=== prio_arb_rr_flat ===
Figure 1. Power grid (prio_arb_rr_flat).
The bar under the picture is 10 µm long. Pins as bars on the die edge.
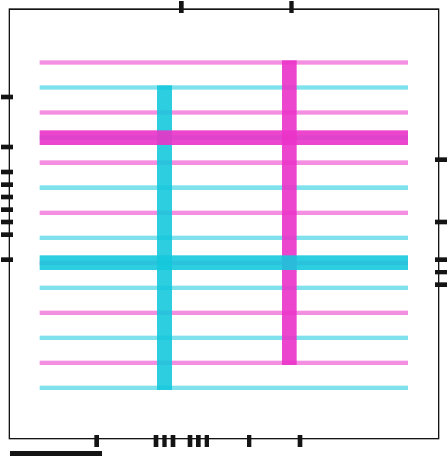
Figure 2. Placed cells, one colour a class (prio_arb_rr_flat).
The bar under the picture is 10 µm long.
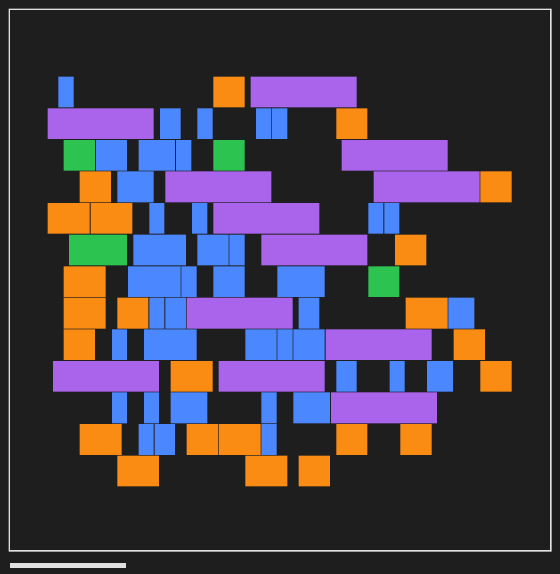
===== src/rtl/prio_arb_pkg.sv =====
// Shared types and helpers for the registered priority / round-robin arbiter.
package prio_arb_pkg;

    typedef enum logic [0:0] {
        IDLE  = 1'b0,
        GRANT = 1'b1
    } arb_state_t;

    localparam int MODE_FIXED = 0;
    localparam int MODE_RR    = 1;

    // Index decrement that wraps at n, not at the next power of two.
    function automatic int unsigned dec_mod(input int unsigned idx, input int unsigned n);
        return (idx == 0) ? (n - 1) : (idx - 1);
    endfunction

endpackage


===== src/rtl/prio_arb_rr_if.sv =====
// Request/grant bundle between the requesters, the consumer and the arbiter.
interface prio_arb_rr_if #(
    parameter int N_REQ = 8
);
    localparam int IDX_W = $clog2(N_REQ);

    logic [N_REQ-1:0] req;
    logic             ack;
    logic             gnt_valid;
    logic [IDX_W-1:0] gnt_idx;
    logic [N_REQ-1:0] gnt_onehot;
    logic             busy;
    logic             timeout;

    modport master (
        output req, ack,
        input  gnt_valid, gnt_idx, gnt_onehot, busy, timeout
    );

    modport slave (
        input  req, ack,
        output gnt_valid, gnt_idx, gnt_onehot, busy, timeout
    );

endinterface


===== src/rtl/prio_enc_rot.sv =====
// Combinational rotated priority encoder: searches i_start, i_start-1, ... modulo N_REQ
// and reports the first set request.
module prio_enc_rot #(
    parameter int N_REQ = 8,
    localparam int IDX_W = $clog2(N_REQ)
) (
    input  logic [N_REQ-1:0] i_req,
    input  logic [IDX_W-1:0] i_start,
    output logic             o_found,
    output logic [IDX_W-1:0] o_idx
);

    logic [IDX_W-1:0] w_pos [N_REQ];
    logic [N_REQ-1:0] w_hit;

    // w_pos[gi] is the requester examined gi steps into the search.
    genvar gi;
    for (gi = 0; gi < N_REQ; gi++) begin : g_pos
        localparam logic [IDX_W:0] OFF = (IDX_W + 1)'(gi);
        logic [IDX_W:0] w_start_ext;
        assign w_start_ext = {1'b0, i_start};
        assign w_pos[gi] = (w_start_ext >= OFF)
                         ? IDX_W'(w_start_ext - OFF)
                         : IDX_W'(w_start_ext + (IDX_W + 1)'(N_REQ) - OFF);
        assign w_hit[gi] = i_req[w_pos[gi]];
    end

    assign o_found = |w_hit;

    always_comb begin
        o_idx = '0;
        for (int k = N_REQ - 1; k >= 0; k--) begin
            if (w_hit[k]) begin
                o_idx = w_pos[k];
            end
        end
    end

endmodule


===== src/rtl/prio_arb_rr.sv =====
// Registered N_REQ-way arbiter (fixed priority or round-robin) with grant/ack handshake.
// Optional grant watchdog enabled by defining PRIO_ARB_TIMEOUT_EN.
module prio_arb_rr
    import prio_arb_pkg::*;
#(
    parameter int N_REQ   = 8,
    parameter int MODE    = MODE_FIXED,
    parameter int TIMEOUT = 16
) (
    input  logic         clk,
    input  logic         rst_n,
    prio_arb_rr_if.slave bus
);

    localparam int IDX_W = $clog2(N_REQ);
    localparam logic [N_REQ-1:0] ONE = {{(N_REQ - 1){1'b0}}, 1'b1};

    if (N_REQ < 2 || TIMEOUT < 1) begin : g_bad_param
        $error("prio_arb_rr: N_REQ must be >= 2 and TIMEOUT >= 1");
    end

    arb_state_t       r_state, w_state_next;
    logic [IDX_W-1:0] r_gnt_idx, w_gnt_idx_next;
    logic [N_REQ-1:0] r_gnt_onehot, w_gnt_onehot_next;
    logic [IDX_W-1:0] r_lptr, w_lptr_next;
    logic             r_timeout, w_timeout_next;

    logic [IDX_W-1:0] w_lptr_eff;
    logic [IDX_W-1:0] w_start;
    logic             w_found;
    logic [IDX_W-1:0] w_win;
    logic             w_new_grant;
    logic             w_expire;

    // In an ack cycle the search must already see the just-finished grant as lptr.
    assign w_lptr_eff = (r_state == GRANT) ? r_gnt_idx : r_lptr;
    assign w_start    = (MODE == MODE_RR)
                      ? IDX_W'(dec_mod(32'(w_lptr_eff), 32'(N_REQ)))
                      : IDX_W'(N_REQ - 1);

    prio_enc_rot #(
        .N_REQ (N_REQ)
    ) u_enc (
        .i_req   (bus.req),
        .i_start (w_start),
        .o_found (w_found),
        .o_idx   (w_win)
    );

`ifdef PRIO_ARB_TIMEOUT_EN
    localparam int WD_W = $clog2(TIMEOUT + 1);
    logic [WD_W-1:0] r_wdog, w_wdog_next;

    // Expiry fires on the edge at which the count would reach TIMEOUT.
    assign w_expire = (r_state == GRANT) && !bus.ack && (r_wdog == WD_W'(TIMEOUT - 1));

    always_comb begin
        w_wdog_next = '0;
        if ((r_state == GRANT) && !bus.ack && !w_expire) begin
            w_wdog_next = r_wdog + 1'b1;
        end
    end

    always_ff @(posedge clk or negedge rst_n) begin
        if (!rst_n) begin
            r_wdog <= '0;
        end else begin
            r_wdog <= w_wdog_next;
        end
    end
`else
    assign w_expire = 1'b0;
`endif

    always_comb begin
        w_state_next      = r_state;
        w_gnt_idx_next    = r_gnt_idx;
        w_gnt_onehot_next = r_gnt_onehot;
        w_lptr_next       = r_lptr;
        w_timeout_next    = 1'b0;
        w_new_grant       = 1'b0;
        case (r_state)
            IDLE: begin
                w_gnt_idx_next    = '0;
                w_gnt_onehot_next = '0;
                w_new_grant       = w_found;
            end
            GRANT: begin
                // Without ack nothing here looks at req, so the grant stays frozen.
                if (bus.ack) begin
                    w_lptr_next = r_gnt_idx;
                    if (w_found) begin
                        w_new_grant = 1'b1;
                    end else begin
                        w_state_next      = IDLE;
                        w_gnt_idx_next    = '0;
                        w_gnt_onehot_next = '0;
                    end
                end else if (w_expire) begin
                    w_lptr_next       = r_gnt_idx;
                    w_state_next      = IDLE;
                    w_gnt_idx_next    = '0;
                    w_gnt_onehot_next = '0;
                    w_timeout_next    = 1'b1;
                end
            end
            default: begin
                w_state_next = IDLE;
            end
        endcase
        if (w_new_grant) begin
            w_state_next      = GRANT;
            w_gnt_idx_next    = w_win;
            w_gnt_onehot_next = ONE << w_win;
        end
    end

    always_ff @(posedge clk or negedge rst_n) begin
        if (!rst_n) begin
            r_state      <= IDLE;
            r_gnt_idx    <= '0;
            r_gnt_onehot <= '0;
            r_lptr       <= '0;
            r_timeout    <= 1'b0;
        end else begin
            r_state      <= w_state_next;
            r_gnt_idx    <= w_gnt_idx_next;
            r_gnt_onehot <= w_gnt_onehot_next;
            r_lptr       <= w_lptr_next;
            r_timeout    <= w_timeout_next;
        end
    end

    assign bus.gnt_valid  = (r_state == GRANT);
    assign bus.busy       = (r_state == GRANT);
    assign bus.gnt_idx    = r_gnt_idx;
    assign bus.gnt_onehot = r_gnt_onehot;
    assign bus.timeout    = r_timeout;

endmodule


===== src/flat_wrapper.sv =====
// flat-port wrapper written by rule: the top's interface ports become plain ports
module prio_arb_rr_flat import prio_arb_pkg::*;
#(
    parameter int N_REQ   = 8,
    parameter int MODE    = MODE_FIXED,
    parameter int TIMEOUT = 16
)
  (clk, rst_n, bus_req, bus_ack, bus_gnt_valid, bus_gnt_idx, bus_gnt_onehot, bus_busy, bus_timeout);
  prio_arb_rr_if #(.N_REQ(N_REQ)) bus_i ();
  input  logic clk;
  input  logic rst_n;
  input wire logic [$bits(bus_i.req)-1:0] bus_req;
  input wire logic [$bits(bus_i.ack)-1:0] bus_ack;
  output wire logic [$bits(bus_i.gnt_valid)-1:0] bus_gnt_valid;
  output wire logic [$bits(bus_i.gnt_idx)-1:0] bus_gnt_idx;
  output wire logic [$bits(bus_i.gnt_onehot)-1:0] bus_gnt_onehot;
  output wire logic [$bits(bus_i.busy)-1:0] bus_busy;
  output wire logic [$bits(bus_i.timeout)-1:0] bus_timeout;
  assign bus_i.req = bus_req;
  assign bus_i.ack = bus_ack;
  assign bus_gnt_valid = bus_i.gnt_valid;
  assign bus_gnt_idx = bus_i.gnt_idx;
  assign bus_gnt_onehot = bus_i.gnt_onehot;
  assign bus_busy = bus_i.busy;
  assign bus_timeout = bus_i.timeout;
  prio_arb_rr #(.N_REQ(N_REQ), .MODE(MODE), .TIMEOUT(TIMEOUT)) u_core (.clk(clk), .rst_n(rst_n), .bus(bus_i));
endmodule

===== config.mk =====
export PLATFORM = sky130hd
export DESIGN_NAME = prio_arb_rr_flat
export DESIGN_NICKNAME = d
export VERILOG_FILES = /design/src/rtl/prio_arb_pkg.sv /design/src/rtl/prio_arb_rr_if.sv /design/src/rtl/prio_enc_rot.sv /design/src/rtl/prio_arb_rr.sv /design/src/flat_wrapper.sv
export SDC_FILE = /design/constraint.sdc
export NUM_CORES = 1
export LEC_CHECK = 0
export CAP_MARGIN = 20
export CORE_MARGIN = 3
export CORE_UTILIZATION = 34
export CTS_CLUSTER_SIZE = 24
export DETAILED_ROUTE_END_ITERATION = 16
export HOLD_SLACK_MARGIN = 0.08
export PLACE_DENSITY = 0.72
export SETUP_SLACK_MARGIN = 0.05
export SYNTH_ARGS = -nofsm -noshare
export SYNTH_HDL_FRONTEND = slang
export SYNTH_SLANG_ARGS = --single-unit

===== constraint.sdc =====
create_clock -name clk -period 2.6 [get_ports clk]
set_input_delay 0.52 -clock clk [delete_from_list [all_inputs] [get_ports clk]]
set_output_delay 0.52 -clock clk [all_outputs]
set_load 0.1 [all_outputs]

==> PnR_summary.wiki <==
== Implementation results ==
{| class="wikitable"
! Metric !! Value
|-
| Status || finished clean
|-
| Multiplexer area fraction after synthesis || 0.0202
|-
| Routed wirelength normalized by instance count || 13.8 µm
|-
| Hold wc startpoint || u_core.bus.gnt_onehot[5]
|-
| IO buf count || 23
|-
| Clock tree from TritonCTS || done
|-
| Share of synthesized registers carrying an async set or reset || 1.00
|-
| Critical path class || primary input to flop
|-
| Post-layout period usage of the worst path || 0.614
|-
| Via density per instance || 5.23
|-
| Clock-cell share || 0.0461
|-
| Inverter tally of the final layout excluding the clock network || 2
|-
| Number of nets at the end of the flow || 91
|-
| Final hold viol count || 0
|-
| Worst voltage drop across the vdd grid || 406 µV
|-
| Post-CTS Setup Repair Bufs || 0
|-
| Met1 track demand over resource in global routing || 0.195
|-
| Cell Type Count || 23
|-
| Worst Path Buf+Inv || 1
|-
| Global-route track usage on met3 || 0.0820
|-
| Worst rel slew slack || 0.564
|-
| Post-synthesis register bit count || 12
|-
| Number of standard cells after synthesis || 56
|-
| Hold Path Cell Cnt || 2
|-
| Startpoint of the worst setup timing path || bus_req[7]
|-
| Tally of OpenROAD warnings || 26
|-
| Clock network power || 0.153 mW
|-
| Number of failing setup endpoints in the final timing report || 0
|-
| Latest clock arrival within the worst-skew pair || 0.28 ns
|-
| Cell area after layout || 787 µm²
|-
| Met2 Resource Use GR || 0.217
|-
| Proportion of layout cells with a drive suffix above 1 || 0.278
|-
| Proportion of power drawn by flip-flops and latches || 0.414
|-
| Post-synthesis adder-cell area fraction || 0
|-
| Synth area leader || sky130_fd_sc_hd__dfrtp_1
|-
| Most common cell in the synthesized netlist || sky130_fd_sc_hd__dfrtp_1
|-
| Via count of the first global-routing pass || 475
|-
| Filler cell count in the final layout || 141
|-
| Largest stage delay, worst path || 0.49 ns
|-
| Area share of buffers outside the clock network || 0.251
|-
| Met2 WL || 595 µm
|-
| Number of iterations in the first detailed-routing pass || 4
|-
| Maximum clock insertion buffer count || 2
|-
| Detail Placement HPWL || 1010 µm
|-
| Final routed wirelength across all metal layers || 1300 µm
|-
| Final non-filler cell total || 94
|-
| Count of unresolved DRC violations after routing || 0
|-
| Critical path launch point type || primary input
|}
About Figure 1:
Key: magenta = VDD; cyan = VSS
14 met1 rails follow the rows. 2 straps on met4. 2 straps on met5. The core has 13 rows.
area of the core: 1420 µm²
DIE HEIGHT: 46.5 µm

About Figure 2:
Key: blue = all other logic [cells 40, share of their area 30%]; green = clock drivers and dummy loads [cells 4, share of their area 4.7%]; purple = flops [cells 12, share of their area 39%]; orange = other buffers and delay cells [cells 23, share of their area 26%]


=== obsidian_alu_sequencer ===
==> src/rtl/obsidian_alu_sequencer.sv <==
// Command-side driver for the combinational obsidian_alu: accepts a command, drives
// registered ALU inputs, captures the ALU result and returns it on a valid/ready channel.
module obsidian_alu_sequencer #(
    parameter int TAG_W = 4,
    parameter int CNT_W = 16
) (
    input  logic             clk,
    input  logic             rst,
    input  logic             cmd_valid,
    output logic             cmd_ready,
    input  logic [3:0]       cmd_op,
    input  logic [31:0]      cmd_a,
    input  logic [31:0]      cmd_b,
    input  logic [4:0]       cmd_shamt,
    input  logic [TAG_W-1:0] cmd_tag,
    output logic [31:0]      alu_a,
    output logic [31:0]      alu_b,
    output logic [3:0]       alu_control,
    output logic [4:0]       alu_shamt,
    input  logic [31:0]      alu_c,
    output logic             resp_valid,
    input  logic             resp_ready,
    output logic [31:0]      resp_data,
    output logic [TAG_W-1:0] resp_tag,
    output logic             resp_err,
    output logic             resp_zero,
    output logic             resp_neg,
    output logic [CNT_W-1:0] ops_done
);

    typedef enum logic [1:0] {
        ST_IDLE  = 2'd0,
        ST_DRIVE = 2'd1,
        ST_RESP  = 2'd2
    } state_t;

    state_t     state_r;
    logic       op_legal_s;
    logic [3:0] op_ctrl_s;

    // Returns {legal, alu_control} for a command opcode; codes 9-15 are illegal.
    function automatic logic [4:0] map_op(input logic [3:0] op);
        logic [4:0] res;
        case (op)
            4'd0:    res = {1'b1, 4'b0000};
            4'd1:    res = {1'b1, 4'b0001};
            4'd2:    res = {1'b1, 4'b0010};
            4'd3:    res = {1'b1, 4'b0011};
            4'd4:    res = {1'b1, 4'b0100};
            4'd5:    res = {1'b1, 4'b0101};
            4'd6:    res = {1'b1, 4'b0110};
            4'd7:    res = {1'b1, 4'b0111};
            4'd8:    res = {1'b1, 4'b1000};
            default: res = {1'b0, 4'b0000};
        endcase
        return res;
    endfunction

    assign {op_legal_s, op_ctrl_s} = map_op(cmd_op);

    // Ready depends on state alone so a sender can never combinationally loop through it.
    assign cmd_ready = (state_r == ST_IDLE);

    // Sequencer FSM with all ALU-facing and response outputs registered.
    always_ff @(posedge clk) begin
        if (rst) begin
            state_r     <= ST_IDLE;
            alu_a       <= 32'd0;
            alu_b       <= 32'd0;
            alu_control <= 4'd0;
            alu_shamt   <= 5'd0;
            resp_valid  <= 1'b0;
            resp_data   <= 32'd0;
            resp_tag    <= '0;
            resp_err    <= 1'b0;
            resp_zero   <= 1'b0;
            resp_neg    <= 1'b0;
            ops_done    <= '0;
        end else begin
            case (state_r)
                ST_IDLE: begin
                    if (cmd_valid) begin
                        resp_tag <= cmd_tag;
                        if (op_legal_s) begin
                            alu_a       <= cmd_a;
                            alu_b       <= cmd_b;
                            alu_shamt   <= cmd_shamt;
                            alu_control <= op_ctrl_s;
                            state_r     <= ST_DRIVE;
                        end else begin
                            // Illegal ops bypass the ALU and leave its inputs untouched.
                            resp_data  <= 32'd0;
                            resp_zero  <= 1'b1;
                            resp_neg   <= 1'b0;
                            resp_err   <= 1'b1;
                            resp_valid <= 1'b1;
                            state_r    <= ST_RESP;
                        end
                    end else begin
                        state_r <= ST_IDLE;
                    end
                end
                ST_DRIVE: begin
                    resp_data  <= alu_c;
                    resp_zero  <= (alu_c == 32'd0);
                    resp_neg   <= alu_c[31];
                    resp_err   <= 1'b0;
                    resp_valid <= 1'b1;
                    state_r    <= ST_RESP;
                end
                ST_RESP: begin
                    if (resp_valid && resp_ready) begin
                        resp_valid <= 1'b0;
                        ops_done   <= ops_done + CNT_W'(1);
                        state_r    <= ST_IDLE;
                    end else begin
                        state_r <= ST_RESP;
                    end
                end
                default: begin
                    state_r    <= ST_IDLE;
                    resp_valid <= 1'b0;
                end
            endcase
        end
    end

endmodule
==> config.mk <==
export PLATFORM = sky130hd
export DESIGN_NAME = obsidian_alu_sequencer
export DESIGN_NICKNAME = d
export VERILOG_FILES = /design/src/rtl/obsidian_alu_sequencer.sv
export SDC_FILE = /design/constraint.sdc
export NUM_CORES = 1
export LEC_CHECK = 0
export CAP_MARGIN = 20
export CORE_MARGIN = 1
export CORE_UTILIZATION = 40
export DETAILED_ROUTE_END_ITERATION = 10
export PLACE_DENSITY_LB_ADDON = 0.15
export SLEW_MARGIN = 20
export SYNTH_ARGS = -nofsm -noshare
export SYNTH_HDL_FRONTEND = slang
export SYNTH_SLANG_ARGS = --single-unit
==> constraint.sdc <==
create_clock -name clk -period 2.4 [get_ports clk]
set_input_delay 0.72 -clock clk [delete_from_list [all_inputs] [get_ports clk]]
set_output_delay 0.72 -clock clk [all_outputs]
set_load 0.05 [all_outputs]
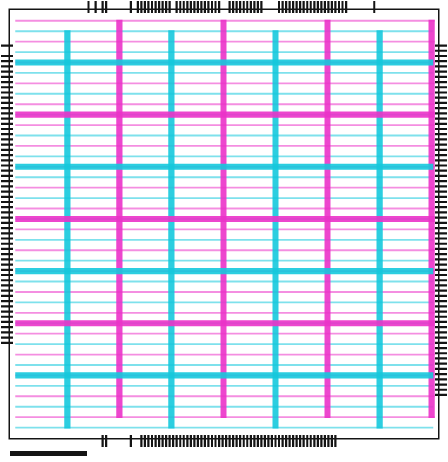
Figure 3: obsidian_alu_sequencer, power grid.
The bar under the picture is 20 µm long. Pins as bars on the die edge.
Key: cyan = VSS; magenta = VDD
The core has 39 rows. 243 signal pins sit on the boundary. 40 met1 rails follow the rows.

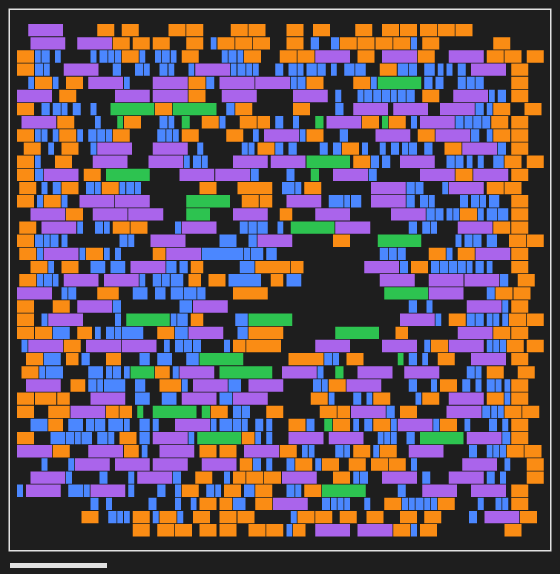
Figure 4: obsidian_alu_sequencer, placed cells, one colour a class.
The bar under the picture is 20 µm long.
Key: green = clock drivers and dummy loads [cells 30, share of their area 6.8%]; orange = other buffers and delay cells [cells 263, share of their area 34%]; purple = flops [cells 130, share of their area 33%]; blue = all other logic [cells 416, share of their area 26%]
cell area after layout: 7970 µm²
register share of the cell area: 0.327
area of the core: 11600 µm²

==> PnR_summary.wiki <==
== Implementation results ==
{| class="wikitable"
! Metric !! Value
|-
| Count of unresolved DRC violations after routing || 17
|-
| Most common cell after layout, fill and taps aside || sky130_fd_sc_hd__clkdlybuf4s50_1
|-
| Net count entering floorplan || 707
|-
| Data required time at the worst endpoint || 1.68 ns
|-
| Comb. pwr || 1.06 mW
|-
| Final routed wirelength across all metal layers || 14500 µm
|-
| Count of flip-flops with a built-in enable after synthesis || 0
|-
| MaxCap Viol Count || 0
|-
| Status || finished with violations
|-
| Leading register cell type out of synthesis || sky130_fd_sc_hd__dfxtp_1
|-
| Registers with the most flip-flops || alu_a: 32 flops, alu_b: 32 flops, resp_data: 32 flops
|-
| Failing checks || DRC
|-
| Worst path arrival time || 1.62 ns
|-
| Critical path class || flop to output pin
|-
| Fraction of synthesized cell area in xor and xnor cells || 0.0200
|-
| Setup crit end || ops_done[8]
|-
| Area of the mapped netlist || 4810 µm²
|-
| Post-route worst hold slack || 0.450 ns
|}
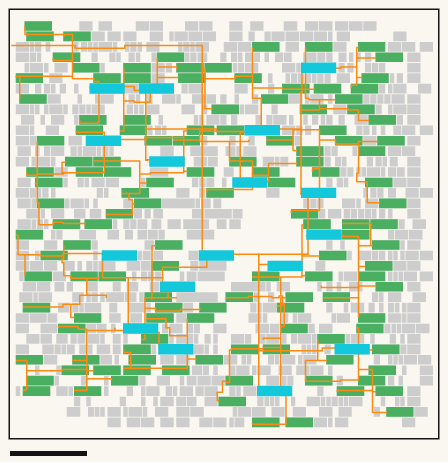
Figure 5: obsidian_alu_sequencer, clock network drawn from the DEF.
The bar under the picture is 20 µm long.
Key: green = flip-flops [count 130]; orange = clock wires [length 1600 µm]; cyan = cells driving clock nets [count 17]
There are 18 routed clock nets.
worst setup skew after layout: 0.00591 ns
proportion of power drawn by the clock network: 0.407


=== alu_regfile_pipe ===
Figure 6. Power grid (alu_regfile_pipe).
The bar under the picture is 100 µm long. Pins as bars on the die edge.
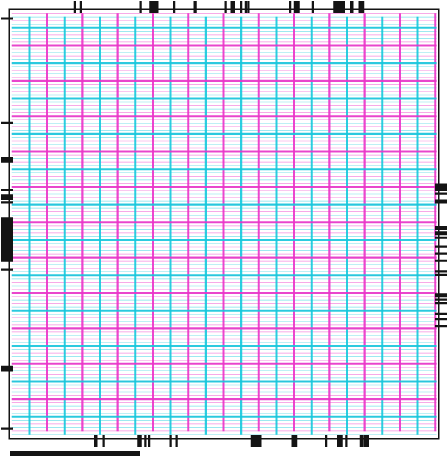
Figure 7. Placed cells, one colour a class (alu_regfile_pipe).
The bar under the picture is 100 µm long.
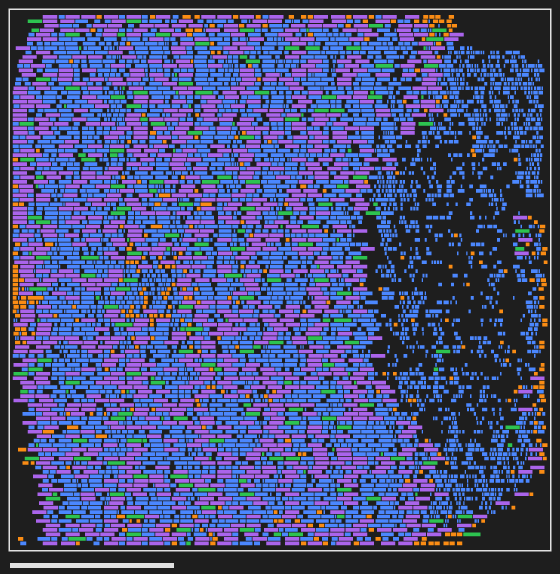
Figure 8. Clock network drawn from the DEF (alu_regfile_pipe).
The bar under the picture is 100 µm long.
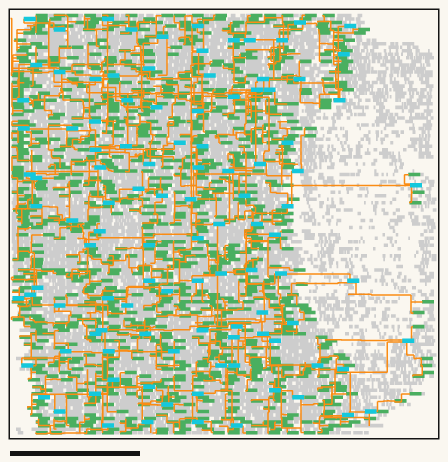
**config.mk**
```make
export PLATFORM = sky130hd
export DESIGN_NAME = alu_regfile_pipe
export DESIGN_NICKNAME = d
export VERILOG_FILES = /design/src/rtl/alu_regfile_pipe.sv
export SDC_FILE = /design/constraint.sdc
export NUM_CORES = 2
export LEC_CHECK = 0
export CORE_MARGIN = 1
export CORE_UTILIZATION = 69
export CTS_CLUSTER_SIZE = 25
export DETAILED_ROUTE_END_ITERATION = 10
export PLACE_DENSITY = 0.87
export SETUP_SLACK_MARGIN = 0.4
export SKIP_LAST_GASP = 1
export SLEW_MARGIN = 20
export SYNTH_ARGS = -nofsm -noshare
export SYNTH_HDL_FRONTEND = slang
export SYNTH_SLANG_ARGS = --single-unit
```
**constraint.sdc**
```tcl
create_clock -name clk -period 108.6 [get_ports clk]
set_input_delay 16.29 -clock clk [delete_from_list [all_inputs] [get_ports clk]]
set_output_delay 16.29 -clock clk [all_outputs]
set_load 0.1 [all_outputs]
```
**src/rtl/alu_regfile_pipe.sv**
```systemverilog
// Two-stage execute unit: register file with write-back forwarding feeding a
// registered ALU with N/Z/C/V flags and a valid/ready result stage.
module alu_regfile_pipe #(
    parameter int XLEN = 32,
    parameter int NREG = 32,
    localparam int AW = $clog2(NREG)
) (
    input  logic            clk,
    input  logic            rst,
    input  logic            in_valid,
    output logic            in_ready,
    input  logic [3:0]      alu_op,
    input  logic [AW-1:0]   rs1,
    input  logic [AW-1:0]   rs2,
    input  logic [AW-1:0]   rd,
    input  logic            w_en,
    input  logic            imm_en,
    input  logic [XLEN-1:0] imm,
    output logic            out_valid,
    input  logic            out_ready,
    output logic [XLEN-1:0] res,
    output logic [3:0]      flags,
    output logic [AW-1:0]   res_rd,
    input  logic [AW-1:0]   dbg_addr,
    output logic [XLEN-1:0] dbg_data
);
    localparam int SW = $clog2(XLEN);

    logic [XLEN-1:0] regs [NREG];

    logic            vld_p1;
    logic            wen_p1;
    logic [XLEN-1:0] res_p1;
    logic [3:0]      flags_p1;
    logic [AW-1:0]   rd_p1;

    logic            issue;
    logic            retire;
    logic            commit;
    logic [XLEN-1:0] op_a;
    logic [XLEN-1:0] op_b;
    logic [XLEN-1:0] alu_res;
    logic            alu_c;
    logic            alu_v;
    logic [XLEN:0]   sum_ext;
    logic [XLEN:0]   diff_ext;
    logic [SW-1:0]   shamt;
    logic signed [XLEN-1:0] a_s;
    logic signed [XLEN-1:0] b_s;

    // Signed overflow from operand/result sign bits; for subtraction B's sign is inverted.
    function automatic logic signed_ovf(input logic a_msb, input logic b_msb,
                                        input logic r_msb, input logic is_sub);
        logic b_eff;
        b_eff = b_msb ^ is_sub;
        return (a_msb == b_eff) && (r_msb != a_msb);
    endfunction

    assign in_ready = !vld_p1 || out_ready;
    assign issue    = in_valid && in_ready;
    assign retire   = vld_p1 && out_ready;
    assign commit   = retire && wen_p1 && (rd_p1 != '0);

    // Stage 1: operand select with forwarding of the result retiring this cycle
    assign op_a = (rs1 == '0) ? '0 : (commit && rd_p1 == rs1) ? res_p1 : regs[rs1];
    assign op_b = imm_en ? imm :
                  (rs2 == '0) ? '0 : (commit && rd_p1 == rs2) ? res_p1 : regs[rs2];

    assign a_s      = op_a;
    assign b_s      = op_b;
    assign sum_ext  = {1'b0, op_a} + {1'b0, op_b};
    assign diff_ext = {1'b0, op_a} - {1'b0, op_b};
    assign shamt    = op_b[SW-1:0];

    always_comb begin
        alu_res = '0;
        alu_c   = 1'b0;
        alu_v   = 1'b0;
        case (alu_op)
            4'd0: begin
                alu_res = sum_ext[XLEN-1:0];
                alu_c   = sum_ext[XLEN];
                alu_v   = signed_ovf(op_a[XLEN-1], op_b[XLEN-1], sum_ext[XLEN-1], 1'b0);
            end
            4'd1: begin
                alu_res = diff_ext[XLEN-1:0];
                alu_c   = diff_ext[XLEN];
                alu_v   = signed_ovf(op_a[XLEN-1], op_b[XLEN-1], diff_ext[XLEN-1], 1'b1);
            end
            4'd2: alu_res = op_a << shamt;
            4'd3: alu_res = {{(XLEN-1){1'b0}}, (a_s < b_s)};
            4'd4: alu_res = {{(XLEN-1){1'b0}}, (op_a < op_b)};
            4'd5: alu_res = op_a ^ op_b;
            4'd6: alu_res = op_a >> shamt;
            4'd7: alu_res = a_s >>> shamt;
            4'd8: alu_res = op_a | op_b;
            4'd9: alu_res = op_a & op_b;
            default: alu_res = '0;
        endcase
    end

    // Stage 2: held result, flags and write-back target
    always_ff @(posedge clk or posedge rst) begin
        if (rst) begin
            vld_p1   <= 1'b0;
            wen_p1   <= 1'b0;
            res_p1   <= '0;
            flags_p1 <= '0;
            rd_p1    <= '0;
        end else if (issue) begin
            vld_p1   <= 1'b1;
            wen_p1   <= w_en;
            res_p1   <= alu_res;
            flags_p1 <= {alu_res[XLEN-1], (alu_res == '0), alu_c, alu_v};
            rd_p1    <= rd;
        end else if (retire) begin
            vld_p1   <= 1'b0;
        end
    end

    // Write-back at retire; register 0 is never written so it always reads zero
    always_ff @(posedge clk or posedge rst) begin
        if (rst) begin
            for (int i = 0; i < NREG; i++) regs[i] <= '0;
        end else if (commit) begin
            regs[rd_p1] <= res_p1;
        end
    end

    assign out_valid = vld_p1;
    assign res       = res_p1;
    assign flags     = flags_p1;
    assign res_rd    = rd_p1;
    assign dbg_data  = regs[dbg_addr];
endmodule

```
==> PnR_summary.wiki <==
== Implementation results ==
{| class="wikitable"
! Metric !! Value
|-
| Status || finished with violations
|-
| Failing checks || DRC
|-
| Critical path class || primary input to output pin
|-
| Count of unresolved DRC violations after routing || 13
|-
| H-Tree Depth || 3
|-
| Largest stage delay, worst path || 1.00 ns
|-
| Die boundary width || 329 µm
|-
| DRC marker count from the first detailed-route iteration || 11900
|-
| IO buf count || 136
|-
| Dominant kind of cell || logic gates
|-
| Post-synthesis register bit count || 1066
|-
| Pwr Density || 15.4 nW/µm²
|-
| Area growth from synthesis to final layout || 8.45%
|-
| Comb. pwr || 0.334 mW
|-
| Layout clock buffer count || 151
|-
| Cells along the critical path || buf_8, buf_4, buf_4, mux4_2, mux4_2, mux2_2, clkdlybuf4s50_1
|-
| R2R cell count || 22
|-
| Final non-filler cell total || 7166
|-
| Clock root buffer || sky130_fd_sc_hd__clkbuf_16
|-
| Highest attainable clock frequency || 26.6 MHz
|-
| Count of instantiated cells in the yosys netlist || 5876
|-
| Multiplexer area fraction after synthesis || 0.428
|-
| Top Layout Cells || sky130_fd_sc_hd__dfrtp_1, sky130_fd_sc_hd__mux2_2, sky130_fd_sc_hd__mux4_2, sky130_fd_sc_hd__mux2i_1, sky130_fd_sc_hd__nor2_1
|-
| Power Total || 1.24 mW
|-
| Met3 layer wire length in the routed design || 54200 µm
|-
| Hold Path Cell Cnt || 0
|-
| Number of buffers added by the clock tree synthesis step || 108
|-
| Share of synthesized cell area in and, or, nand and nor gates || 0.0534
|-
| Post-CTS Setup Repair Bufs || 0
|-
| Met2 Resource Use GR || 0.764
|-
| Latest clock arrival within the worst-skew pair || 0.74 ns
|-
| Combinational gate area || 44500 µm²
|-
| Clock sink count || 1066
|-
| Final hold viol count || 0
|-
| Leading register cell type out of synthesis || sky130_fd_sc_hd__dfrtp_1
|-
| Share of power burned in combinational logic || 0.270
|-
| Net count entering floorplan || 6041
|-
| Worst setup skew after layout || 0.0272 ns
|-
| Worst min path class || flop to flop
|-
| Inserted Diodes || 10
|-
| Cell area after layout || 80100 µm²
|-
| Core utilization of the finished layout || 0.758
|-
| Setup TNS || 0 ns
|-
| Worst path arrival time || 21.24 ns
|-
| Clock tree from TritonCTS || done
|-
| Total area of sequential cells || 26700 µm²
|-
| Biggest area cells || sky130_fd_sc_hd__dfrtp_1, sky130_fd_sc_hd__mux4_2, sky130_fd_sc_hd__mux2_2
|-
| Number of non-clock buffers in the layout || 336
|}
Notes on Figure 6 above:
Key: magenta = VDD; cyan = VSS
137 signal pins sit on the boundary. 24 straps on met4. 120 met1 rails follow the rows. 23 straps on met5. The core has 119 rows.

Notes on Figure 7 above:
Key: purple = flops [cells 1066, share of their area 34%]; blue = all other logic [cells 4168, share of their area 57%]; orange = other buffers and delay cells [cells 336, share of their area 3.8%]; green = clock drivers and dummy loads [cells 195, share of their area 4.9%]
area of the core: 106000 µm²
register share of the cell area: 0.333

Notes on Figure 8 above:
Key: cyan = cells driving clock nets [count 108]; green = flip-flops [count 1066]; orange = clock wires [length 13500 µm]
There are 109 routed clock nets.


=== dff_pipeline ===
Figure 9. Power grid (dff_pipeline).
The bar under the picture is 10 µm long. Pins as bars on the die edge.
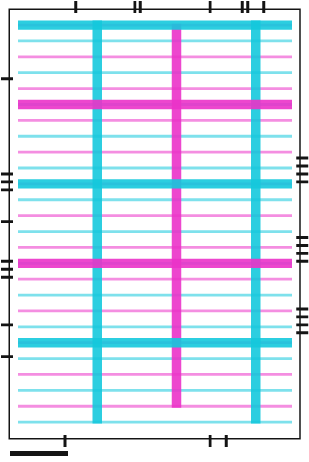
[src/rtl/dff_pipeline_pkg.sv]
`default_nettype none
// ============================================================================
// Module   : dff_pipeline_pkg
// Brief    : Shared defaults, count-width helper and stage record type.
// Revision : 1.0
// ============================================================================
package dff_pipeline_pkg;

    localparam int c_default_width = 8;
    localparam int c_default_depth = 3;

    // One stage as seen at default width: valid flag above the data word.
    typedef struct packed {
        logic                       valid;
        logic [c_default_width-1:0] data;
    } stage_rec_t;

    function automatic int count_width(input int depth);
        return $clog2(depth + 1);
    endfunction

endpackage
`default_nettype wire

[src/rtl/dff_pipe_stage.sv]
`default_nettype none
// ============================================================================
// Module   : dff_pipe_stage
// Brief    : One elastic register slot (valid + data) with load enable.
// Revision : 1.0
// ============================================================================
module dff_pipe_stage
    import dff_pipeline_pkg::*;
#(
    parameter int               WIDTH     = c_default_width,
    parameter logic [WIDTH-1:0] RESET_VAL = '0
) (
    input  logic             clk,
    input  logic             rst,
    input  logic             i_load,
    input  logic             i_valid,
    input  logic [WIDTH-1:0] i_data,
    output logic             o_valid,
    output logic [WIDTH-1:0] o_data
);

    logic             r_valid;
    logic [WIDTH-1:0] r_data;

    // Data only moves with a valid word, so bubbles keep the last payload.
    always_ff @(posedge clk or posedge rst) begin
        if (rst) begin
            r_valid <= 1'b0;
            r_data  <= RESET_VAL;
        end else if (i_load) begin
            r_valid <= i_valid;
            if (i_valid) begin
                r_data <= i_data;
            end
        end
    end

    assign o_valid = r_valid;
    assign o_data  = r_data;

endmodule
`default_nettype wire

[src/rtl/dff_pipeline.sv]
`default_nettype none
// ============================================================================
// Module   : dff_pipeline
// Brief    : WIDTH x DEPTH elastic register pipeline with q/qbar and count.
//            Optional synchronous flush port under DFF_PIPELINE_FLUSH_EN.
// Revision : 1.0
// ============================================================================
module dff_pipeline
    import dff_pipeline_pkg::*;
#(
    parameter int               WIDTH     = c_default_width,
    parameter int               DEPTH     = c_default_depth,
    parameter logic [WIDTH-1:0] RESET_VAL = '0
) (
`ifdef DFF_PIPELINE_FLUSH_EN
    input  logic                          flush,
`endif
    input  logic                          clk,
    input  logic                          reset,
    input  logic [WIDTH-1:0]              d,
    input  logic                          in_valid,
    output logic                          in_ready,
    output logic [WIDTH-1:0]              q,
    output logic [WIDTH-1:0]              qbar,
    output logic                          out_valid,
    input  logic                          out_ready,
    output logic [count_width(DEPTH)-1:0] count
);

    localparam int c_cnt_w = count_width(DEPTH);

    logic [DEPTH-1:0] w_load;
    logic [DEPTH-1:0] w_valid;
    logic [DEPTH-1:0] w_up_valid;
    logic [WIDTH-1:0] w_data    [DEPTH];
    logic [WIDTH-1:0] w_up_data [DEPTH];
    logic             w_flush;
    logic             w_accept;
    logic             w_emit;
    logic [c_cnt_w-1:0] r_count;

`ifdef DFF_PIPELINE_FLUSH_EN
    assign w_flush = flush;
`else
    assign w_flush = 1'b0;
`endif

    // A stage may load when it is empty or its downstream neighbour loads.
    always_comb begin
        w_load = '0;
        w_load[DEPTH-1] = ~w_valid[DEPTH-1] | out_ready;
        for (int i = DEPTH - 2; i >= 0; i--) begin
            w_load[i] = ~w_valid[i] | w_load[i+1];
        end
    end

    always_comb begin
        w_up_valid    = '0;
        w_up_valid[0] = in_valid;
        w_up_data[0]  = d;
        for (int i = 1; i < DEPTH; i++) begin
            w_up_valid[i] = w_valid[i-1];
            w_up_data[i]  = w_data[i-1];
        end
    end

    // Flush is folded in as a forced load of an invalid word: valids clear, data holds.
    for (genvar i = 0; i < DEPTH; i++) begin : g_stage
        dff_pipe_stage #(
            .WIDTH     (WIDTH),
            .RESET_VAL (RESET_VAL)
        ) u_stage (
            .clk     (clk),
            .rst     (reset),
            .i_load  (w_load[i] | w_flush),
            .i_valid (w_up_valid[i] & ~w_flush),
            .i_data  (w_up_data[i]),
            .o_valid (w_valid[i]),
            .o_data  (w_data[i])
        );
    end

    assign in_ready  = w_load[0] & ~w_flush;
    assign out_valid = w_valid[DEPTH-1] & ~w_flush;
    assign q         = w_data[DEPTH-1];
    assign qbar      = ~w_data[DEPTH-1];

    assign w_accept = in_valid & in_ready;
    assign w_emit   = out_valid & out_ready;

    always_ff @(posedge clk or posedge reset) begin
        if (reset) begin
            r_count <= '0;
        end else if (w_flush) begin
            r_count <= '0;
        end else begin
            r_count <= r_count + c_cnt_w'(w_accept) - c_cnt_w'(w_emit);
        end
    end

    assign count = r_count;

endmodule
`default_nettype wire

[config.mk]
export PLATFORM = sky130hd
export DESIGN_NAME = dff_pipeline
export DESIGN_NICKNAME = d
export VERILOG_FILES = /design/src/rtl/dff_pipeline_pkg.sv /design/src/rtl/dff_pipe_stage.sv /design/src/rtl/dff_pipeline.sv
export SDC_FILE = /design/constraint.sdc
export NUM_CORES = 1
export LEC_CHECK = 0
export ABC_AREA = 1
export CELL_PAD_IN_SITES_DETAIL_PLACEMENT = 0
export CELL_PAD_IN_SITES_GLOBAL_PLACEMENT = 1
export CORE_ASPECT_RATIO = 1.5
export CORE_UTILIZATION = 35
export CTS_BUF_LIST = sky130_fd_sc_hd__clkbuf_8
export CTS_CLUSTER_SIZE = 16
export DETAILED_ROUTE_END_ITERATION = 10
export PLACE_DENSITY_LB_ADDON = 0.1
export SETUP_SLACK_MARGIN = 0.5
export SLEW_MARGIN = 20
export SYNTH_ARGS = -nofsm -noshare
export SYNTH_HDL_FRONTEND = slang
export SYNTH_SLANG_ARGS = --single-unit
[constraint.sdc]
create_clock -name clk -period 1.8 [get_ports clk]
set_clock_uncertainty 0.2 [all_clocks]
set_input_delay 0.18 -clock clk [delete_from_list [all_inputs] [get_ports clk]]
set_output_delay 0.18 -clock clk [all_outputs]
set_load 0.02 [all_outputs]
==> PnR_summary.wiki <==
== Implementation results ==
{| class="wikitable"
! Metric !! Value
|-
| Synth area leader || sky130_fd_sc_hd__dfrtp_1
|-
| MaxCap Viol Count || 0
|-
| Biggest area cells || sky130_fd_sc_hd__dfrtp_1, sky130_fd_sc_hd__nand2_1, sky130_fd_sc_hd__nand3_1
|-
| Number of placed I/O pins || 32
|-
| Net switching power of the design || 1.05 mW
|-
| DIE HEIGHT || 73.3 µm
|-
| Count of flip-flops with a built-in enable after synthesis || 0
|-
| Proportion of power drawn by the clock network || 0.185
|-
| Crit path max fanout || 3
|-
| Most common cell in the synthesized netlist || sky130_fd_sc_hd__nand2_1
|-
| Number of standard cells after synthesis || 127
|-
| Final hold viol count || 0
|-
| Via density per instance || 4.42
|-
| Comb. pwr || 1.17 mW
|-
| Synthesis Warnings || 0
|-
| Cell area after layout || 1730 µm²
|-
| Post-synthesis register bit count || 29
|-
| Detail Placement HPWL || 1530 µm
|-
| Clock sink count || 29
|-
| Status || finished clean
|-
| Power Total || 2.67 mW
|-
| Net count entering floorplan || 141
|-
| Cells along the critical path || buf_6, nand2_1, inv_1, ha_4, inv_4, ha_4, nand2_1, nand2_1
|-
| Tally of OpenROAD warnings || 29
|-
| Final routed wirelength across all metal layers || 2290 µm
|-
| FF-to-FF End || count[1]
|-
| Leakage power || 0.916 nW
|-
| Nature of the critical path endpoint || flop
|-
| Routed wirelength normalized by instance count || 10.7 µm
|-
| Inverter tally of the final layout excluding the clock network || 14
|-
| Number of stages on the worst setup path || 8
|-
| Most common cell after layout, fill and taps aside || sky130_fd_sc_hd__nand2_1
|-
| Largest stage delay, worst path || 0.42 ns
|-
| Number of non-clock buffers in the layout || 43
|-
| Worst path slowest cell || sky130_fd_sc_hd__dfrtp_2
|-
| Area of the mapped netlist || 1190 µm²
|-
| ANT nets after route || 0
|-
| Setup crit end || count[1]
|-
| Clock-cell share || 0.0477
|-
| Fraction of synthesized cell area in xor and xnor cells || 0.00738
|-
| Worst voltage drop across the vdd grid || 801 µV
|-
| Startpoint of the worst setup timing path || g_stage[2].u_stage.o_valid
|-
| Synth Area in Compound Gates || 0.0338
|-
| Worst path arrival time || 1.50 ns
|-
| Area of the synthesized netlist per yosys stat || 1190 µm²
|-
| R2R cell count || 8
|-
| Core utilization of the finished layout || 0.542
|-
| Combinational gate area || 463 µm²
|-
| Share of synthesized registers carrying an async set or reset || 1.00
|-
| Area share of the leading cell type in the synthesized netlist || 0.612
|-
| Share of power burned in combinational logic || 0.437
|-
| Dominant kind of cell || sequential cells
|-
| Cell Area, Placed || 1600 µm²
|-
| Worst Tran Pin Value || 0.367 ns
|-
| Clock tree from TritonCTS || done
|-
| Via count of the first global-routing pass || 985
|-
| DRC marker count from the first detailed-route iteration || 7
|-
| Number of nets at the end of the flow || 187
|-
| Power consumed by sequential cells || 1.01 mW
|-
| Clock root buffer || sky130_fd_sc_hd__clkbuf_8
|-
| Setup TNS || 0 ns
|-
| Library cell appearing most often on the critical path || sky130_fd_sc_hd__nand2_1
|-
| Clock period minus final worst setup slack || 1.53 ns
|-
| Critical path's top delay family || flip-flops
|-
| Layout clock buffer count || 5
|-
| Cell internal power dissipation || 1.62 mW
|-
| Worst rel slew slack || 0.756
|}
About Figure 9:
Key: magenta = VDD; cyan = VSS
32 signal pins sit on the boundary. 3 straps on met4. 26 met1 rails follow the rows. The core has 25 rows. 5 straps on met5.


=== msf_pulse_classifier ===
==> src/rtl/msf_pulse_classifier.sv <==
// MSF front end: synchronise and glitch-filter the demodulated carrier, lock to
// the start-of-second edge and classify each second into bit A, bit B and minute.
module msf_pulse_classifier #(
  parameter int TICK_CYCLES = 1000
) (
  input  logic clk_i,
  input  logic rst_ni,
  input  logic data_i,
  output logic sec_valid_o,
  output logic bit_a_o,
  output logic bit_b_o,
  output logic minute_o,
  output logic err_o,
  output logic sync_o
);

  localparam int PW = $clog2(TICK_CYCLES);
  localparam logic [PW-1:0] PRE_MAX = PW'(TICK_CYCLES - 1);

  typedef enum logic [1:0] {
    WAIT_EDGE = 2'd0,
    MEASURE   = 2'd1,
    HOLDOFF   = 2'd2
  } state_t;

  logic          s_meta_q;
  logic          s_sync_q;
  logic [PW-1:0] pre_cnt_q;
  logic [2:0]    hist_q;
  logic          f_q;
  logic          f_prev_q;
  logic [6:0]    sc_q;
  logic [6:0]    since_q;
  state_t        state_q;
  logic          a_q;
  logic          b_q;

  logic          tick;
  logic [2:0]    hist_n;
  logic          maj;
  logic          rise;
  logic          edge_accept;
  logic [6:0]    sc_n;
  logic [6:0]    since_n;

  state_t        state_d;
  logic          a_d;
  logic          b_d;
  logic          valid_d;
  logic          err_d;
  logic          sync_d;
  logic          bit_a_d;
  logic          bit_b_d;
  logic          minute_d;

  assign tick   = (pre_cnt_q == PRE_MAX);
  assign hist_n = {hist_q[1:0], s_sync_q};
  assign maj    = (hist_n[0] & hist_n[1]) | (hist_n[0] & hist_n[2]) | (hist_n[1] & hist_n[2]);
  assign rise   = f_q & ~f_prev_q;

  // sc_n / since_n are the index of the current tick within the second, so the
  // decision points compare directly against 5, 15, 25, 45 and 90.
  assign edge_accept = tick && (state_q == WAIT_EDGE) && rise;
  assign sc_n        = edge_accept ? 7'd0 : sc_q + 7'd1;
  assign since_n     = edge_accept ? 7'd0 : ((since_q == 7'd127) ? 7'd127 : since_q + 7'd1);

  always_comb begin
    state_d  = state_q;
    a_d      = a_q;
    b_d      = b_q;
    valid_d  = 1'b0;
    err_d    = 1'b0;
    sync_d   = sync_o;
    bit_a_d  = bit_a_o;
    bit_b_d  = bit_b_o;
    minute_d = minute_o;
    if (tick) begin
      case (state_q)
        WAIT_EDGE: begin
          if (rise) begin
            state_d = MEASURE;
          end else if (since_n >= 7'd110) begin
            sync_d = 1'b0;
          end
        end
        MEASURE: begin
          if (sc_n == 7'd5 && !f_q) begin
            err_d   = 1'b1;
            sync_d  = 1'b0;
            state_d = WAIT_EDGE;
          end
          if (sc_n == 7'd15) a_d = f_q;
          if (sc_n == 7'd25) b_d = f_q;
          if (sc_n == 7'd45) begin
            bit_a_d  = a_q;
            bit_b_d  = b_q;
            minute_d = f_q;
            valid_d  = 1'b1;
            sync_d   = 1'b1;
            state_d  = HOLDOFF;
          end
        end
        HOLDOFF: begin
          if (sc_n == 7'd90) state_d = WAIT_EDGE;
        end
        default: state_d = WAIT_EDGE;
      endcase
    end
  end

  always_ff @(posedge clk_i) begin
    if (!rst_ni) begin
      s_meta_q    <= 1'b0;
      s_sync_q    <= 1'b0;
      pre_cnt_q   <= '0;
      hist_q      <= 3'b000;
      f_q         <= 1'b0;
      f_prev_q    <= 1'b0;
      sc_q        <= 7'd0;
      since_q     <= 7'd0;
      state_q     <= WAIT_EDGE;
      a_q         <= 1'b0;
      b_q         <= 1'b0;
      sec_valid_o <= 1'b0;
      err_o       <= 1'b0;
      sync_o      <= 1'b0;
      bit_a_o     <= 1'b0;
      bit_b_o     <= 1'b0;
      minute_o    <= 1'b0;
    end else begin
      s_meta_q  <= data_i;
      s_sync_q  <= s_meta_q;
      pre_cnt_q <= tick ? '0 : pre_cnt_q + PW'(1);
      if (tick) begin
        hist_q   <= hist_n;
        f_q      <= maj;
        f_prev_q <= f_q;
        sc_q     <= sc_n;
        since_q  <= since_n;
      end
      state_q     <= state_d;
      a_q         <= a_d;
      b_q         <= b_d;
      sec_valid_o <= valid_d;
      err_o       <= err_d;
      sync_o      <= sync_d;
      bit_a_o     <= bit_a_d;
      bit_b_o     <= bit_b_d;
      minute_o    <= minute_d;
    end
  end

endmodule

==> config.mk <==
export PLATFORM = sky130hd
export DESIGN_NAME = msf_pulse_classifier
export DESIGN_NICKNAME = d
export VERILOG_FILES = /design/src/rtl/msf_pulse_classifier.sv
export SDC_FILE = /design/constraint.sdc
export NUM_CORES = 1
export LEC_CHECK = 0
export CAP_MARGIN = 10
export CORE_MARGIN = 10
export CORE_UTILIZATION = 55
export DETAILED_ROUTE_END_ITERATION = 12
export HOLD_SLACK_MARGIN = 0.1
export MAX_ROUTING_LAYER = met4
export PLACE_DENSITY = 0.7
export SYNTH_ARGS = -nofsm -noshare
export SYNTH_HDL_FRONTEND = slang
export SYNTH_SLANG_ARGS = --single-unit
export TNS_END_PERCENT = 30
==> constraint.sdc <==
create_clock -name clk_i -period 2.8 [get_ports clk_i]
set_input_delay 0.56 -clock clk_i [delete_from_list [all_inputs] [get_ports clk_i]]
set_output_delay 0.56 -clock clk_i [all_outputs]
set_load 0.05 [all_outputs]
==> PnR_summary.wiki <==
== Implementation results ==
{| class="wikitable"
! Metric !! Value
|-
| Dominant kind of cell || logic gates
|-
| Highest routing layer actually used || met4
|-
| Max FFs per register || 10
|-
| Net switching power of the design || 0.218 mW
|-
| Dpl cells || 292
|-
| Largest stage delay, worst path || 0.52 ns
|-
| Leading register cell type out of synthesis || sky130_fd_sc_hd__dfxtp_1
|-
| Filler cell count in the final layout || 337
|-
| Placement Rows || 22
|-
| Number of buffers added by the clock tree synthesis step || 5
|-
| Combinational gate area || 1140 µm²
|-
| Synth area leader || sky130_fd_sc_hd__dfxtp_1
|-
| Clock-cell share || 0.0404
|-
| Setup TNS || 0 ns
|-
| Met3 layer wire length in the routed design || 202 µm
|-
| Latest clock arrival within the worst-skew pair || 0.29 ns
|-
| FF-to-FF End || minute_o
|-
| Critical path launch point type || flop
|-
| Inserted Diodes || 0
|-
| Setup repair after global routing missed its margin || no
|-
| Endpoint of the worst hold path || s_sync_q
|-
| Multiplexer area fraction after synthesis || 0.00986
|-
| Maximum clock insertion buffer count || 2
|-
| Via count of the first global-routing pass || 1616
|-
| Status || finished clean
|}
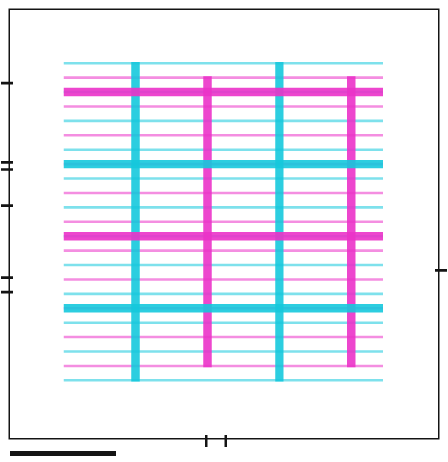
Figure 10: msf_pulse_classifier, power grid.
The bar under the picture is 20 µm long. Pins as bars on the die edge.
Key: magenta = VDD; cyan = VSS
9 signal pins sit on the boundary. The core has 22 rows.
die boundary width: 80.8 µm
DIE HEIGHT: 80.8 µm
area of the core: 3610 µm²


=== boot_frame_loader ===
--- config.mk ---
export PLATFORM = sky130hd
export DESIGN_NAME = boot_frame_loader
export DESIGN_NICKNAME = d
export VERILOG_FILES = /design/src/rtl/boot_frame_loader.sv
export SDC_FILE = /design/constraint.sdc
export NUM_CORES = 1
export LEC_CHECK = 0
export CAP_MARGIN = 0
export CORE_MARGIN = 2
export CORE_UTILIZATION = 42
export CTS_CLUSTER_DIAMETER = 60
export DETAILED_ROUTE_END_ITERATION = 12
export SLEW_MARGIN = 20
export SYNTH_ARGS = -nofsm -noshare
export SYNTH_HDL_FRONTEND = slang
export SYNTH_SLANG_ARGS = --single-unit
--- constraint.sdc ---
create_clock -name clk_i -period 3.3 [get_ports clk_i]
set_input_delay 0.66 -clock clk_i [delete_from_list [all_inputs] [get_ports clk_i]]
set_output_delay 0.66 -clock clk_i [all_outputs]
set_load 0.03 [all_outputs]
--- src/rtl/boot_frame_loader.sv ---
// Framed UART boot loader: sync/length/data[/checksum] frames packed into 32-bit ICCM writes.
// Define BOOT_LDR_CHKSUM_EN to require a trailing XOR checksum byte after the data.
module boot_frame_loader #(
  parameter int          AddrWidth     = 12,
  parameter int          MaxWords      = 4096,
  parameter int          TimeoutCycles = 100000,
  parameter logic [7:0]  SyncByte      = 8'hA5
) (
  input  logic                 clk_i,
  input  logic                 rst_ni,
  input  logic                 rx_dv_i,
  input  logic [7:0]           rx_byte_i,
  output logic                 we_o,
  output logic [AddrWidth-1:0] addr_o,
  output logic [31:0]          wdata_o,
  output logic                 hold_rst_o,
  output logic                 done_o,
  output logic                 err_o
);
  localparam logic [2:0] IDLE   = 3'd0;
  localparam logic [2:0] LEN_LO = 3'd1;
  localparam logic [2:0] LEN_HI = 3'd2;
  localparam logic [2:0] DATA   = 3'd3;
  localparam logic [2:0] CHK    = 3'd4;
  localparam logic [2:0] DONE   = 3'd5;
  localparam logic [2:0] ERR    = 3'd6;
  localparam int TW = $clog2(TimeoutCycles + 1);

  logic [2:0]           state;
  logic [7:0]           len_lo;
  logic [15:0]          len;
  logic [AddrWidth-1:0] idx;
  logic [1:0]           bcnt;
  logic [23:0]          acc;
  logic [TW-1:0]        tmo;
  logic [15:0]          len_full;
  logic                 len_ok, last_word, tmo_hit, idle_like;
`ifdef BOOT_LDR_CHKSUM_EN
  logic [7:0]           chk;
`endif

  assign len_full  = {rx_byte_i, len_lo};
  assign len_ok    = (len_full != 16'd0) && (32'(len_full) <= MaxWords);
  assign last_word = (32'(idx) + 32'd1) == 32'(len);
  assign tmo_hit   = tmo == TW'(TimeoutCycles - 1);
  assign idle_like = (state == IDLE) || (state == DONE) || (state == ERR);

  always_ff @(posedge clk_i) begin
    if (!rst_ni) begin
      state      <= IDLE;
      len_lo     <= '0;
      len        <= '0;
      idx        <= '0;
      bcnt       <= '0;
      acc        <= '0;
      tmo        <= '0;
      we_o       <= 1'b0;
      addr_o     <= '0;
      wdata_o    <= '0;
      hold_rst_o <= 1'b0;
      done_o     <= 1'b0;
      err_o      <= 1'b0;
`ifdef BOOT_LDR_CHKSUM_EN
      chk        <= '0;
`endif
    end else begin
      we_o <= 1'b0;
      if (idle_like) begin
        if (rx_dv_i && rx_byte_i == SyncByte) begin
          state      <= LEN_LO;
          hold_rst_o <= 1'b1;
          done_o     <= 1'b0;
          err_o      <= 1'b0;
          idx        <= '0;
          bcnt       <= '0;
          tmo        <= '0;
`ifdef BOOT_LDR_CHKSUM_EN
          chk        <= '0;
`endif
        end
      end else if (tmo_hit) begin
        // Timeout wins over a byte arriving in the same cycle.
        state <= ERR;
        err_o <= 1'b1;
      end else if (!rx_dv_i) begin
        tmo <= tmo + 1'b1;
      end else begin
        tmo <= '0;
`ifdef BOOT_LDR_CHKSUM_EN
        if (state != CHK) chk <= chk ^ rx_byte_i;
`endif
        case (state)
          LEN_LO: begin
            len_lo <= rx_byte_i;
            state  <= LEN_HI;
          end
          LEN_HI: begin
            len <= len_full;
            if (len_ok) state <= DATA;
            else begin
              state <= ERR;
              err_o <= 1'b1;
            end
          end
          DATA: begin
            bcnt <= bcnt + 1'b1;
            case (bcnt)
              2'd0:    acc[7:0]   <= rx_byte_i;
              2'd1:    acc[15:8]  <= rx_byte_i;
              2'd2:    acc[23:16] <= rx_byte_i;
              default: begin
                we_o    <= 1'b1;
                addr_o  <= idx;
                wdata_o <= {rx_byte_i, acc};
                if (last_word) begin
`ifdef BOOT_LDR_CHKSUM_EN
                  state <= CHK;
`else
                  state      <= DONE;
                  done_o     <= 1'b1;
                  hold_rst_o <= 1'b0;
`endif
                end else begin
                  idx <= idx + 1'b1;
                end
              end
            endcase
          end
`ifdef BOOT_LDR_CHKSUM_EN
          CHK: begin
            if (rx_byte_i == chk) begin
              state      <= DONE;
              done_o     <= 1'b1;
              hold_rst_o <= 1'b0;
            end else begin
              state <= ERR;
              err_o <= 1'b1;
            end
          end
`endif
          default: state <= IDLE;
        endcase
      end
    end
  end
endmodule
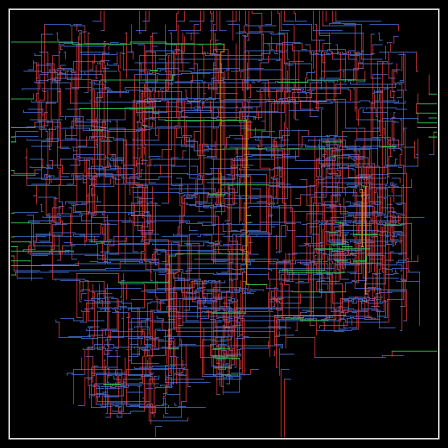
Figure 11: boot_frame_loader, routed metal, one colour a layer.
Key: green = met3 [wire length 627 µm]; blue = met1 [wire length 6980 µm]; orange = met4 [wire length 173 µm]; red = met2 [wire length 7620 µm]

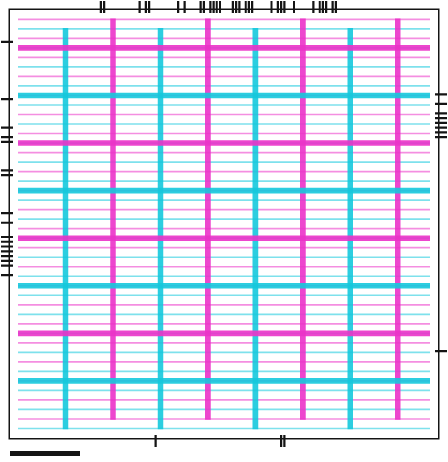
Figure 12: boot_frame_loader, power grid.
The bar under the picture is 20 µm long. Pins as bars on the die edge.
Key: magenta = VDD; cyan = VSS
59 signal pins sit on the boundary. 8 straps on met4. 8 straps on met5. The core has 43 rows.
area of the core: 13800 µm²
die boundary width: 122 µm
DIE HEIGHT: 122 µm
worst voltage drop across the vdd grid: 375 µV

==> PnR_summary.wiki <==
== Implementation results ==
{| class="wikitable"
! Metric !! Value
|-
| Status || finished clean
|-
| Total number of sequential cells || 130
|-
| Chip area || 15000 µm²
|-
| Leading register cell type out of synthesis || sky130_fd_sc_hd__dfxtp_1
|-
| Dominant kind of cell || logic gates
|-
| Post-synthesis register bit count || 130
|-
| Post-route worst hold slack || 0.452 ns
|-
| MaxCap Viol Count || 0
|-
| Multi-input gate share of the layout cell area || 0.414
|-
| Global-route track usage on met3 || 0.0539
|-
| Crit path max fanout || 8
|-
| Clock-cell share || 0.0803
|-
| Comb. pwr || 0.557 mW
|-
| Biggest area cells || sky130_fd_sc_hd__dfxtp_1, sky130_fd_sc_hd__nand2_1, sky130_fd_sc_hd__a21oi_1
|-
| Commonest cells in the netlist || sky130_fd_sc_hd__nand2_1, sky130_fd_sc_hd__dfxtp_1, sky130_fd_sc_hd__a21oi_1
|-
| Tally of OpenROAD warnings || 29
|-
| Nature of the critical path endpoint || flop
|-
| Leakage power || 2.61 nW
|-
| Via count of the first global-routing pass || 5005
|-
| Number of non-clock buffers in the layout || 84
|-
| Reg2Reg Launch Point || idx[1]
|-
| Share of synthesized cell area in and, or, nand and nor gates || 0.264
|-
| Worst rel slew slack || 0.521
|-
| Area share of the leading cell type in the synthesized netlist || 0.442
|-
| Total global routing track utilization || 0.214
|-
| Synth Area in Compound Gates || 0.141
|-
| Worst Path Buf+Inv || 0
|-
| Area share of buffers outside the clock network || 0.109
|-
| Cell internal power dissipation || 2.97 mW
|-
| Number of nets at the end of the flow || 784
|-
| Routed met1 length || 6980 µm
|-
| Multiplexer area fraction after synthesis || 0.0442
|-
| Total area of sequential cells || 2600 µm²
|-
| Critical path class || flop to flop
|-
| Area of the synthesized netlist per yosys stat || 5880 µm²
|-
| Grt peak-use layer || met2
|-
| Largest net degree at the start of global routing || 51
|-
| Inserted Diodes || 0
|-
| Highest attainable clock frequency || 343 MHz
|-
| Worst Tran Pin Value || 0.716 ns
|-
| Setup TNS || 0 ns
|-
| Cells along the critical path || ha_1, nand3_4, or4_1, a2111oi_2, nand4_1, nor2_1, a211oi_1, o31a_1
|-
| Layout clock buffer count || 20
|-
| Data required time at the worst endpoint || 3.60 ns
|-
| Hold-fix buffer count after cts || 0
|-
| Count of instantiated cells in the yosys netlist || 719
|-
| Dpl cells || 928
|-
| Met2 Resource Use GR || 0.361
|-
| Met2 WL || 7620 µm
|-
| Maximum clock insertion buffer count || 2
|-
| Count of unresolved DRC violations after routing || 0
|-
| Combinational gate area || 2980 µm²
|-
| Core utilization of the finished layout || 0.523
|-
| Clock network power || 1.83 mW
|-
| Via count of the routed design || 5270
|-
| Top Layout Cells || sky130_fd_sc_hd__nand2_1, sky130_fd_sc_hd__dfxtp_1, sky130_fd_sc_hd__a21oi_1, sky130_fd_sc_hd__clkdlybuf4s50_1, sky130_fd_sc_hd__nand3_1
|-
| Proportion of power drawn by the clock network || 0.449
|}
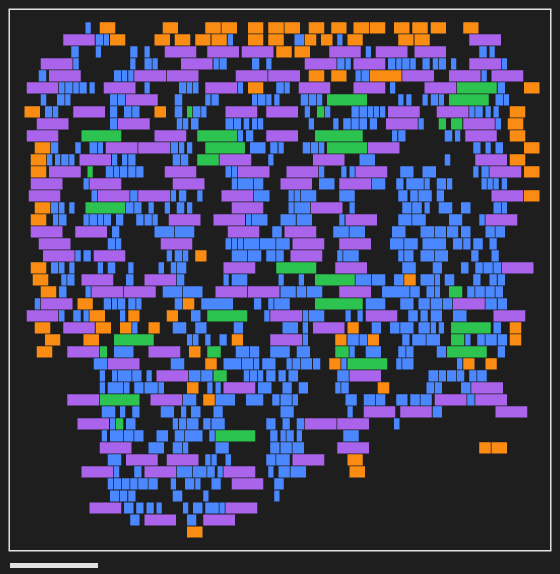
Figure 13: boot_frame_loader, placed cells, one colour a class.
The bar under the picture is 20 µm long.
Key: orange = other buffers and delay cells [cells 84, share of their area 11%]; green = clock drivers and dummy loads [cells 32, share of their area 8.3%]; purple = flops [cells 130, share of their area 37%]; blue = all other logic [cells 534, share of their area 43%]
register share of the cell area: 0.361
Placement Rows: 43
cell area after layout: 7200 µm²


=== sparse_idx_gen ===
Figure 14. Track usage over the die (sparse_idx_gen).
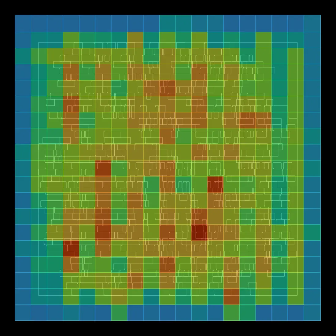
Figure 15. Power grid (sparse_idx_gen).
The bar under the picture is 50 µm long. Pins as bars on the die edge.
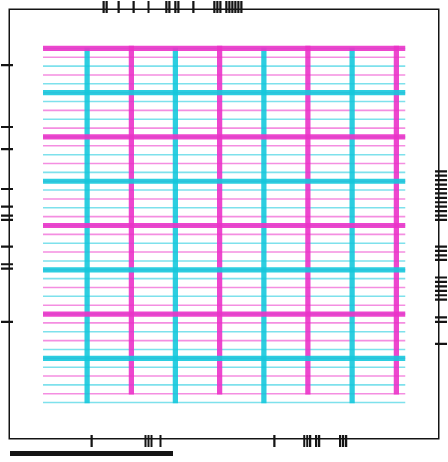
--- src/rtl/sparse_pkg.sv ---
// ----------------------------------------------------------------------------
// sparse_pkg
// Shared constants for the sparse datapath: the index generator geometry and
// the crossbar lane/select types that consume its output. Keeping them side by
// side keeps the generator lane count and the crossbar width in step.
// ----------------------------------------------------------------------------
package sparse_pkg;

    // Index generator defaults
    localparam int SP_NUM_IN = 8;
    localparam int SP_DW_IDX = $clog2(SP_NUM_IN);
    localparam int SP_DW_NNZ = 16;

    // Crossbar: one lane per input position, each lane selects a source index
    typedef logic [SP_DW_IDX-1:0]               xbar_sel_t;
    typedef logic [SP_NUM_IN-1:0][SP_DW_IDX-1:0] xbar_ctl_t;
    typedef logic [SP_NUM_IN-1:0]               xbar_lane_en_t;

endpackage

--- src/rtl/prefix_cnt.sv ---
// ----------------------------------------------------------------------------
// prefix_cnt
// Exclusive prefix popcount of a bitmap: pfx[i] is the number of set bits in
// mask[i-1:0], so a set bit i lands on compacted lane pfx[i].
// Purely combinational.
//
// Ports
//   mask  in   NUM_IN            bitmap
//   pfx   out  NUM_IN x DW_IDX+1 exclusive prefix count per position
// ----------------------------------------------------------------------------
module prefix_cnt
    import sparse_pkg::*;
#(
    parameter int NUM_IN = SP_NUM_IN,
    parameter int DW_IDX = SP_DW_IDX
) (
    input  logic [NUM_IN-1:0]           mask,
    output logic [NUM_IN-1:0][DW_IDX:0] pfx
);

    localparam int CW = DW_IDX + 1;

    logic [CW-1:0] run;

    always_comb begin
        run = '0;
        pfx = '0;
        for (int i = 0; i < NUM_IN; i++) begin
            pfx[i] = run;
            run    = run + CW'(mask[i]);
        end
    end

endmodule

--- src/rtl/sparse_idx_gen.sv ---
// ----------------------------------------------------------------------------
// sparse_idx_gen
// Turns a nonzero bitmap into crossbar control: lane j receives the position
// of the (j+1)-th set bit. Two-stage valid/ready pipeline, plus a per-tile
// nonzero accumulator reported when the last mask of a tile leaves.
//
// Ports
//   clk, rst_n        clock, synchronous active-low reset
//   in_valid/in_ready input handshake; in_mask bitmap, in_last tile end
//   out_valid/out_ready output handshake
//   out_idx           lane j source index at [j*DW_IDX +: DW_IDX]
//   out_lane_vld      lane j carries a real nonzero
//   out_cnt           popcount of the mask
//   out_last          in_last carried through
//   tile_nnz          nonzero total of the last completed tile (saturating)
//   tile_done         one-cycle pulse when tile_nnz updates
// ----------------------------------------------------------------------------
module sparse_idx_gen
    import sparse_pkg::*;
#(
    parameter int NUM_IN = SP_NUM_IN,
    parameter int DW_IDX = SP_DW_IDX,
    parameter int DW_NNZ = SP_DW_NNZ
) (
    input  logic                     clk,
    input  logic                     rst_n,
    input  logic                     in_valid,
    output logic                     in_ready,
    input  logic [NUM_IN-1:0]        in_mask,
    input  logic                     in_last,
    output logic                     out_valid,
    input  logic                     out_ready,
    output logic [NUM_IN*DW_IDX-1:0] out_idx,
    output logic [NUM_IN-1:0]        out_lane_vld,
    output logic [DW_IDX:0]          out_cnt,
    output logic                     out_last,
    output logic [DW_NNZ-1:0]        tile_nnz,
    output logic                     tile_done
);

    localparam int CW = DW_IDX + 1;
    localparam int SW = ((DW_NNZ > CW) ? DW_NNZ : CW) + 1;

    function automatic logic [DW_NNZ-1:0] sat_add(input logic [DW_NNZ-1:0] a,
                                                  input logic [CW-1:0]     b);
        logic [SW-1:0] sum;
        sum = SW'(a) + SW'(b);
        if (|sum[SW-1:DW_NNZ])
            return '1;
        return sum[DW_NNZ-1:0];
    endfunction

    logic                      vld_p1, vld_p2;
    logic                      s1_ready, s2_ready;
    logic                      in_fire, out_fire;
    logic [NUM_IN-1:0][CW-1:0] pfx_c, pfx_p1;
    logic [NUM_IN-1:0]         mask_p1;
    logic                      last_p1;
    logic [NUM_IN*DW_IDX-1:0]  idx_c;
    logic [NUM_IN-1:0]         lane_vld_c;
    logic [CW-1:0]             cnt_c;
    logic [DW_NNZ-1:0]         acc, acc_nxt;

    assign s2_ready  = !vld_p2 || out_ready;
    assign s1_ready  = !vld_p1 || s2_ready;
    // Reset forces both handshake outputs low combinationally.
    assign in_ready  = rst_n && s1_ready;
    assign out_valid = rst_n && vld_p2;
    assign in_fire   = in_valid && in_ready;
    assign out_fire  = out_valid && out_ready;

    // ---- Stage 1: register mask, last flag and exclusive prefix counts ----
    prefix_cnt #(
        .NUM_IN (NUM_IN),
        .DW_IDX (DW_IDX)
    ) u_prefix_cnt (
        .mask (in_mask),
        .pfx  (pfx_c)
    );

    always_ff @(posedge clk) begin
        if (!rst_n)
            vld_p1 <= 1'b0;
        else if (s1_ready)
            vld_p1 <= in_valid;
    end

    always_ff @(posedge clk) begin
        if (in_fire) begin
            mask_p1 <= in_mask;
            last_p1 <= in_last;
            pfx_p1  <= pfx_c;
        end
    end

    // ---- Stage 2: compact into lanes, register idx/lane_vld/cnt/last ----
    always_comb begin
        idx_c      = '0;
        lane_vld_c = '0;
        for (int j = 0; j < NUM_IN; j++) begin
            for (int i = 0; i < NUM_IN; i++) begin
                if (mask_p1[i] && (pfx_p1[i] == CW'(j))) begin
                    idx_c[j*DW_IDX +: DW_IDX] = DW_IDX'(i);
                    lane_vld_c[j]             = 1'b1;
                end
            end
        end
        cnt_c = pfx_p1[NUM_IN-1] + CW'(mask_p1[NUM_IN-1]);
    end

    always_ff @(posedge clk) begin
        if (!rst_n) begin
            vld_p2       <= 1'b0;
            out_idx      <= '0;
            out_lane_vld <= '0;
            out_cnt      <= '0;
            out_last     <= 1'b0;
        end else if (s2_ready) begin
            vld_p2 <= vld_p1;
            if (vld_p1) begin
                out_idx      <= idx_c;
                out_lane_vld <= lane_vld_c;
                out_cnt      <= cnt_c;
                out_last     <= last_p1;
            end
        end
    end

    // ---- Tile accumulator: sums beats as they leave, reports on last ----
    assign acc_nxt = sat_add(acc, out_cnt);

    always_ff @(posedge clk) begin
        if (!rst_n) begin
            acc       <= '0;
            tile_nnz  <= '0;
            tile_done <= 1'b0;
        end else begin
            tile_done <= 1'b0;
            if (out_fire) begin
                if (out_last) begin
                    tile_nnz  <= acc_nxt;
                    tile_done <= 1'b1;
                    acc       <= '0;
                end else begin
                    acc <= acc_nxt;
                end
            end
        end
    end

endmodule

--- config.mk ---
export PLATFORM = sky130hd
export DESIGN_NAME = sparse_idx_gen
export DESIGN_NICKNAME = d
export VERILOG_FILES = /design/src/rtl/sparse_pkg.sv /design/src/rtl/prefix_cnt.sv /design/src/rtl/sparse_idx_gen.sv
export SDC_FILE = /design/constraint.sdc
export NUM_CORES = 1
export LEC_CHECK = 0
export CELL_PAD_IN_SITES_DETAIL_PLACEMENT = 0
export CELL_PAD_IN_SITES_GLOBAL_PLACEMENT = 1
export CORE_MARGIN = 10
export CORE_UTILIZATION = 39
export CTS_BUF_LIST = sky130_fd_sc_hd__clkbuf_8
export DETAILED_ROUTE_END_ITERATION = 12
export GPL_ROUTABILITY_DRIVEN = 0
export HOLD_SLACK_MARGIN = 0.03
export MAX_ROUTING_LAYER = met4
export PLACE_DENSITY_LB_ADDON = 0.1
export SETUP_SLACK_MARGIN = 0.4
export SYNTH_ARGS = -nofsm -noshare
export SYNTH_HDL_FRONTEND = slang
export SYNTH_SLANG_ARGS = --single-unit
--- constraint.sdc ---
create_clock -name clk -period 3 [get_ports clk]
set_clock_uncertainty 0.05 [all_clocks]
set_input_delay 0.3 -clock clk [delete_from_list [all_inputs] [get_ports clk]]
set_output_delay 0.3 -clock clk [all_outputs]
set_load 0.01 [all_outputs]
==> PnR_summary.wiki <==
== Implementation results ==
{| class="wikitable"
! Metric !! Value
|-
| Core utilization at floorplan || 0.400
|-
| Worst Path Buf+Inv || 1
|-
| Setup crit end || pfx_p1[31]
|-
| Tally of OpenROAD warnings || 32
|-
| H-Tree Depth || 3
|-
| Share of synthesized cell area in and, or, nand and nor gates || 0.210
|-
| Status || finished clean
|-
| Setup repair after global routing missed its margin || no
|-
| Worst path slowest cell || sky130_fd_sc_hd__fa_2
|-
| Nature of the critical path endpoint || flop
|-
| Biggest area cells || sky130_fd_sc_hd__dfxtp_1, sky130_fd_sc_hd__edfxtp_1, sky130_fd_sc_hd__o21ai_0
|-
| Placement Rows || 40
|-
| Filler cell count in the final layout || 1159
|-
| Number of standard cells after synthesis || 504
|-
| Final critical-path setup slack || 0.456 ns
|-
| Maximum clock insertion buffer count || 2
|-
| Number of nets at the end of the flow || 610
|-
| Highest attainable clock frequency || 393 MHz
|-
| Combinational gate area || 2470 µm²
|-
| Synth Area in Compound Gates || 0.185
|-
| Met3 layer wire length in the routed design || 485 µm
|-
| Registers with the most flip-flops || out_idx: 24 flops, pfx_p1: 21 flops
|-
| Dominant combinational cell family by area after synthesis || simple AND/OR/NAND/NOR gates
|-
| Via count of the routed design || 3964
|-
| Area share of the leading cell type in the synthesized netlist || 0.297
|-
| Clock tree from TritonCTS || done
|-
| Via count of the first global-routing pass || 3828
|-
| Top Layout Cells || sky130_fd_sc_hd__dfxtp_1, sky130_fd_sc_hd__clkdlybuf4s50_1, sky130_fd_sc_hd__o21ai_0, sky130_fd_sc_hd__nand2_1, sky130_fd_sc_hd__a21oi_1
|-
| FF-to-FF End || acc[11]
|-
| Cell Area, Placed || 5810 µm²
|-
| Fraction of synthesized cell area in xor and xnor cells || 0.0478
|-
| Final count of pins violating max slew || 0
|-
| Inverter tally of the final layout excluding the clock network || 4
|-
| Proportion of layout cells with a drive suffix above 1 || 0.111
|-
| Count of unresolved DRC violations after routing || 0
|-
| Number of non-clock buffers in the layout || 82
|-
| Clock root buffer || sky130_fd_sc_hd__clkbuf_8
|-
| Power consumed by sequential cells || 1.56 mW
|-
| Cell internal power dissipation || 2.29 mW
|-
| CTS clk-pin slew, worst paths || 0.10 ns
|-
| Worst path arrival time || 2.64 ns
|-
| Area share of buffers outside the clock network || 0.129
|-
| Cells along the critical path || dlygate4sd2_1, fa_2, ha_4, ha_4, ha_4, ha_4, nor2b_1, maj3_2, a21oi_2, xnor2_1
|-
| Cell Type Count || 57
|-
| Clock period minus final worst setup slack || 2.54 ns
|-
| Count of flip-flops with a built-in enable after synthesis || 30
|-
| Share of synthesized registers carrying an async set or reset || 0
|-
| Power Total || 3.06 mW
|-
| Clock sink count || 102
|-
| Hold Path Cell Cnt || 2
|-
| R2R cell count || 8
|-
| Routed met1 length || 6580 µm
|-
| Latest clock arrival within the worst-skew pair || 0.38 ns
|-
| Comb. pwr || 0.474 mW
|-
| Largest net degree at the start of global routing || 45
|-
| Net switching power of the design || 0.769 mW
|-
| Initial antenna violation count || 0
|-
| Synthesis Warnings || 0
|-
| Number of buffers added by the clock tree synthesis step || 9
|-
| Post-Place Setup Slack || -0.206 ns
|-
| Worst min path class || primary input to flop
|-
| Total global routing track utilization || 0.148
|-
| Count of instantiated cells in the yosys netlist || 504
|-
| Commonest cells in the netlist || sky130_fd_sc_hd__dfxtp_1, sky130_fd_sc_hd__o21ai_0, sky130_fd_sc_hd__a21oi_1
|-
| Largest stage delay, worst path || 0.59 ns
|-
| Mean area per synthesized cell || 9.62 µm²
|-
| Final non-filler cell total || 751
|-
| Proportion of power drawn by flip-flops and latches || 0.512
|-
| Critical path launch point type || primary input
|-
| Register share of the cell area || 0.387
|}
Notes on Figure 14 above:
met1 track demand over resource in global routing: 0.211
met2 Resource Use GR: 0.202
routed wirelength normalized by instance count: 16.5 µm
global-route track usage on met3: 0.0290
grt peak-use layer: met1

Notes on Figure 15 above:
Key: magenta = VDD; cyan = VSS
The core has 40 rows. 8 straps on met4.
area of the core: 12100 µm²
worst voltage drop across the vdd grid: 257 µV
die boundary width: 131 µm


=== mod_sync_timer_flat ===
Figure 16. Power grid (mod_sync_timer_flat).
The bar under the picture is 50 µm long. Pins as bars on the die edge.
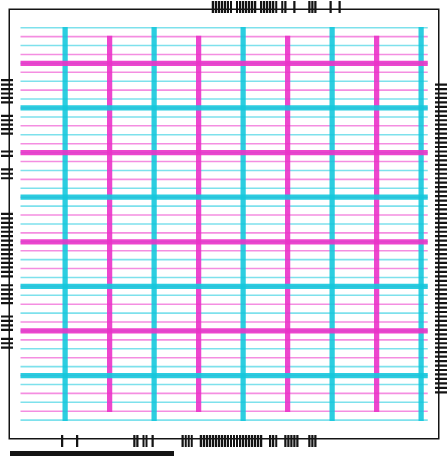
Figure 17. Placed cells, one colour a class (mod_sync_timer_flat).
The bar under the picture is 50 µm long.
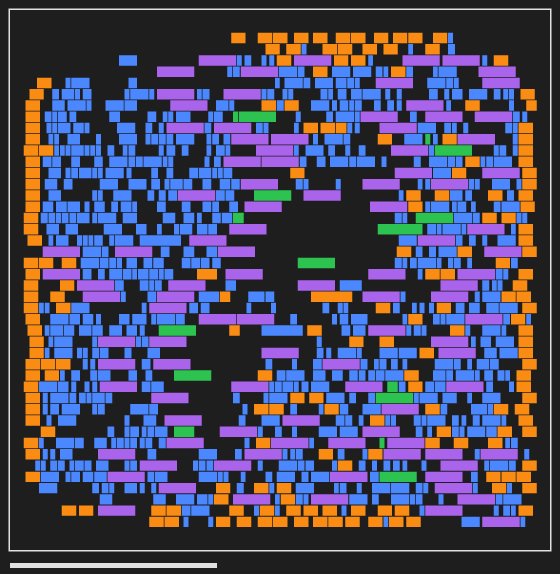
`src/rtl/mod_sync_pkg.sv`:
```
// Shared constants and state encoding for the modulation sync timer slice.
package mod_sync_pkg;

  localparam int TIME_W = 64;
  localparam int IDX_W  = 16;

  typedef enum logic [1:0] {
    IDLE  = 2'd0,
    ARMED = 2'd1,
    RUN   = 2'd2
  } sync_state_t;

endpackage

```
`src/rtl/mod_sync_timer_if.sv`:
```
// Modulation sync bundle from the configuration stage to the sync timer.
interface mod_sync_timer_if #(
  parameter int TIME_W = mod_sync_pkg::TIME_W,
  parameter int IDX_W  = mod_sync_pkg::IDX_W
);

  logic              MOD_CLK_INIT;
  logic [IDX_W-1:0]  MOD_CLK_CYCLE;
  logic [IDX_W-1:0]  MOD_CLK_DIV;
  logic [TIME_W-1:0] MOD_CLK_SYNC_TIME_NS;

  modport master (
    output MOD_CLK_INIT,
    output MOD_CLK_CYCLE,
    output MOD_CLK_DIV,
    output MOD_CLK_SYNC_TIME_NS
  );

  modport slave (
    input MOD_CLK_INIT,
    input MOD_CLK_CYCLE,
    input MOD_CLK_DIV,
    input MOD_CLK_SYNC_TIME_NS
  );

endinterface

```
`src/rtl/mod_tick_divider.sv`:
```
// Divides the base TICK by a live divider value; emits a step strobe on the
// TICK that completes each division period.
module mod_tick_divider
  import mod_sync_pkg::*;
#(
  parameter int DIV_W = IDX_W
) (
  input  logic             CLK,
  input  logic             RST_N,
  input  logic             tick,
  input  logic             clear,
  input  logic [DIV_W-1:0] div,
  output logic             step
);

  logic [DIV_W-1:0] div_cnt;
  logic [DIV_W-1:0] div_max;

  // A divider of 0 behaves like 1; >= lets a shrunk divider wrap immediately.
  assign div_max = (div == '0) ? '0 : div - DIV_W'(1);
  assign step    = tick && (div_cnt >= div_max);

  // NOTE: state is updated with non-blocking assignments so every register
  // samples the pre-edge values of its neighbours.
  always_ff @(posedge CLK or negedge RST_N) begin
    if (!RST_N) begin
      div_cnt <= '0;
    end else if (clear) begin
      div_cnt <= '0;
    end else if (tick) begin
      div_cnt <= step ? '0 : div_cnt + DIV_W'(1);
    end
  end

endmodule

```
`src/rtl/mod_sync_timer.sv`:
```
// Modulation sync timer: aligns modulation index 0 to an absolute system time
// and steps the index on divided TICKs. Optional late-arm flag: MOD_SYNC_LATE_DETECT_EN.
module mod_sync_timer
  import mod_sync_pkg::*;
#(
  parameter int TIME_W = mod_sync_pkg::TIME_W,
  parameter int IDX_W  = mod_sync_pkg::IDX_W
) (
  input  logic              CLK,
  input  logic              RST_N,
  input  logic [TIME_W-1:0] SYS_TIME,
  input  logic              TICK,
  mod_sync_timer_if.slave   cfg,
  output logic [IDX_W-1:0]  MOD_IDX,
  output logic              IDX_UPDATE,
  output logic              SYNC_PULSE,
  output logic              SYNCED,
  output logic              SYNC_LATE
);

  sync_state_t       state_q;
  sync_state_t       state_d;
  logic              init_q;
  logic              init_rise;
  logic [TIME_W-1:0] sync_t;
  logic              sync_hit;
  logic              align;
  logic              tick_run;
  logic              step;
  logic [IDX_W-1:0]  mod_idx_d;
  logic              idx_update_d;
  logic              sync_pulse_d;

  assign init_rise = cfg.MOD_CLK_INIT & ~init_q;
  assign sync_hit  = (SYS_TIME >= sync_t);
  assign align     = (state_q == ARMED) && (state_d == RUN);
  // A re-arm request takes priority over a coincident TICK.
  assign tick_run  = TICK && (state_q == RUN) && !init_rise;
  assign SYNCED    = (state_q == RUN);

  mod_tick_divider #(
    .DIV_W (IDX_W)
  ) u_divider (
    .CLK   (CLK),
    .RST_N (RST_N),
    .tick  (tick_run),
    .clear (align),
    .div   (cfg.MOD_CLK_DIV),
    .step  (step)
  );

  always_ff @(posedge CLK or negedge RST_N) begin
    if (!RST_N) begin
      state_q <= IDLE;
    end else begin
      state_q <= state_d;
    end
  end

  always_comb begin
    state_d = state_q;
    case (state_q)
      IDLE:    if (init_rise) state_d = ARMED;
      ARMED:   if (init_rise) state_d = ARMED;
               else if (sync_hit) state_d = RUN;
      RUN:     if (init_rise) state_d = ARMED;
      default: state_d = IDLE;
    endcase
  end

  // NOTE: every output of this block gets a default first so no latch is inferred.
  always_comb begin
    mod_idx_d    = MOD_IDX;
    idx_update_d = 1'b0;
    sync_pulse_d = 1'b0;
    if (align) begin
      mod_idx_d    = '0;
      idx_update_d = 1'b1;
      sync_pulse_d = 1'b1;
    end else if (step) begin
      mod_idx_d    = (MOD_IDX >= cfg.MOD_CLK_CYCLE) ? '0 : MOD_IDX + IDX_W'(1);
      idx_update_d = 1'b1;
    end
  end

  always_ff @(posedge CLK or negedge RST_N) begin
    if (!RST_N) begin
      init_q     <= 1'b0;
      sync_t     <= '0;
      MOD_IDX    <= '0;
      IDX_UPDATE <= 1'b0;
      SYNC_PULSE <= 1'b0;
    end else begin
      init_q     <= cfg.MOD_CLK_INIT;
      MOD_IDX    <= mod_idx_d;
      IDX_UPDATE <= idx_update_d;
      SYNC_PULSE <= sync_pulse_d;
      if (init_rise) begin
        sync_t <= cfg.MOD_CLK_SYNC_TIME_NS;
      end
    end
  end

`ifdef MOD_SYNC_LATE_DETECT_EN
  // Each arm either sets or clears the flag, so an on-time re-arm clears it.
  always_ff @(posedge CLK or negedge RST_N) begin
    if (!RST_N) begin
      SYNC_LATE <= 1'b0;
    end else if (init_rise) begin
      SYNC_LATE <= (SYS_TIME > cfg.MOD_CLK_SYNC_TIME_NS);
    end
  end
`else
  assign SYNC_LATE = 1'b0;
`endif

endmodule
```
`src/flat_wrapper.sv`:
```
// flat-port wrapper written by rule: the top's interface ports become plain ports
module mod_sync_timer_flat import mod_sync_pkg::*;
#(
  parameter int TIME_W = mod_sync_pkg::TIME_W,
  parameter int IDX_W  = mod_sync_pkg::IDX_W
)
  (CLK, RST_N, SYS_TIME, TICK, MOD_IDX, IDX_UPDATE, SYNC_PULSE, SYNCED, SYNC_LATE, cfg_MOD_CLK_INIT, cfg_MOD_CLK_CYCLE, cfg_MOD_CLK_DIV, cfg_MOD_CLK_SYNC_TIME_NS);
  mod_sync_timer_if #(.TIME_W(TIME_W), .IDX_W(IDX_W)) cfg_i ();
  input  logic CLK;
  input  logic RST_N;
  input  logic [TIME_W-1:0] SYS_TIME;
  input  logic TICK;
  output logic [IDX_W-1:0] MOD_IDX;
  output logic IDX_UPDATE;
  output logic SYNC_PULSE;
  output logic SYNCED;
  output logic SYNC_LATE;
  input wire logic [$bits(cfg_i.MOD_CLK_INIT)-1:0] cfg_MOD_CLK_INIT;
  input wire logic [$bits(cfg_i.MOD_CLK_CYCLE)-1:0] cfg_MOD_CLK_CYCLE;
  input wire logic [$bits(cfg_i.MOD_CLK_DIV)-1:0] cfg_MOD_CLK_DIV;
  input wire logic [$bits(cfg_i.MOD_CLK_SYNC_TIME_NS)-1:0] cfg_MOD_CLK_SYNC_TIME_NS;
  assign cfg_i.MOD_CLK_INIT = cfg_MOD_CLK_INIT;
  assign cfg_i.MOD_CLK_CYCLE = cfg_MOD_CLK_CYCLE;
  assign cfg_i.MOD_CLK_DIV = cfg_MOD_CLK_DIV;
  assign cfg_i.MOD_CLK_SYNC_TIME_NS = cfg_MOD_CLK_SYNC_TIME_NS;
  mod_sync_timer #(.TIME_W(TIME_W), .IDX_W(IDX_W)) u_core (.CLK(CLK), .RST_N(RST_N), .SYS_TIME(SYS_TIME), .TICK(TICK), .cfg(cfg_i), .MOD_IDX(MOD_IDX), .IDX_UPDATE(IDX_UPDATE), .SYNC_PULSE(SYNC_PULSE), .SYNCED(SYNCED), .SYNC_LATE(SYNC_LATE));
endmodule
```
`config.mk`:
```
export PLATFORM = sky130hd
export DESIGN_NAME = mod_sync_timer_flat
export DESIGN_NICKNAME = d
export VERILOG_FILES = /design/src/rtl/mod_sync_pkg.sv /design/src/rtl/mod_sync_timer_if.sv /design/src/rtl/mod_tick_divider.sv /design/src/rtl/mod_sync_timer.sv /design/src/flat_wrapper.sv
export SDC_FILE = /design/constraint.sdc
export NUM_CORES = 1
export LEC_CHECK = 0
export ABC_AREA = 0
export CAP_MARGIN = 20
export CORE_MARGIN = 3
export CORE_UTILIZATION = 45
export DETAILED_ROUTE_END_ITERATION = 12
export PLACE_DENSITY = 0.78
export SLEW_MARGIN = 15
export SYNTH_ARGS = -nofsm -noshare
export SYNTH_HDL_FRONTEND = slang
export SYNTH_HIERARCHICAL = 1
export SYNTH_SLANG_ARGS = --single-unit
```
`constraint.sdc`:
```
create_clock -name CLK -period 10.6 [get_ports CLK]
set_input_delay 1.06 -clock CLK [delete_from_list [all_inputs] [get_ports CLK]]
set_output_delay 1.06 -clock CLK [all_outputs]
set_load 0.03 [all_outputs]
```
==> PnR_summary.wiki <==
== Implementation results ==
{| class="wikitable"
! Metric !! Value
|-
| Cell Type Count || 62
|-
| Area share of buffers outside the clock network || 0.203
|-
| Top Layout Cells || sky130_fd_sc_hd__clkdlybuf4s50_1, sky130_fd_sc_hd__nand2_1, sky130_fd_sc_hd__dfrtp_1, sky130_fd_sc_hd__ha_1, sky130_fd_sc_hd__inv_1
|-
| Setup TNS || 0 ns
|-
| Worst rel slew slack || 0.281
|-
| Total global routing track utilization || 0.203
|-
| Most common cell in the synthesized netlist || sky130_fd_sc_hd__nand2_1
|-
| Pwr Density || 116 nW/µm²
|-
| Data required time at the worst endpoint || 10.85 ns
|-
| Critical path class || primary input to flop
|-
| Quantity of gates resized following cts || 0
|-
| Number of failing setup endpoints in the final timing report || 0
|-
| Nature of the critical path endpoint || flop
|-
| FF-to-FF End || u_core/MOD_IDX[8]
|-
| Comb. pwr || 0.300 mW
|-
| Highest attainable clock frequency || 143 MHz
|-
| Final non-filler cell total || 1175
|-
| Area of the mapped netlist || 6980 µm²
|-
| Clock sink count || 101
|-
| Number of placed I/O pins || 184
|-
| Core utilization of the finished layout || 0.623
|-
| Met2 WL || 7960 µm
|-
| DRC marker count from the first detailed-route iteration || 419
|-
| Area growth from synthesis to final layout || 32.8%
|-
| Crit path max fanout || 28
|-
| Latest clock arrival within the worst-skew pair || 0.34 ns
|-
| Synth area leader || sky130_fd_sc_hd__dfrtp_1
|-
| Proportion of power drawn by flip-flops and latches || 0.415
|-
| Biggest area cells || sky130_fd_sc_hd__dfrtp_1, sky130_fd_sc_hd__ha_1, sky130_fd_sc_hd__nand2_1
|-
| Status || finished clean
|-
| Area of the synthesized netlist per yosys stat || 6980 µm²
|-
| Critical path launch point type || primary input
|-
| Final count of pins violating max slew || 0
|-
| Biggest power consumer among the groups || sequential cells
|-
| Post-layout period usage of the worst path || 0.658
|-
| Worst path arrival time || 7.22 ns
|-
| Post-synthesis adder-cell area fraction || 0.179
|-
| Power Total || 1.08 mW
|-
| Net switching power of the design || 0.315 mW
|-
| Cell Area, Placed || 8930 µm²
|-
| Detail Placement HPWL || 13200 µm
|-
| Endpoint of the worst hold path || u_core/sync_t[0]
|-
| Share of synthesized registers carrying an async set or reset || 1.00
|-
| Global-route track usage on met3 || 0.0268
|-
| Routed wirelength normalized by instance count || 14.6 µm
|-
| Worst Tran Pin Value || 1.08 ns
|-
| Die boundary width || 131 µm
|-
| Synth Area in Compound Gates || 0.176
|-
| Number of non-clock buffers in the layout || 187
|-
| Commonest cells in the netlist || sky130_fd_sc_hd__nand2_1, sky130_fd_sc_hd__dfrtp_1, sky130_fd_sc_hd__ha_1
|-
| Largest net degree at the start of global routing || 130
|-
| CTS clk-pin slew, worst paths || 0.07 ns
|-
| Final critical-path setup slack || 3.63 ns
|-
| Leakage power || 4.20 nW
|-
| Number of buffers added by the clock tree synthesis step || 9
|-
| Registers with the most flip-flops || u_core/sync_t: 64 flops, u_core/MOD_IDX: 16 flops, u_core/u_divider/div_cnt: 16 flops
|-
| Hold Path Cell Cnt || 2
|-
| Largest stage delay, worst path || 0.97 ns
|-
| Share of synthesized cell area in and, or, nand and nor gates || 0.188
|-
| Initial antenna violation count || 0
|-
| Placement Rows || 44
|-
| Cell internal power dissipation || 0.764 mW
|-
| Tally of OpenROAD warnings || 28
|-
| Number of standard cells after synthesis || 815
|-
| Mean area per synthesized cell || 8.56 µm²
|}
## Picture notes: Figure 16
Key: magenta = VDD; cyan = VSS
45 met1 rails follow the rows. 8 straps on met5. 184 signal pins sit on the boundary.

## Picture notes: Figure 17
Key: blue = all other logic [cells 687, share of their area 48%]; purple = flops [cells 101, share of their area 28%]; orange = other buffers and delay cells [cells 187, share of their area 21%]; green = clock drivers and dummy loads [cells 16, share of their area 3.3%]


=== axi4l_arb2 ===
$ cat src/rtl/axi4l_arb2.sv
// axi4l_arb2: two AXI4-Lite masters sharing one AXI4-Lite register-bank slave.
// Writes and reads are arbitrated separately, so one master may write while
// the other reads. Each path grants one master at a time and holds the grant
// until the response handshake, so the slave sees at most one outstanding
// write and one outstanding read. Ties are broken round-robin per path.
//
// Write FSM
//   state  | meaning
//   W_IDLE | no grant; waiting for any awvalid
//   W_XFER | AW and W of the granted master forwarded until both handshake
//   W_RESP | B routed back to the granted master until bvalid & bready
//
// Read FSM
//   state  | meaning
//   R_IDLE | no grant; waiting for any arvalid
//   R_XFER | AR of the granted master forwarded until it handshakes
//   R_RESP | R routed back to the granted master until rvalid & rready

module axi4l_arb2 #(
    parameter int ADDR_WIDTH = 3,
    parameter int DATA_WIDTH = 32
) (
    input  logic                    aclk,
    input  logic                    areset,

    // master 0
    input  logic                    m0_awvalid,
    input  logic [ADDR_WIDTH-1:0]   m0_awaddr,
    input  logic [2:0]              m0_awprot,
    output logic                    m0_awready,
    input  logic                    m0_wvalid,
    input  logic [DATA_WIDTH-1:0]   m0_wdata,
    input  logic [DATA_WIDTH/8-1:0] m0_wstrb,
    output logic                    m0_wready,
    output logic                    m0_bvalid,
    output logic [1:0]              m0_bresp,
    input  logic                    m0_bready,
    input  logic                    m0_arvalid,
    input  logic [ADDR_WIDTH-1:0]   m0_araddr,
    input  logic [2:0]              m0_arprot,
    output logic                    m0_arready,
    output logic                    m0_rvalid,
    output logic [DATA_WIDTH-1:0]   m0_rdata,
    output logic [1:0]              m0_rresp,
    input  logic                    m0_rready,

    // master 1
    input  logic                    m1_awvalid,
    input  logic [ADDR_WIDTH-1:0]   m1_awaddr,
    input  logic [2:0]              m1_awprot,
    output logic                    m1_awready,
    input  logic                    m1_wvalid,
    input  logic [DATA_WIDTH-1:0]   m1_wdata,
    input  logic [DATA_WIDTH/8-1:0] m1_wstrb,
    output logic                    m1_wready,
    output logic                    m1_bvalid,
    output logic [1:0]              m1_bresp,
    input  logic                    m1_bready,
    input  logic                    m1_arvalid,
    input  logic [ADDR_WIDTH-1:0]   m1_araddr,
    input  logic [2:0]              m1_arprot,
    output logic                    m1_arready,
    output logic                    m1_rvalid,
    output logic [DATA_WIDTH-1:0]   m1_rdata,
    output logic [1:0]              m1_rresp,
    input  logic                    m1_rready,

    // shared slave
    output logic                    s_awvalid,
    output logic [ADDR_WIDTH-1:0]   s_awaddr,
    output logic [2:0]              s_awprot,
    input  logic                    s_awready,
    output logic                    s_wvalid,
    output logic [DATA_WIDTH-1:0]   s_wdata,
    output logic [DATA_WIDTH/8-1:0] s_wstrb,
    input  logic                    s_wready,
    input  logic                    s_bvalid,
    input  logic [1:0]              s_bresp,
    output logic                    s_bready,
    output logic                    s_arvalid,
    output logic [ADDR_WIDTH-1:0]   s_araddr,
    output logic [2:0]              s_arprot,
    input  logic                    s_arready,
    input  logic                    s_rvalid,
    input  logic [DATA_WIDTH-1:0]   s_rdata,
    input  logic [1:0]              s_rresp,
    output logic                    s_rready
);

    typedef enum logic [1:0] {
        W_IDLE = 2'd0,
        W_XFER = 2'd1,
        W_RESP = 2'd2
    } w_state_t;

    typedef enum logic [1:0] {
        R_IDLE = 2'd0,
        R_XFER = 2'd1,
        R_RESP = 2'd2
    } r_state_t;

    // Grant and last-granted encode the master index: 0 = m0, 1 = m1.
    w_state_t w_state, w_state_nxt;
    logic     w_gnt, w_gnt_nxt;
    logic     w_last, w_last_nxt;
    logic     aw_done, aw_done_nxt;
    logic     w_done, w_done_nxt;
    logic     aw_hs, w_hs;

    r_state_t r_state, r_state_nxt;
    logic     r_gnt, r_gnt_nxt;
    logic     r_last, r_last_nxt;

    logic     sel_awvalid, sel_wvalid, sel_bready;
    logic     sel_arvalid, sel_rready;

    // Response payloads are broadcast; only the valid flags depend on grant.
    assign m0_bresp = s_bresp;
    assign m1_bresp = s_bresp;
    assign m0_rdata = s_rdata;
    assign m1_rdata = s_rdata;
    assign m0_rresp = s_rresp;
    assign m1_rresp = s_rresp;

    assign sel_awvalid = w_gnt ? m1_awvalid : m0_awvalid;
    assign sel_wvalid  = w_gnt ? m1_wvalid  : m0_wvalid;
    assign sel_bready  = w_gnt ? m1_bready  : m0_bready;
    assign sel_arvalid = r_gnt ? m1_arvalid : m0_arvalid;
    assign sel_rready  = r_gnt ? m1_rready  : m0_rready;

    // Forward the write-granted master's AW/W payload to the slave.
    always_comb begin
        if (w_gnt) begin
            s_awaddr = m1_awaddr;
            s_awprot = m1_awprot;
            s_wdata  = m1_wdata;
            s_wstrb  = m1_wstrb;
        end else begin
            s_awaddr = m0_awaddr;
            s_awprot = m0_awprot;
            s_wdata  = m0_wdata;
            s_wstrb  = m0_wstrb;
        end
    end

    // Forward the read-granted master's AR payload to the slave.
    always_comb begin
        if (r_gnt) begin
            s_araddr = m1_araddr;
            s_arprot = m1_arprot;
        end else begin
            s_araddr = m0_araddr;
            s_arprot = m0_arprot;
        end
    end

    // Write path state register; pointer resets to m1 so m0 wins the first tie.
    always_ff @(posedge aclk or posedge areset) begin
        if (areset) begin
            w_state <= W_IDLE;
            w_gnt   <= 1'b0;
            w_last  <= 1'b1;
            aw_done <= 1'b0;
            w_done  <= 1'b0;
        end else begin
            w_state <= w_state_nxt;
            w_gnt   <= w_gnt_nxt;
            w_last  <= w_last_nxt;
            aw_done <= aw_done_nxt;
            w_done  <= w_done_nxt;
        end
    end

    // Write path next-state and channel gating.
    always_comb begin
        w_state_nxt = w_state;
        w_gnt_nxt   = w_gnt;
        w_last_nxt  = w_last;
        aw_done_nxt = aw_done;
        w_done_nxt  = w_done;
        aw_hs       = 1'b0;
        w_hs        = 1'b0;
        s_awvalid   = 1'b0;
        s_wvalid    = 1'b0;
        s_bready    = 1'b0;
        m0_awready  = 1'b0;
        m1_awready  = 1'b0;
        m0_wready   = 1'b0;
        m1_wready   = 1'b0;
        m0_bvalid   = 1'b0;
        m1_bvalid   = 1'b0;

        case (w_state)
            W_IDLE: begin
                if (m0_awvalid || m1_awvalid) begin
                    // On a tie the master not granted last wins.
                    w_gnt_nxt   = (m0_awvalid && m1_awvalid) ? ~w_last : m1_awvalid;
                    w_state_nxt = W_XFER;
                end
            end
            W_XFER: begin
                // Done flags keep a channel from being issued twice while
                // the other channel is still waiting for its handshake.
                s_awvalid   = sel_awvalid & ~aw_done;
                s_wvalid    = sel_wvalid & ~w_done;
                m0_awready  = ~w_gnt & ~aw_done & s_awready;
                m1_awready  =  w_gnt & ~aw_done & s_awready;
                m0_wready   = ~w_gnt & ~w_done & s_wready;
                m1_wready   =  w_gnt & ~w_done & s_wready;
                aw_hs       = s_awvalid & s_awready;
                w_hs        = s_wvalid & s_wready;
                aw_done_nxt = aw_done | aw_hs;
                w_done_nxt  = w_done | w_hs;
                if (aw_done_nxt && w_done_nxt) begin
                    w_state_nxt = W_RESP;
                end
            end
            W_RESP: begin
                s_bready  = sel_bready;
                m0_bvalid = ~w_gnt & s_bvalid;
                m1_bvalid =  w_gnt & s_bvalid;
                if (s_bvalid && sel_bready) begin
                    w_state_nxt = W_IDLE;
                    w_last_nxt  = w_gnt;
                    aw_done_nxt = 1'b0;
                    w_done_nxt  = 1'b0;
                end
            end
            default: begin
                w_state_nxt = W_IDLE;
                aw_done_nxt = 1'b0;
                w_done_nxt  = 1'b0;
            end
        endcase
    end

    // Read path state register; pointer resets to m1 so m0 wins the first tie.
    always_ff @(posedge aclk or posedge areset) begin
        if (areset) begin
            r_state <= R_IDLE;
            r_gnt   <= 1'b0;
            r_last  <= 1'b1;
        end else begin
            r_state <= r_state_nxt;
            r_gnt   <= r_gnt_nxt;
            r_last  <= r_last_nxt;
        end
    end

    // Read path next-state and channel gating.
    always_comb begin
        r_state_nxt = r_state;
        r_gnt_nxt   = r_gnt;
        r_last_nxt  = r_last;
        s_arvalid   = 1'b0;
        s_rready    = 1'b0;
        m0_arready  = 1'b0;
        m1_arready  = 1'b0;
        m0_rvalid   = 1'b0;
        m1_rvalid   = 1'b0;

        case (r_state)
            R_IDLE: begin
                if (m0_arvalid || m1_arvalid) begin
                    r_gnt_nxt   = (m0_arvalid && m1_arvalid) ? ~r_last : m1_arvalid;
                    r_state_nxt = R_XFER;
                end
            end
            R_XFER: begin
                s_arvalid  = sel_arvalid;
                m0_arready = ~r_gnt & s_arready;
                m1_arready =  r_gnt & s_arready;
                if (sel_arvalid && s_arready) begin
                    r_state_nxt = R_RESP;
                end
            end
            R_RESP: begin
                s_rready  = sel_rready;
                m0_rvalid = ~r_gnt & s_rvalid;
                m1_rvalid =  r_gnt & s_rvalid;
                if (s_rvalid && sel_rready) begin
                    r_state_nxt = R_IDLE;
                    r_last_nxt  = r_gnt;
                end
            end
            default: begin
                r_state_nxt = R_IDLE;
            end
        endcase
    end

endmodule

$ cat config.mk
export PLATFORM = sky130hd
export DESIGN_NAME = axi4l_arb2
export DESIGN_NICKNAME = d
export VERILOG_FILES = /design/src/rtl/axi4l_arb2.sv
export SDC_FILE = /design/constraint.sdc
export NUM_CORES = 1
export LEC_CHECK = 0
export CORE_AREA = 5 5 109 111
export DETAILED_ROUTE_END_ITERATION = 10
export DIE_AREA = 0 0 114 116
export DONT_BUFFER_PORTS = 1
export GPL_TIMING_DRIVEN = 0
export SETUP_SLACK_MARGIN = 0.2
export SYNTH_ARGS = -nofsm -noshare
export SYNTH_HDL_FRONTEND = slang
export SYNTH_SLANG_ARGS = --single-unit
$ cat constraint.sdc
create_clock -name aclk -period 1.6 [get_ports aclk]
set_input_delay 0.16 -clock aclk [delete_from_list [all_inputs] [get_ports aclk]]
set_output_delay 0.16 -clock aclk [all_outputs]
set_load 0.01 [all_outputs]
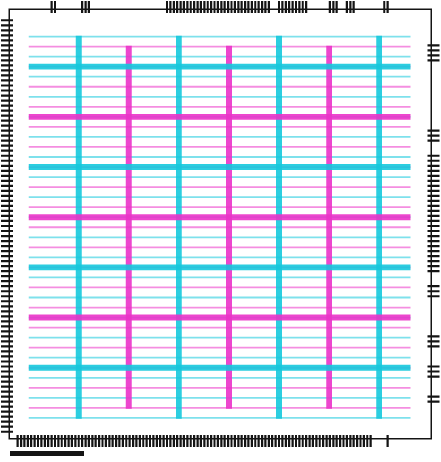
Figure 18: axi4l_arb2, power grid.
The bar under the picture is 20 µm long. Pins as bars on the die edge.
Key: cyan = VSS; magenta = VDD
7 straps on met4. 7 straps on met5. 39 met1 rails follow the rows.
DIE HEIGHT: 116 µm
die boundary width: 114 µm
worst voltage drop across the vdd grid: 529 µV
area of the core: 10700 µm²

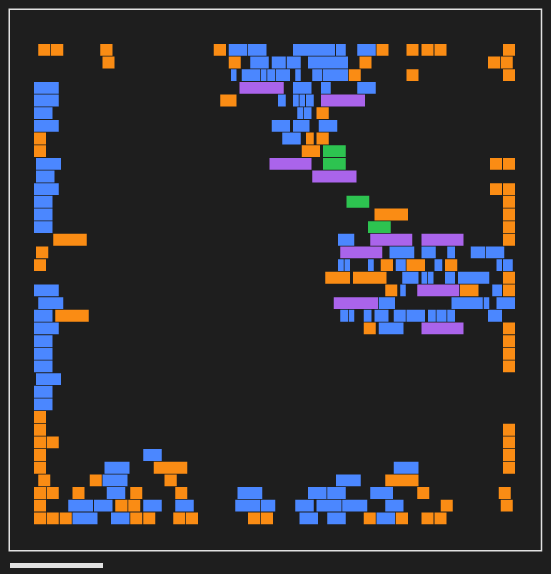
Figure 19: axi4l_arb2, placed cells, one colour a class.
The bar under the picture is 20 µm long.
Key: orange = other buffers and delay cells [cells 91, share of their area 35%]; blue = all other logic [cells 110, share of their area 51%]; green = clock drivers and dummy loads [cells 4, share of their area 2.5%]; purple = flops [cells 10, share of their area 12%]

==> PnR_summary.wiki <==
== Implementation results ==
{| class="wikitable"
! Metric !! Value
|-
| Status || finished clean
|-
| Sequential element share of the synthesized area || 0.140
|-
| Critical path class || flop to output pin
|-
| ANT nets after route || 0
|-
| Detail Placement HPWL || 5830 µm
|-
| Clock tree from TritonCTS || done
|-
| Endpoint of the worst hold path || w_last
|-
| Number of nets at the end of the flow || 365
|-
| Setup TNS || 0 ns
|-
| Largest stage delay, worst path || 0.37 ns
|-
| Reg2Reg Launch Point || w_gnt
|-
| Nature of the critical path endpoint || output pin
|-
| Setup crit end || s_awaddr[1]
|-
| Clock period minus final worst setup slack || 1.45 ns
|-
| Share of synthesized cell area in and, or, nand and nor gates || 0.117
|-
| Post-synthesis adder-cell area fraction || 0
|-
| Cell Type Count || 30
|-
| Commonest cells in the netlist || sky130_fd_sc_hd__buf_4, sky130_fd_sc_hd__mux2_2, sky130_fd_sc_hd__a21oi_1, sky130_fd_sc_hd__dfrtp_1
|-
| Routed wirelength normalized by instance count || 18.4 µm
|-
| Count of unresolved DRC violations after routing || 0
|-
| Multiplexer area fraction after synthesis || 0.345
|-
| IO buf count || 0
|-
| Crit path max fanout || 10
|-
| Number of buffers added by the clock tree synthesis step || 3
|-
| Maximum clock insertion buffer count || 2
|-
| Core utilization of the finished layout || 0.223
|-
| Number of stages on the worst setup path || 3
|-
| Global-route track usage on met3 || 0.0162
|-
| Number of multi-input combinational cells || 106
|-
| DRC marker count from the first detailed-route iteration || 31
|-
| Final hold viol count || 0
|-
| Inverter tally of the final layout excluding the clock network || 4
|-
| Final non-filler cell total || 355
|-
| Dominant combinational cell family by area after synthesis || multiplexers
|-
| Dominant kind of cell || logic gates
|-
| Worst path slowest cell || sky130_fd_sc_hd__dfrtp_1
|-
| Critical path launch point type || flop
|-
| Filler cell count in the final layout || 1136
|-
| Number of iterations in the first detailed-routing pass || 4
|-
| Clock sink count || 10
|-
| Area share of buffers outside the clock network || 0.326
|-
| Number of standard cells after synthesis || 202
|-
| FF-to-FF End || w_state[0]
|-
| Hold Path Cell Cnt || 2
|-
| Area of the synthesized netlist per yosys stat || 1800 µm²
|-
| Mean area per synthesized cell || 8.93 µm²
|-
| Routed met1 length || 2050 µm
|-
| Quantity of gates resized following cts || 47
|-
| Worst path arrival time || 1.29 ns
|-
| Via count of the first global-routing pass || 1418
|-
| Cell area after layout || 2380 µm²
|-
| Leakage power || 1.09 nW
|-
| Grt peak-use layer || met2
|-
| Power Total || 3.59 mW
|-
| Worst min path class || primary input to flop
|-
| Clock root buffer || sky130_fd_sc_hd__clkbuf_8
|-
| Via count of the routed design || 1476
|-
| Biggest power consumer among the groups || combinational logic
|-
| Highest attainable clock frequency || 690 MHz
|-
| Cells along the critical path || buf_12, buf_12, mux2_2
|-
| Post-Place Setup Slack || 0.250 ns
|-
| Chip area || 13200 µm²
|-
| Largest net degree at the start of global routing || 11
|-
| Power consumed by sequential cells || 0.470 mW
|-
| Leading register cell type out of synthesis || sky130_fd_sc_hd__dfrtp_1
|-
| Most common cell after layout, fill and taps aside || sky130_fd_sc_hd__buf_4
|-
| Data required time at the worst endpoint || 1.44 ns
|}
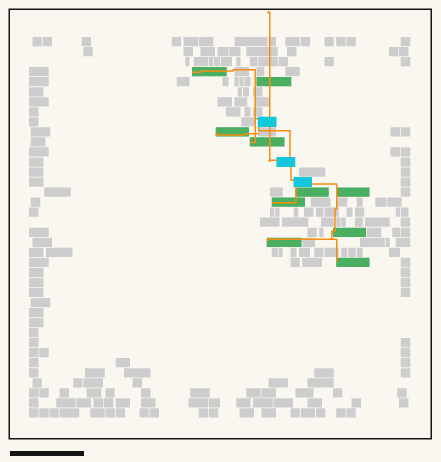
Figure 20: axi4l_arb2, clock network drawn from the DEF.
The bar under the picture is 20 µm long.
Key: orange = clock wires [length 191 µm]; cyan = cells driving clock nets [count 3]; green = flip-flops [count 10]
There are 4 routed clock nets.
worst setup skew after layout: 0.000513 ns
clock network power: 0.323 mW
proportion of power drawn by the clock network: 0.090


=== decode_operand_unit ===
Figure 21. Power grid (decode_operand_unit).
The bar under the picture is 50 µm long. Pins as bars on the die edge.
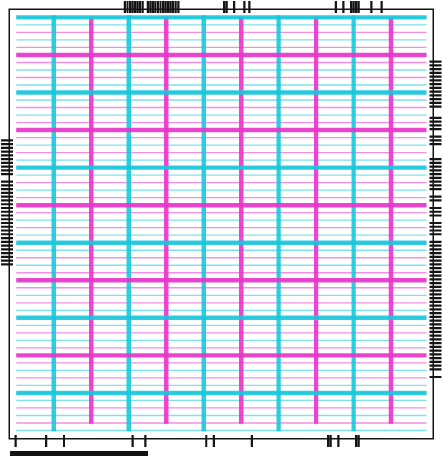
Figure 22. Placed cells, one colour a class (decode_operand_unit).
The bar under the picture is 50 µm long.
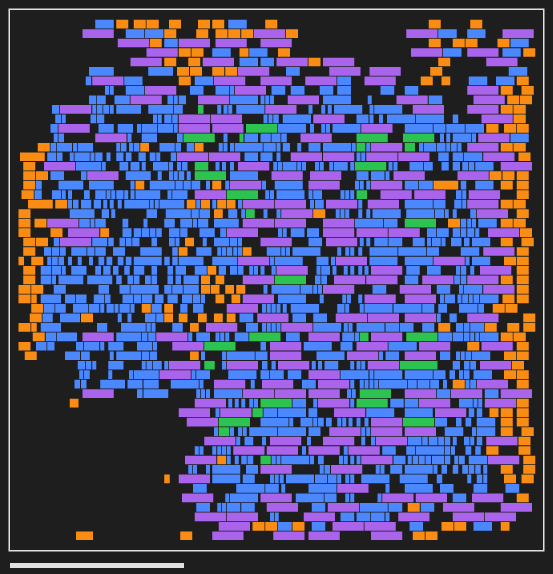
`config.mk`:
```
export PLATFORM = sky130hd
export DESIGN_NAME = decode_operand_unit
export DESIGN_NICKNAME = d
export VERILOG_FILES = /design/src/rtl/decode_operand_unit.sv
export SDC_FILE = /design/constraint.sdc
export NUM_CORES = 1
export LEC_CHECK = 0
export CAP_MARGIN = 20
export CORE_AREA = 2 2 151 153
export DETAILED_ROUTE_END_ITERATION = 10
export DIE_AREA = 0 0 153 155
export PLACE_DENSITY = 0.8
export SYNTH_ARGS = -nofsm -noshare
export SYNTH_HDL_FRONTEND = slang
export SYNTH_SLANG_ARGS = --single-unit
```
`constraint.sdc`:
```
create_clock -name clk -period 4.1 [get_ports clk]
set_input_delay 0.41 -clock clk [delete_from_list [all_inputs] [get_ports clk]]
set_output_delay 0.41 -clock clk [all_outputs]
set_load 0.05 [all_outputs]
```
`src/rtl/decode_operand_unit.sv`:
```
// Decode operand unit: RF with WB bypass, EX/MEM/WB forwarding, per-register writer scoreboard, hazard stall.
// Accept-to-out_valid is 1 cycle; in_ready drops on hazard, flush, or a held out register that execute is not taking.
module decode_operand_unit #(
  parameter int DATA_W = 16,
  parameter int NREG   = 8,
  parameter int SEL_W  = $clog2(NREG),
  parameter int CNT_W  = 2
) (
  input  logic              clk,
  input  logic              rst,
  input  logic              in_valid,
  output logic              in_ready,
  input  logic [SEL_W-1:0]  in_rs1,
  input  logic [SEL_W-1:0]  in_rs2,
  input  logic [SEL_W-1:0]  in_rd,
  input  logic              in_rd_we,
  input  logic              in_is_load,
  input  logic [DATA_W-1:0] in_imm,
  input  logic              wb_en,
  input  logic [SEL_W-1:0]  wb_sel,
  input  logic [DATA_W-1:0] wb_data,
  input  logic              sb_release,
  input  logic [SEL_W-1:0]  sb_release_sel,
  input  logic              ex_hit,
  input  logic [SEL_W-1:0]  ex_sel,
  input  logic              ex_dv,
  input  logic [DATA_W-1:0] ex_data,
  input  logic              mem_hit,
  input  logic [SEL_W-1:0]  mem_sel,
  input  logic              mem_dv,
  input  logic [DATA_W-1:0] mem_data,
  input  logic              flush,
  output logic              out_valid,
  input  logic              out_ready,
  output logic [DATA_W-1:0] out_a,
  output logic [DATA_W-1:0] out_b,
  output logic [DATA_W-1:0] out_imm,
  output logic [SEL_W-1:0]  out_rd,
  output logic              out_rd_we,
  output logic              out_is_load,
  output logic              stall
);

  localparam logic [CNT_W-1:0]   CNT_MAX  = {CNT_W{1'b1}};
  localparam logic [CNT_W+1:0]   CNT_MAXW = (CNT_W+2)'(CNT_MAX);

  logic [DATA_W-1:0]            r_rf [NREG];
  logic [NREG-1:0][CNT_W-1:0]   r_cnt;
  logic                         r_out_valid;
  logic [DATA_W-1:0]            r_out_a, r_out_b, r_out_imm;
  logic [SEL_W-1:0]             r_out_rd;
  logic                         r_out_rd_we, r_out_is_load;

  logic [1:0][SEL_W-1:0]        w_src;
  logic [1:0][DATA_W-1:0]       w_opnd;
  logic [1:0]                   w_ex_m, w_mem_m, w_wb_m, w_pend, w_haz;
  logic                         w_rd_retire, w_struct, w_stall, w_accept, w_kill_wr;
  logic [NREG-1:0][CNT_W-1:0]   w_cnt_nxt;
  logic [CNT_W+1:0]             w_up, w_dn, w_diff;

  assign w_src = {in_rs2, in_rs1};

  always_comb begin
    w_opnd  = '0;
    w_ex_m  = '0;
    w_mem_m = '0;
    w_wb_m  = '0;
    w_pend  = '0;
    w_haz   = '0;
    for (int i = 0; i < 2; i++) begin
      w_ex_m[i]  = ex_hit  && (ex_sel  == w_src[i]);
      w_mem_m[i] = mem_hit && (mem_sel == w_src[i]);
      w_wb_m[i]  = wb_en   && (wb_sel  == w_src[i]);
      w_pend[i]  = r_out_valid && r_out_rd_we && (r_out_rd == w_src[i]);
      if (w_ex_m[i])       w_opnd[i] = ex_data;
      else if (w_mem_m[i]) w_opnd[i] = mem_data;
      else if (w_wb_m[i])  w_opnd[i] = wb_data;
      else                 w_opnd[i] = r_rf[w_src[i]];
      // A pending writer with no forwardable value anywhere in the pipe blocks the read.
      w_haz[i] = (r_cnt[w_src[i]] != '0) &&
                 (w_pend[i] || (w_ex_m[i] && !ex_dv) ||
                  (!w_ex_m[i] && !w_mem_m[i] && !w_wb_m[i]));
    end
  end

  assign w_rd_retire = (wb_en && (wb_sel == in_rd)) || (sb_release && (sb_release_sel == in_rd));
  assign w_struct    = in_rd_we && (r_cnt[in_rd] == CNT_MAX) && !w_rd_retire;
  assign w_stall     = |w_haz || w_struct;
  assign stall       = w_stall;
  assign in_ready    = !w_stall && !flush && (!r_out_valid || out_ready);
  assign w_accept    = in_valid && in_ready;
  assign w_kill_wr   = flush && r_out_valid && r_out_rd_we;

  // Events on one register in the same cycle net out; underflow clamps at zero.
  always_comb begin
    w_cnt_nxt = r_cnt;
    w_up      = '0;
    w_dn      = '0;
    w_diff    = '0;
    for (int r = 0; r < NREG; r++) begin
      w_up = (CNT_W+2)'(r_cnt[r]) +
             (CNT_W+2)'(w_accept && in_rd_we && (in_rd == SEL_W'(r)));
      w_dn = (CNT_W+2)'(wb_en && (wb_sel == SEL_W'(r))) +
             (CNT_W+2)'(sb_release && (sb_release_sel == SEL_W'(r))) +
             (CNT_W+2)'(w_kill_wr && (r_out_rd == SEL_W'(r)));
      w_diff = (w_up > w_dn) ? (w_up - w_dn) : '0;
      w_cnt_nxt[r] = (w_diff > CNT_MAXW) ? CNT_MAX : w_diff[CNT_W-1:0];
    end
  end

  always_ff @(posedge clk or negedge rst) begin
    if (!rst) begin
      for (int i = 0; i < NREG; i++) r_rf[i] <= '0;
      r_cnt <= '0;
    end else begin
      if (wb_en) r_rf[wb_sel] <= wb_data;
      r_cnt <= w_cnt_nxt;
    end
  end

  always_ff @(posedge clk or negedge rst) begin
    if (!rst) begin
      r_out_valid   <= 1'b0;
      r_out_a       <= '0;
      r_out_b       <= '0;
      r_out_imm     <= '0;
      r_out_rd      <= '0;
      r_out_rd_we   <= 1'b0;
      r_out_is_load <= 1'b0;
    end else if (flush) begin
      r_out_valid   <= 1'b0;
    end else if (w_accept) begin
      r_out_valid   <= 1'b1;
      r_out_a       <= w_opnd[0];
      r_out_b       <= w_opnd[1];
      r_out_imm     <= in_imm;
      r_out_rd      <= in_rd;
      r_out_rd_we   <= in_rd_we;
      r_out_is_load <= in_is_load;
    end else if (out_ready) begin
      r_out_valid   <= 1'b0;
    end
  end

  assign out_valid   = r_out_valid;
  assign out_a       = r_out_a;
  assign out_b       = r_out_b;
  assign out_imm     = r_out_imm;
  assign out_rd      = r_out_rd;
  assign out_rd_we   = r_out_rd_we;
  assign out_is_load = r_out_is_load;

  logic w_unused;
  assign w_unused = mem_dv;

endmodule

```
==> PnR_summary.wiki <==
== Implementation results ==
{| class="wikitable"
! Metric !! Value
|-
| Post-synthesis adder-cell area fraction || 0.0631
|-
| Final non-filler cell total || 1552
|-
| H-Tree Depth || 4
|-
| Number of multi-input combinational cells || 815
|-
| Dpl cells || 1521
|-
| Final routed wirelength across all metal layers || 33200 µm
|-
| Core utilization of the finished layout || 0.661
|-
| Synth area leader || sky130_fd_sc_hd__dfrtp_1
|-
| Number of stages on the worst setup path || 15
|-
| Filler cell count in the final layout || 1644
|-
| Total global routing track utilization || 0.286
|-
| Number of placed I/O pins || 154
|-
| Routed wirelength normalized by instance count || 21.4 µm
|-
| Post-layout period usage of the worst path || 0.886
|-
| DRC marker count from the first detailed-route iteration || 889
|-
| Status || finished clean
|-
| Nature of the critical path endpoint || flop
|-
| Largest net degree at the start of global routing || 123
|-
| Quantity of gates resized following cts || 0
|-
| Remaining Overflow, GRT || 0
|-
| Post-synthesis register bit count || 198
|-
| Worst path arrival time || 3.99 ns
|-
| Met2 WL || 16000 µm
|-
| Hold-fix buffer count after cts || 0
|-
| Net count entering floorplan || 1276
|-
| Proportion of power drawn by flip-flops and latches || 0.376
|-
| Cell internal power dissipation || 4.92 mW
|-
| Worst Tran Pin Value || 1.03 ns
|-
| Dominant combinational cell family by area after synthesis || multiplexers
|-
| Post-CTS Setup Repair Bufs || 0
|-
| Net switching power of the design || 3.08 mW
|-
| Cells along the critical path || clkdlybuf4s50_1, xnor2_1, nand4_2, and3_1, o21a_1, a211o_4, nor4_1, ha_1, inv_1, ha_1, nand2b_1, a21oi_1, nor2_1, o22ai_1, o21bai_1
|-
| Global-route track usage on met3 || 0.0510
|-
| Clock period minus final worst setup slack || 3.63 ns
|-
| Clock network power || 1.62 mW
|}
## Picture notes: Figure 21
Key: cyan = VSS; magenta = VDD
154 signal pins sit on the boundary. 10 straps on met4.

## Picture notes: Figure 22
Key: purple = flops [cells 198, share of their area 35%]; green = clock drivers and dummy loads [cells 30, share of their area 3.8%]; blue = all other logic [cells 848, share of their area 49%]; orange = other buffers and delay cells [cells 190, share of their area 13%]
Placement Rows: 55
cell area after layout: 14700 µm²



==> notes/layouts.md <==
Pictures saved along the way, in no particular order.

Placed cells, one colour a class.
shot_01.png
The bar under the picture is 10 µm long.
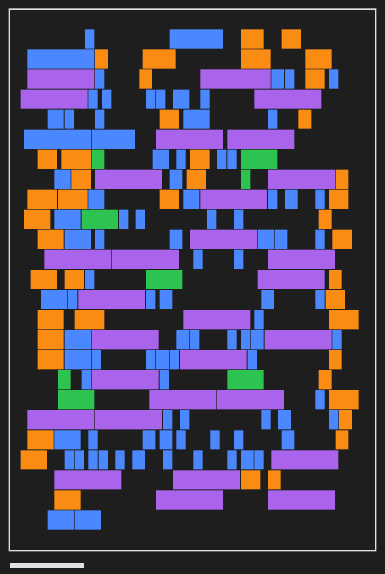
shot_02.png
The bar under the picture is 20 µm long.
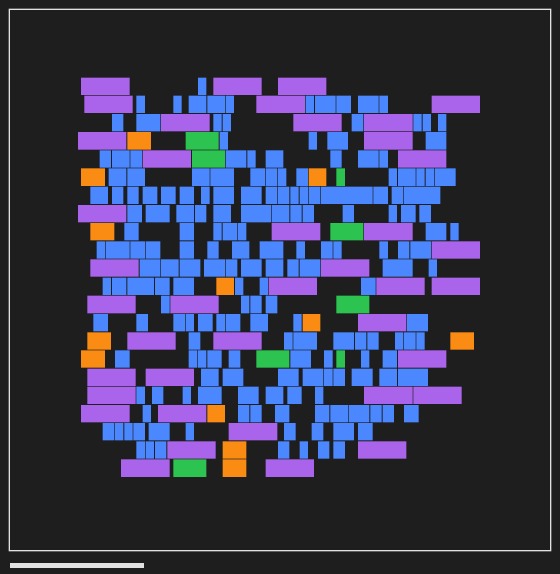
shot_03.png
The bar under the picture is 50 µm long.
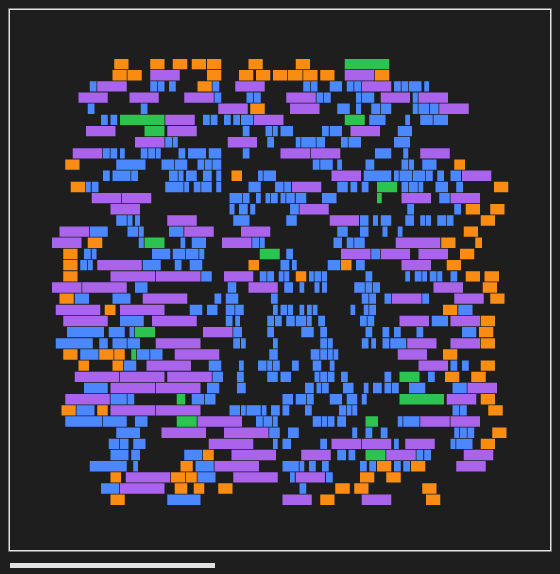
- largest die: shot_03.png
shot_02.png -> msf_pulse_classifier
shot_01.png -> dff_pipeline
shot_03.png -> sparse_idx_gen

Key to shot_03.png:
Key: orange = other buffers and delay cells [cells 82, share of their area 13%]; blue = all other logic [cells 383, share of their area 43%]; purple = flops [cells 102, share of their area 40%]; green = clock drivers and dummy loads [cells 16, share of their area 4.0%]


==> notes/layouts.md <==
Pictures saved along the way, in no particular order.

Routed metal, one colour a layer.
Plate I
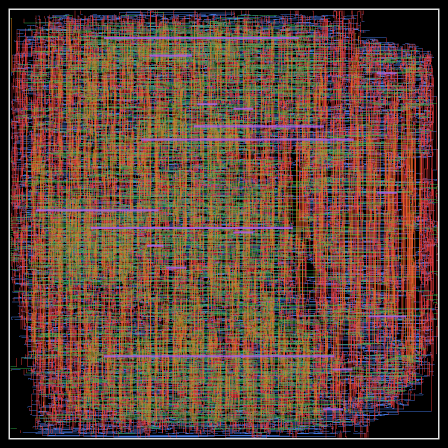
Plate II
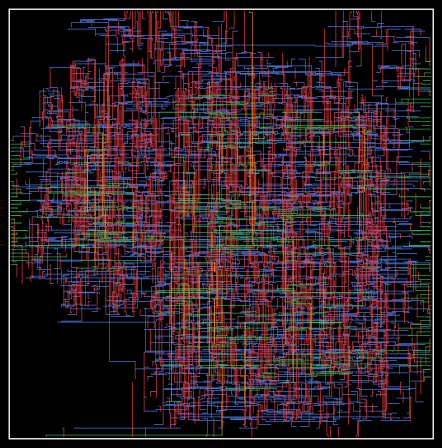
Plate III
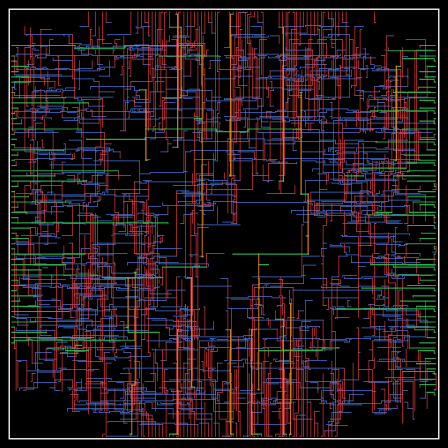
Plate IV
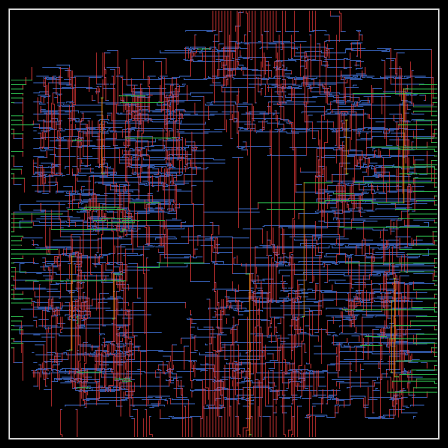
Plate V
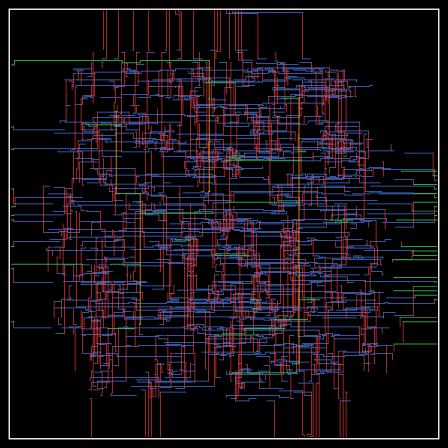
Plate VI
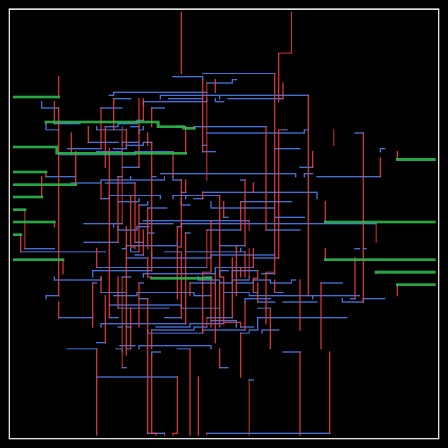
Plate VI: prio_arb_rr_flat
Plate V: sparse_idx_gen
Plate III: obsidian_alu_sequencer
Plate II: decode_operand_unit
Plate IV: mod_sync_timer_flat
Plate I: alu_regfile_pipe
Of these, least wire: Plate VI
Of these, most wire: Plate I

Power figures rest on the tool's default switching activity, not on a simulated workload.
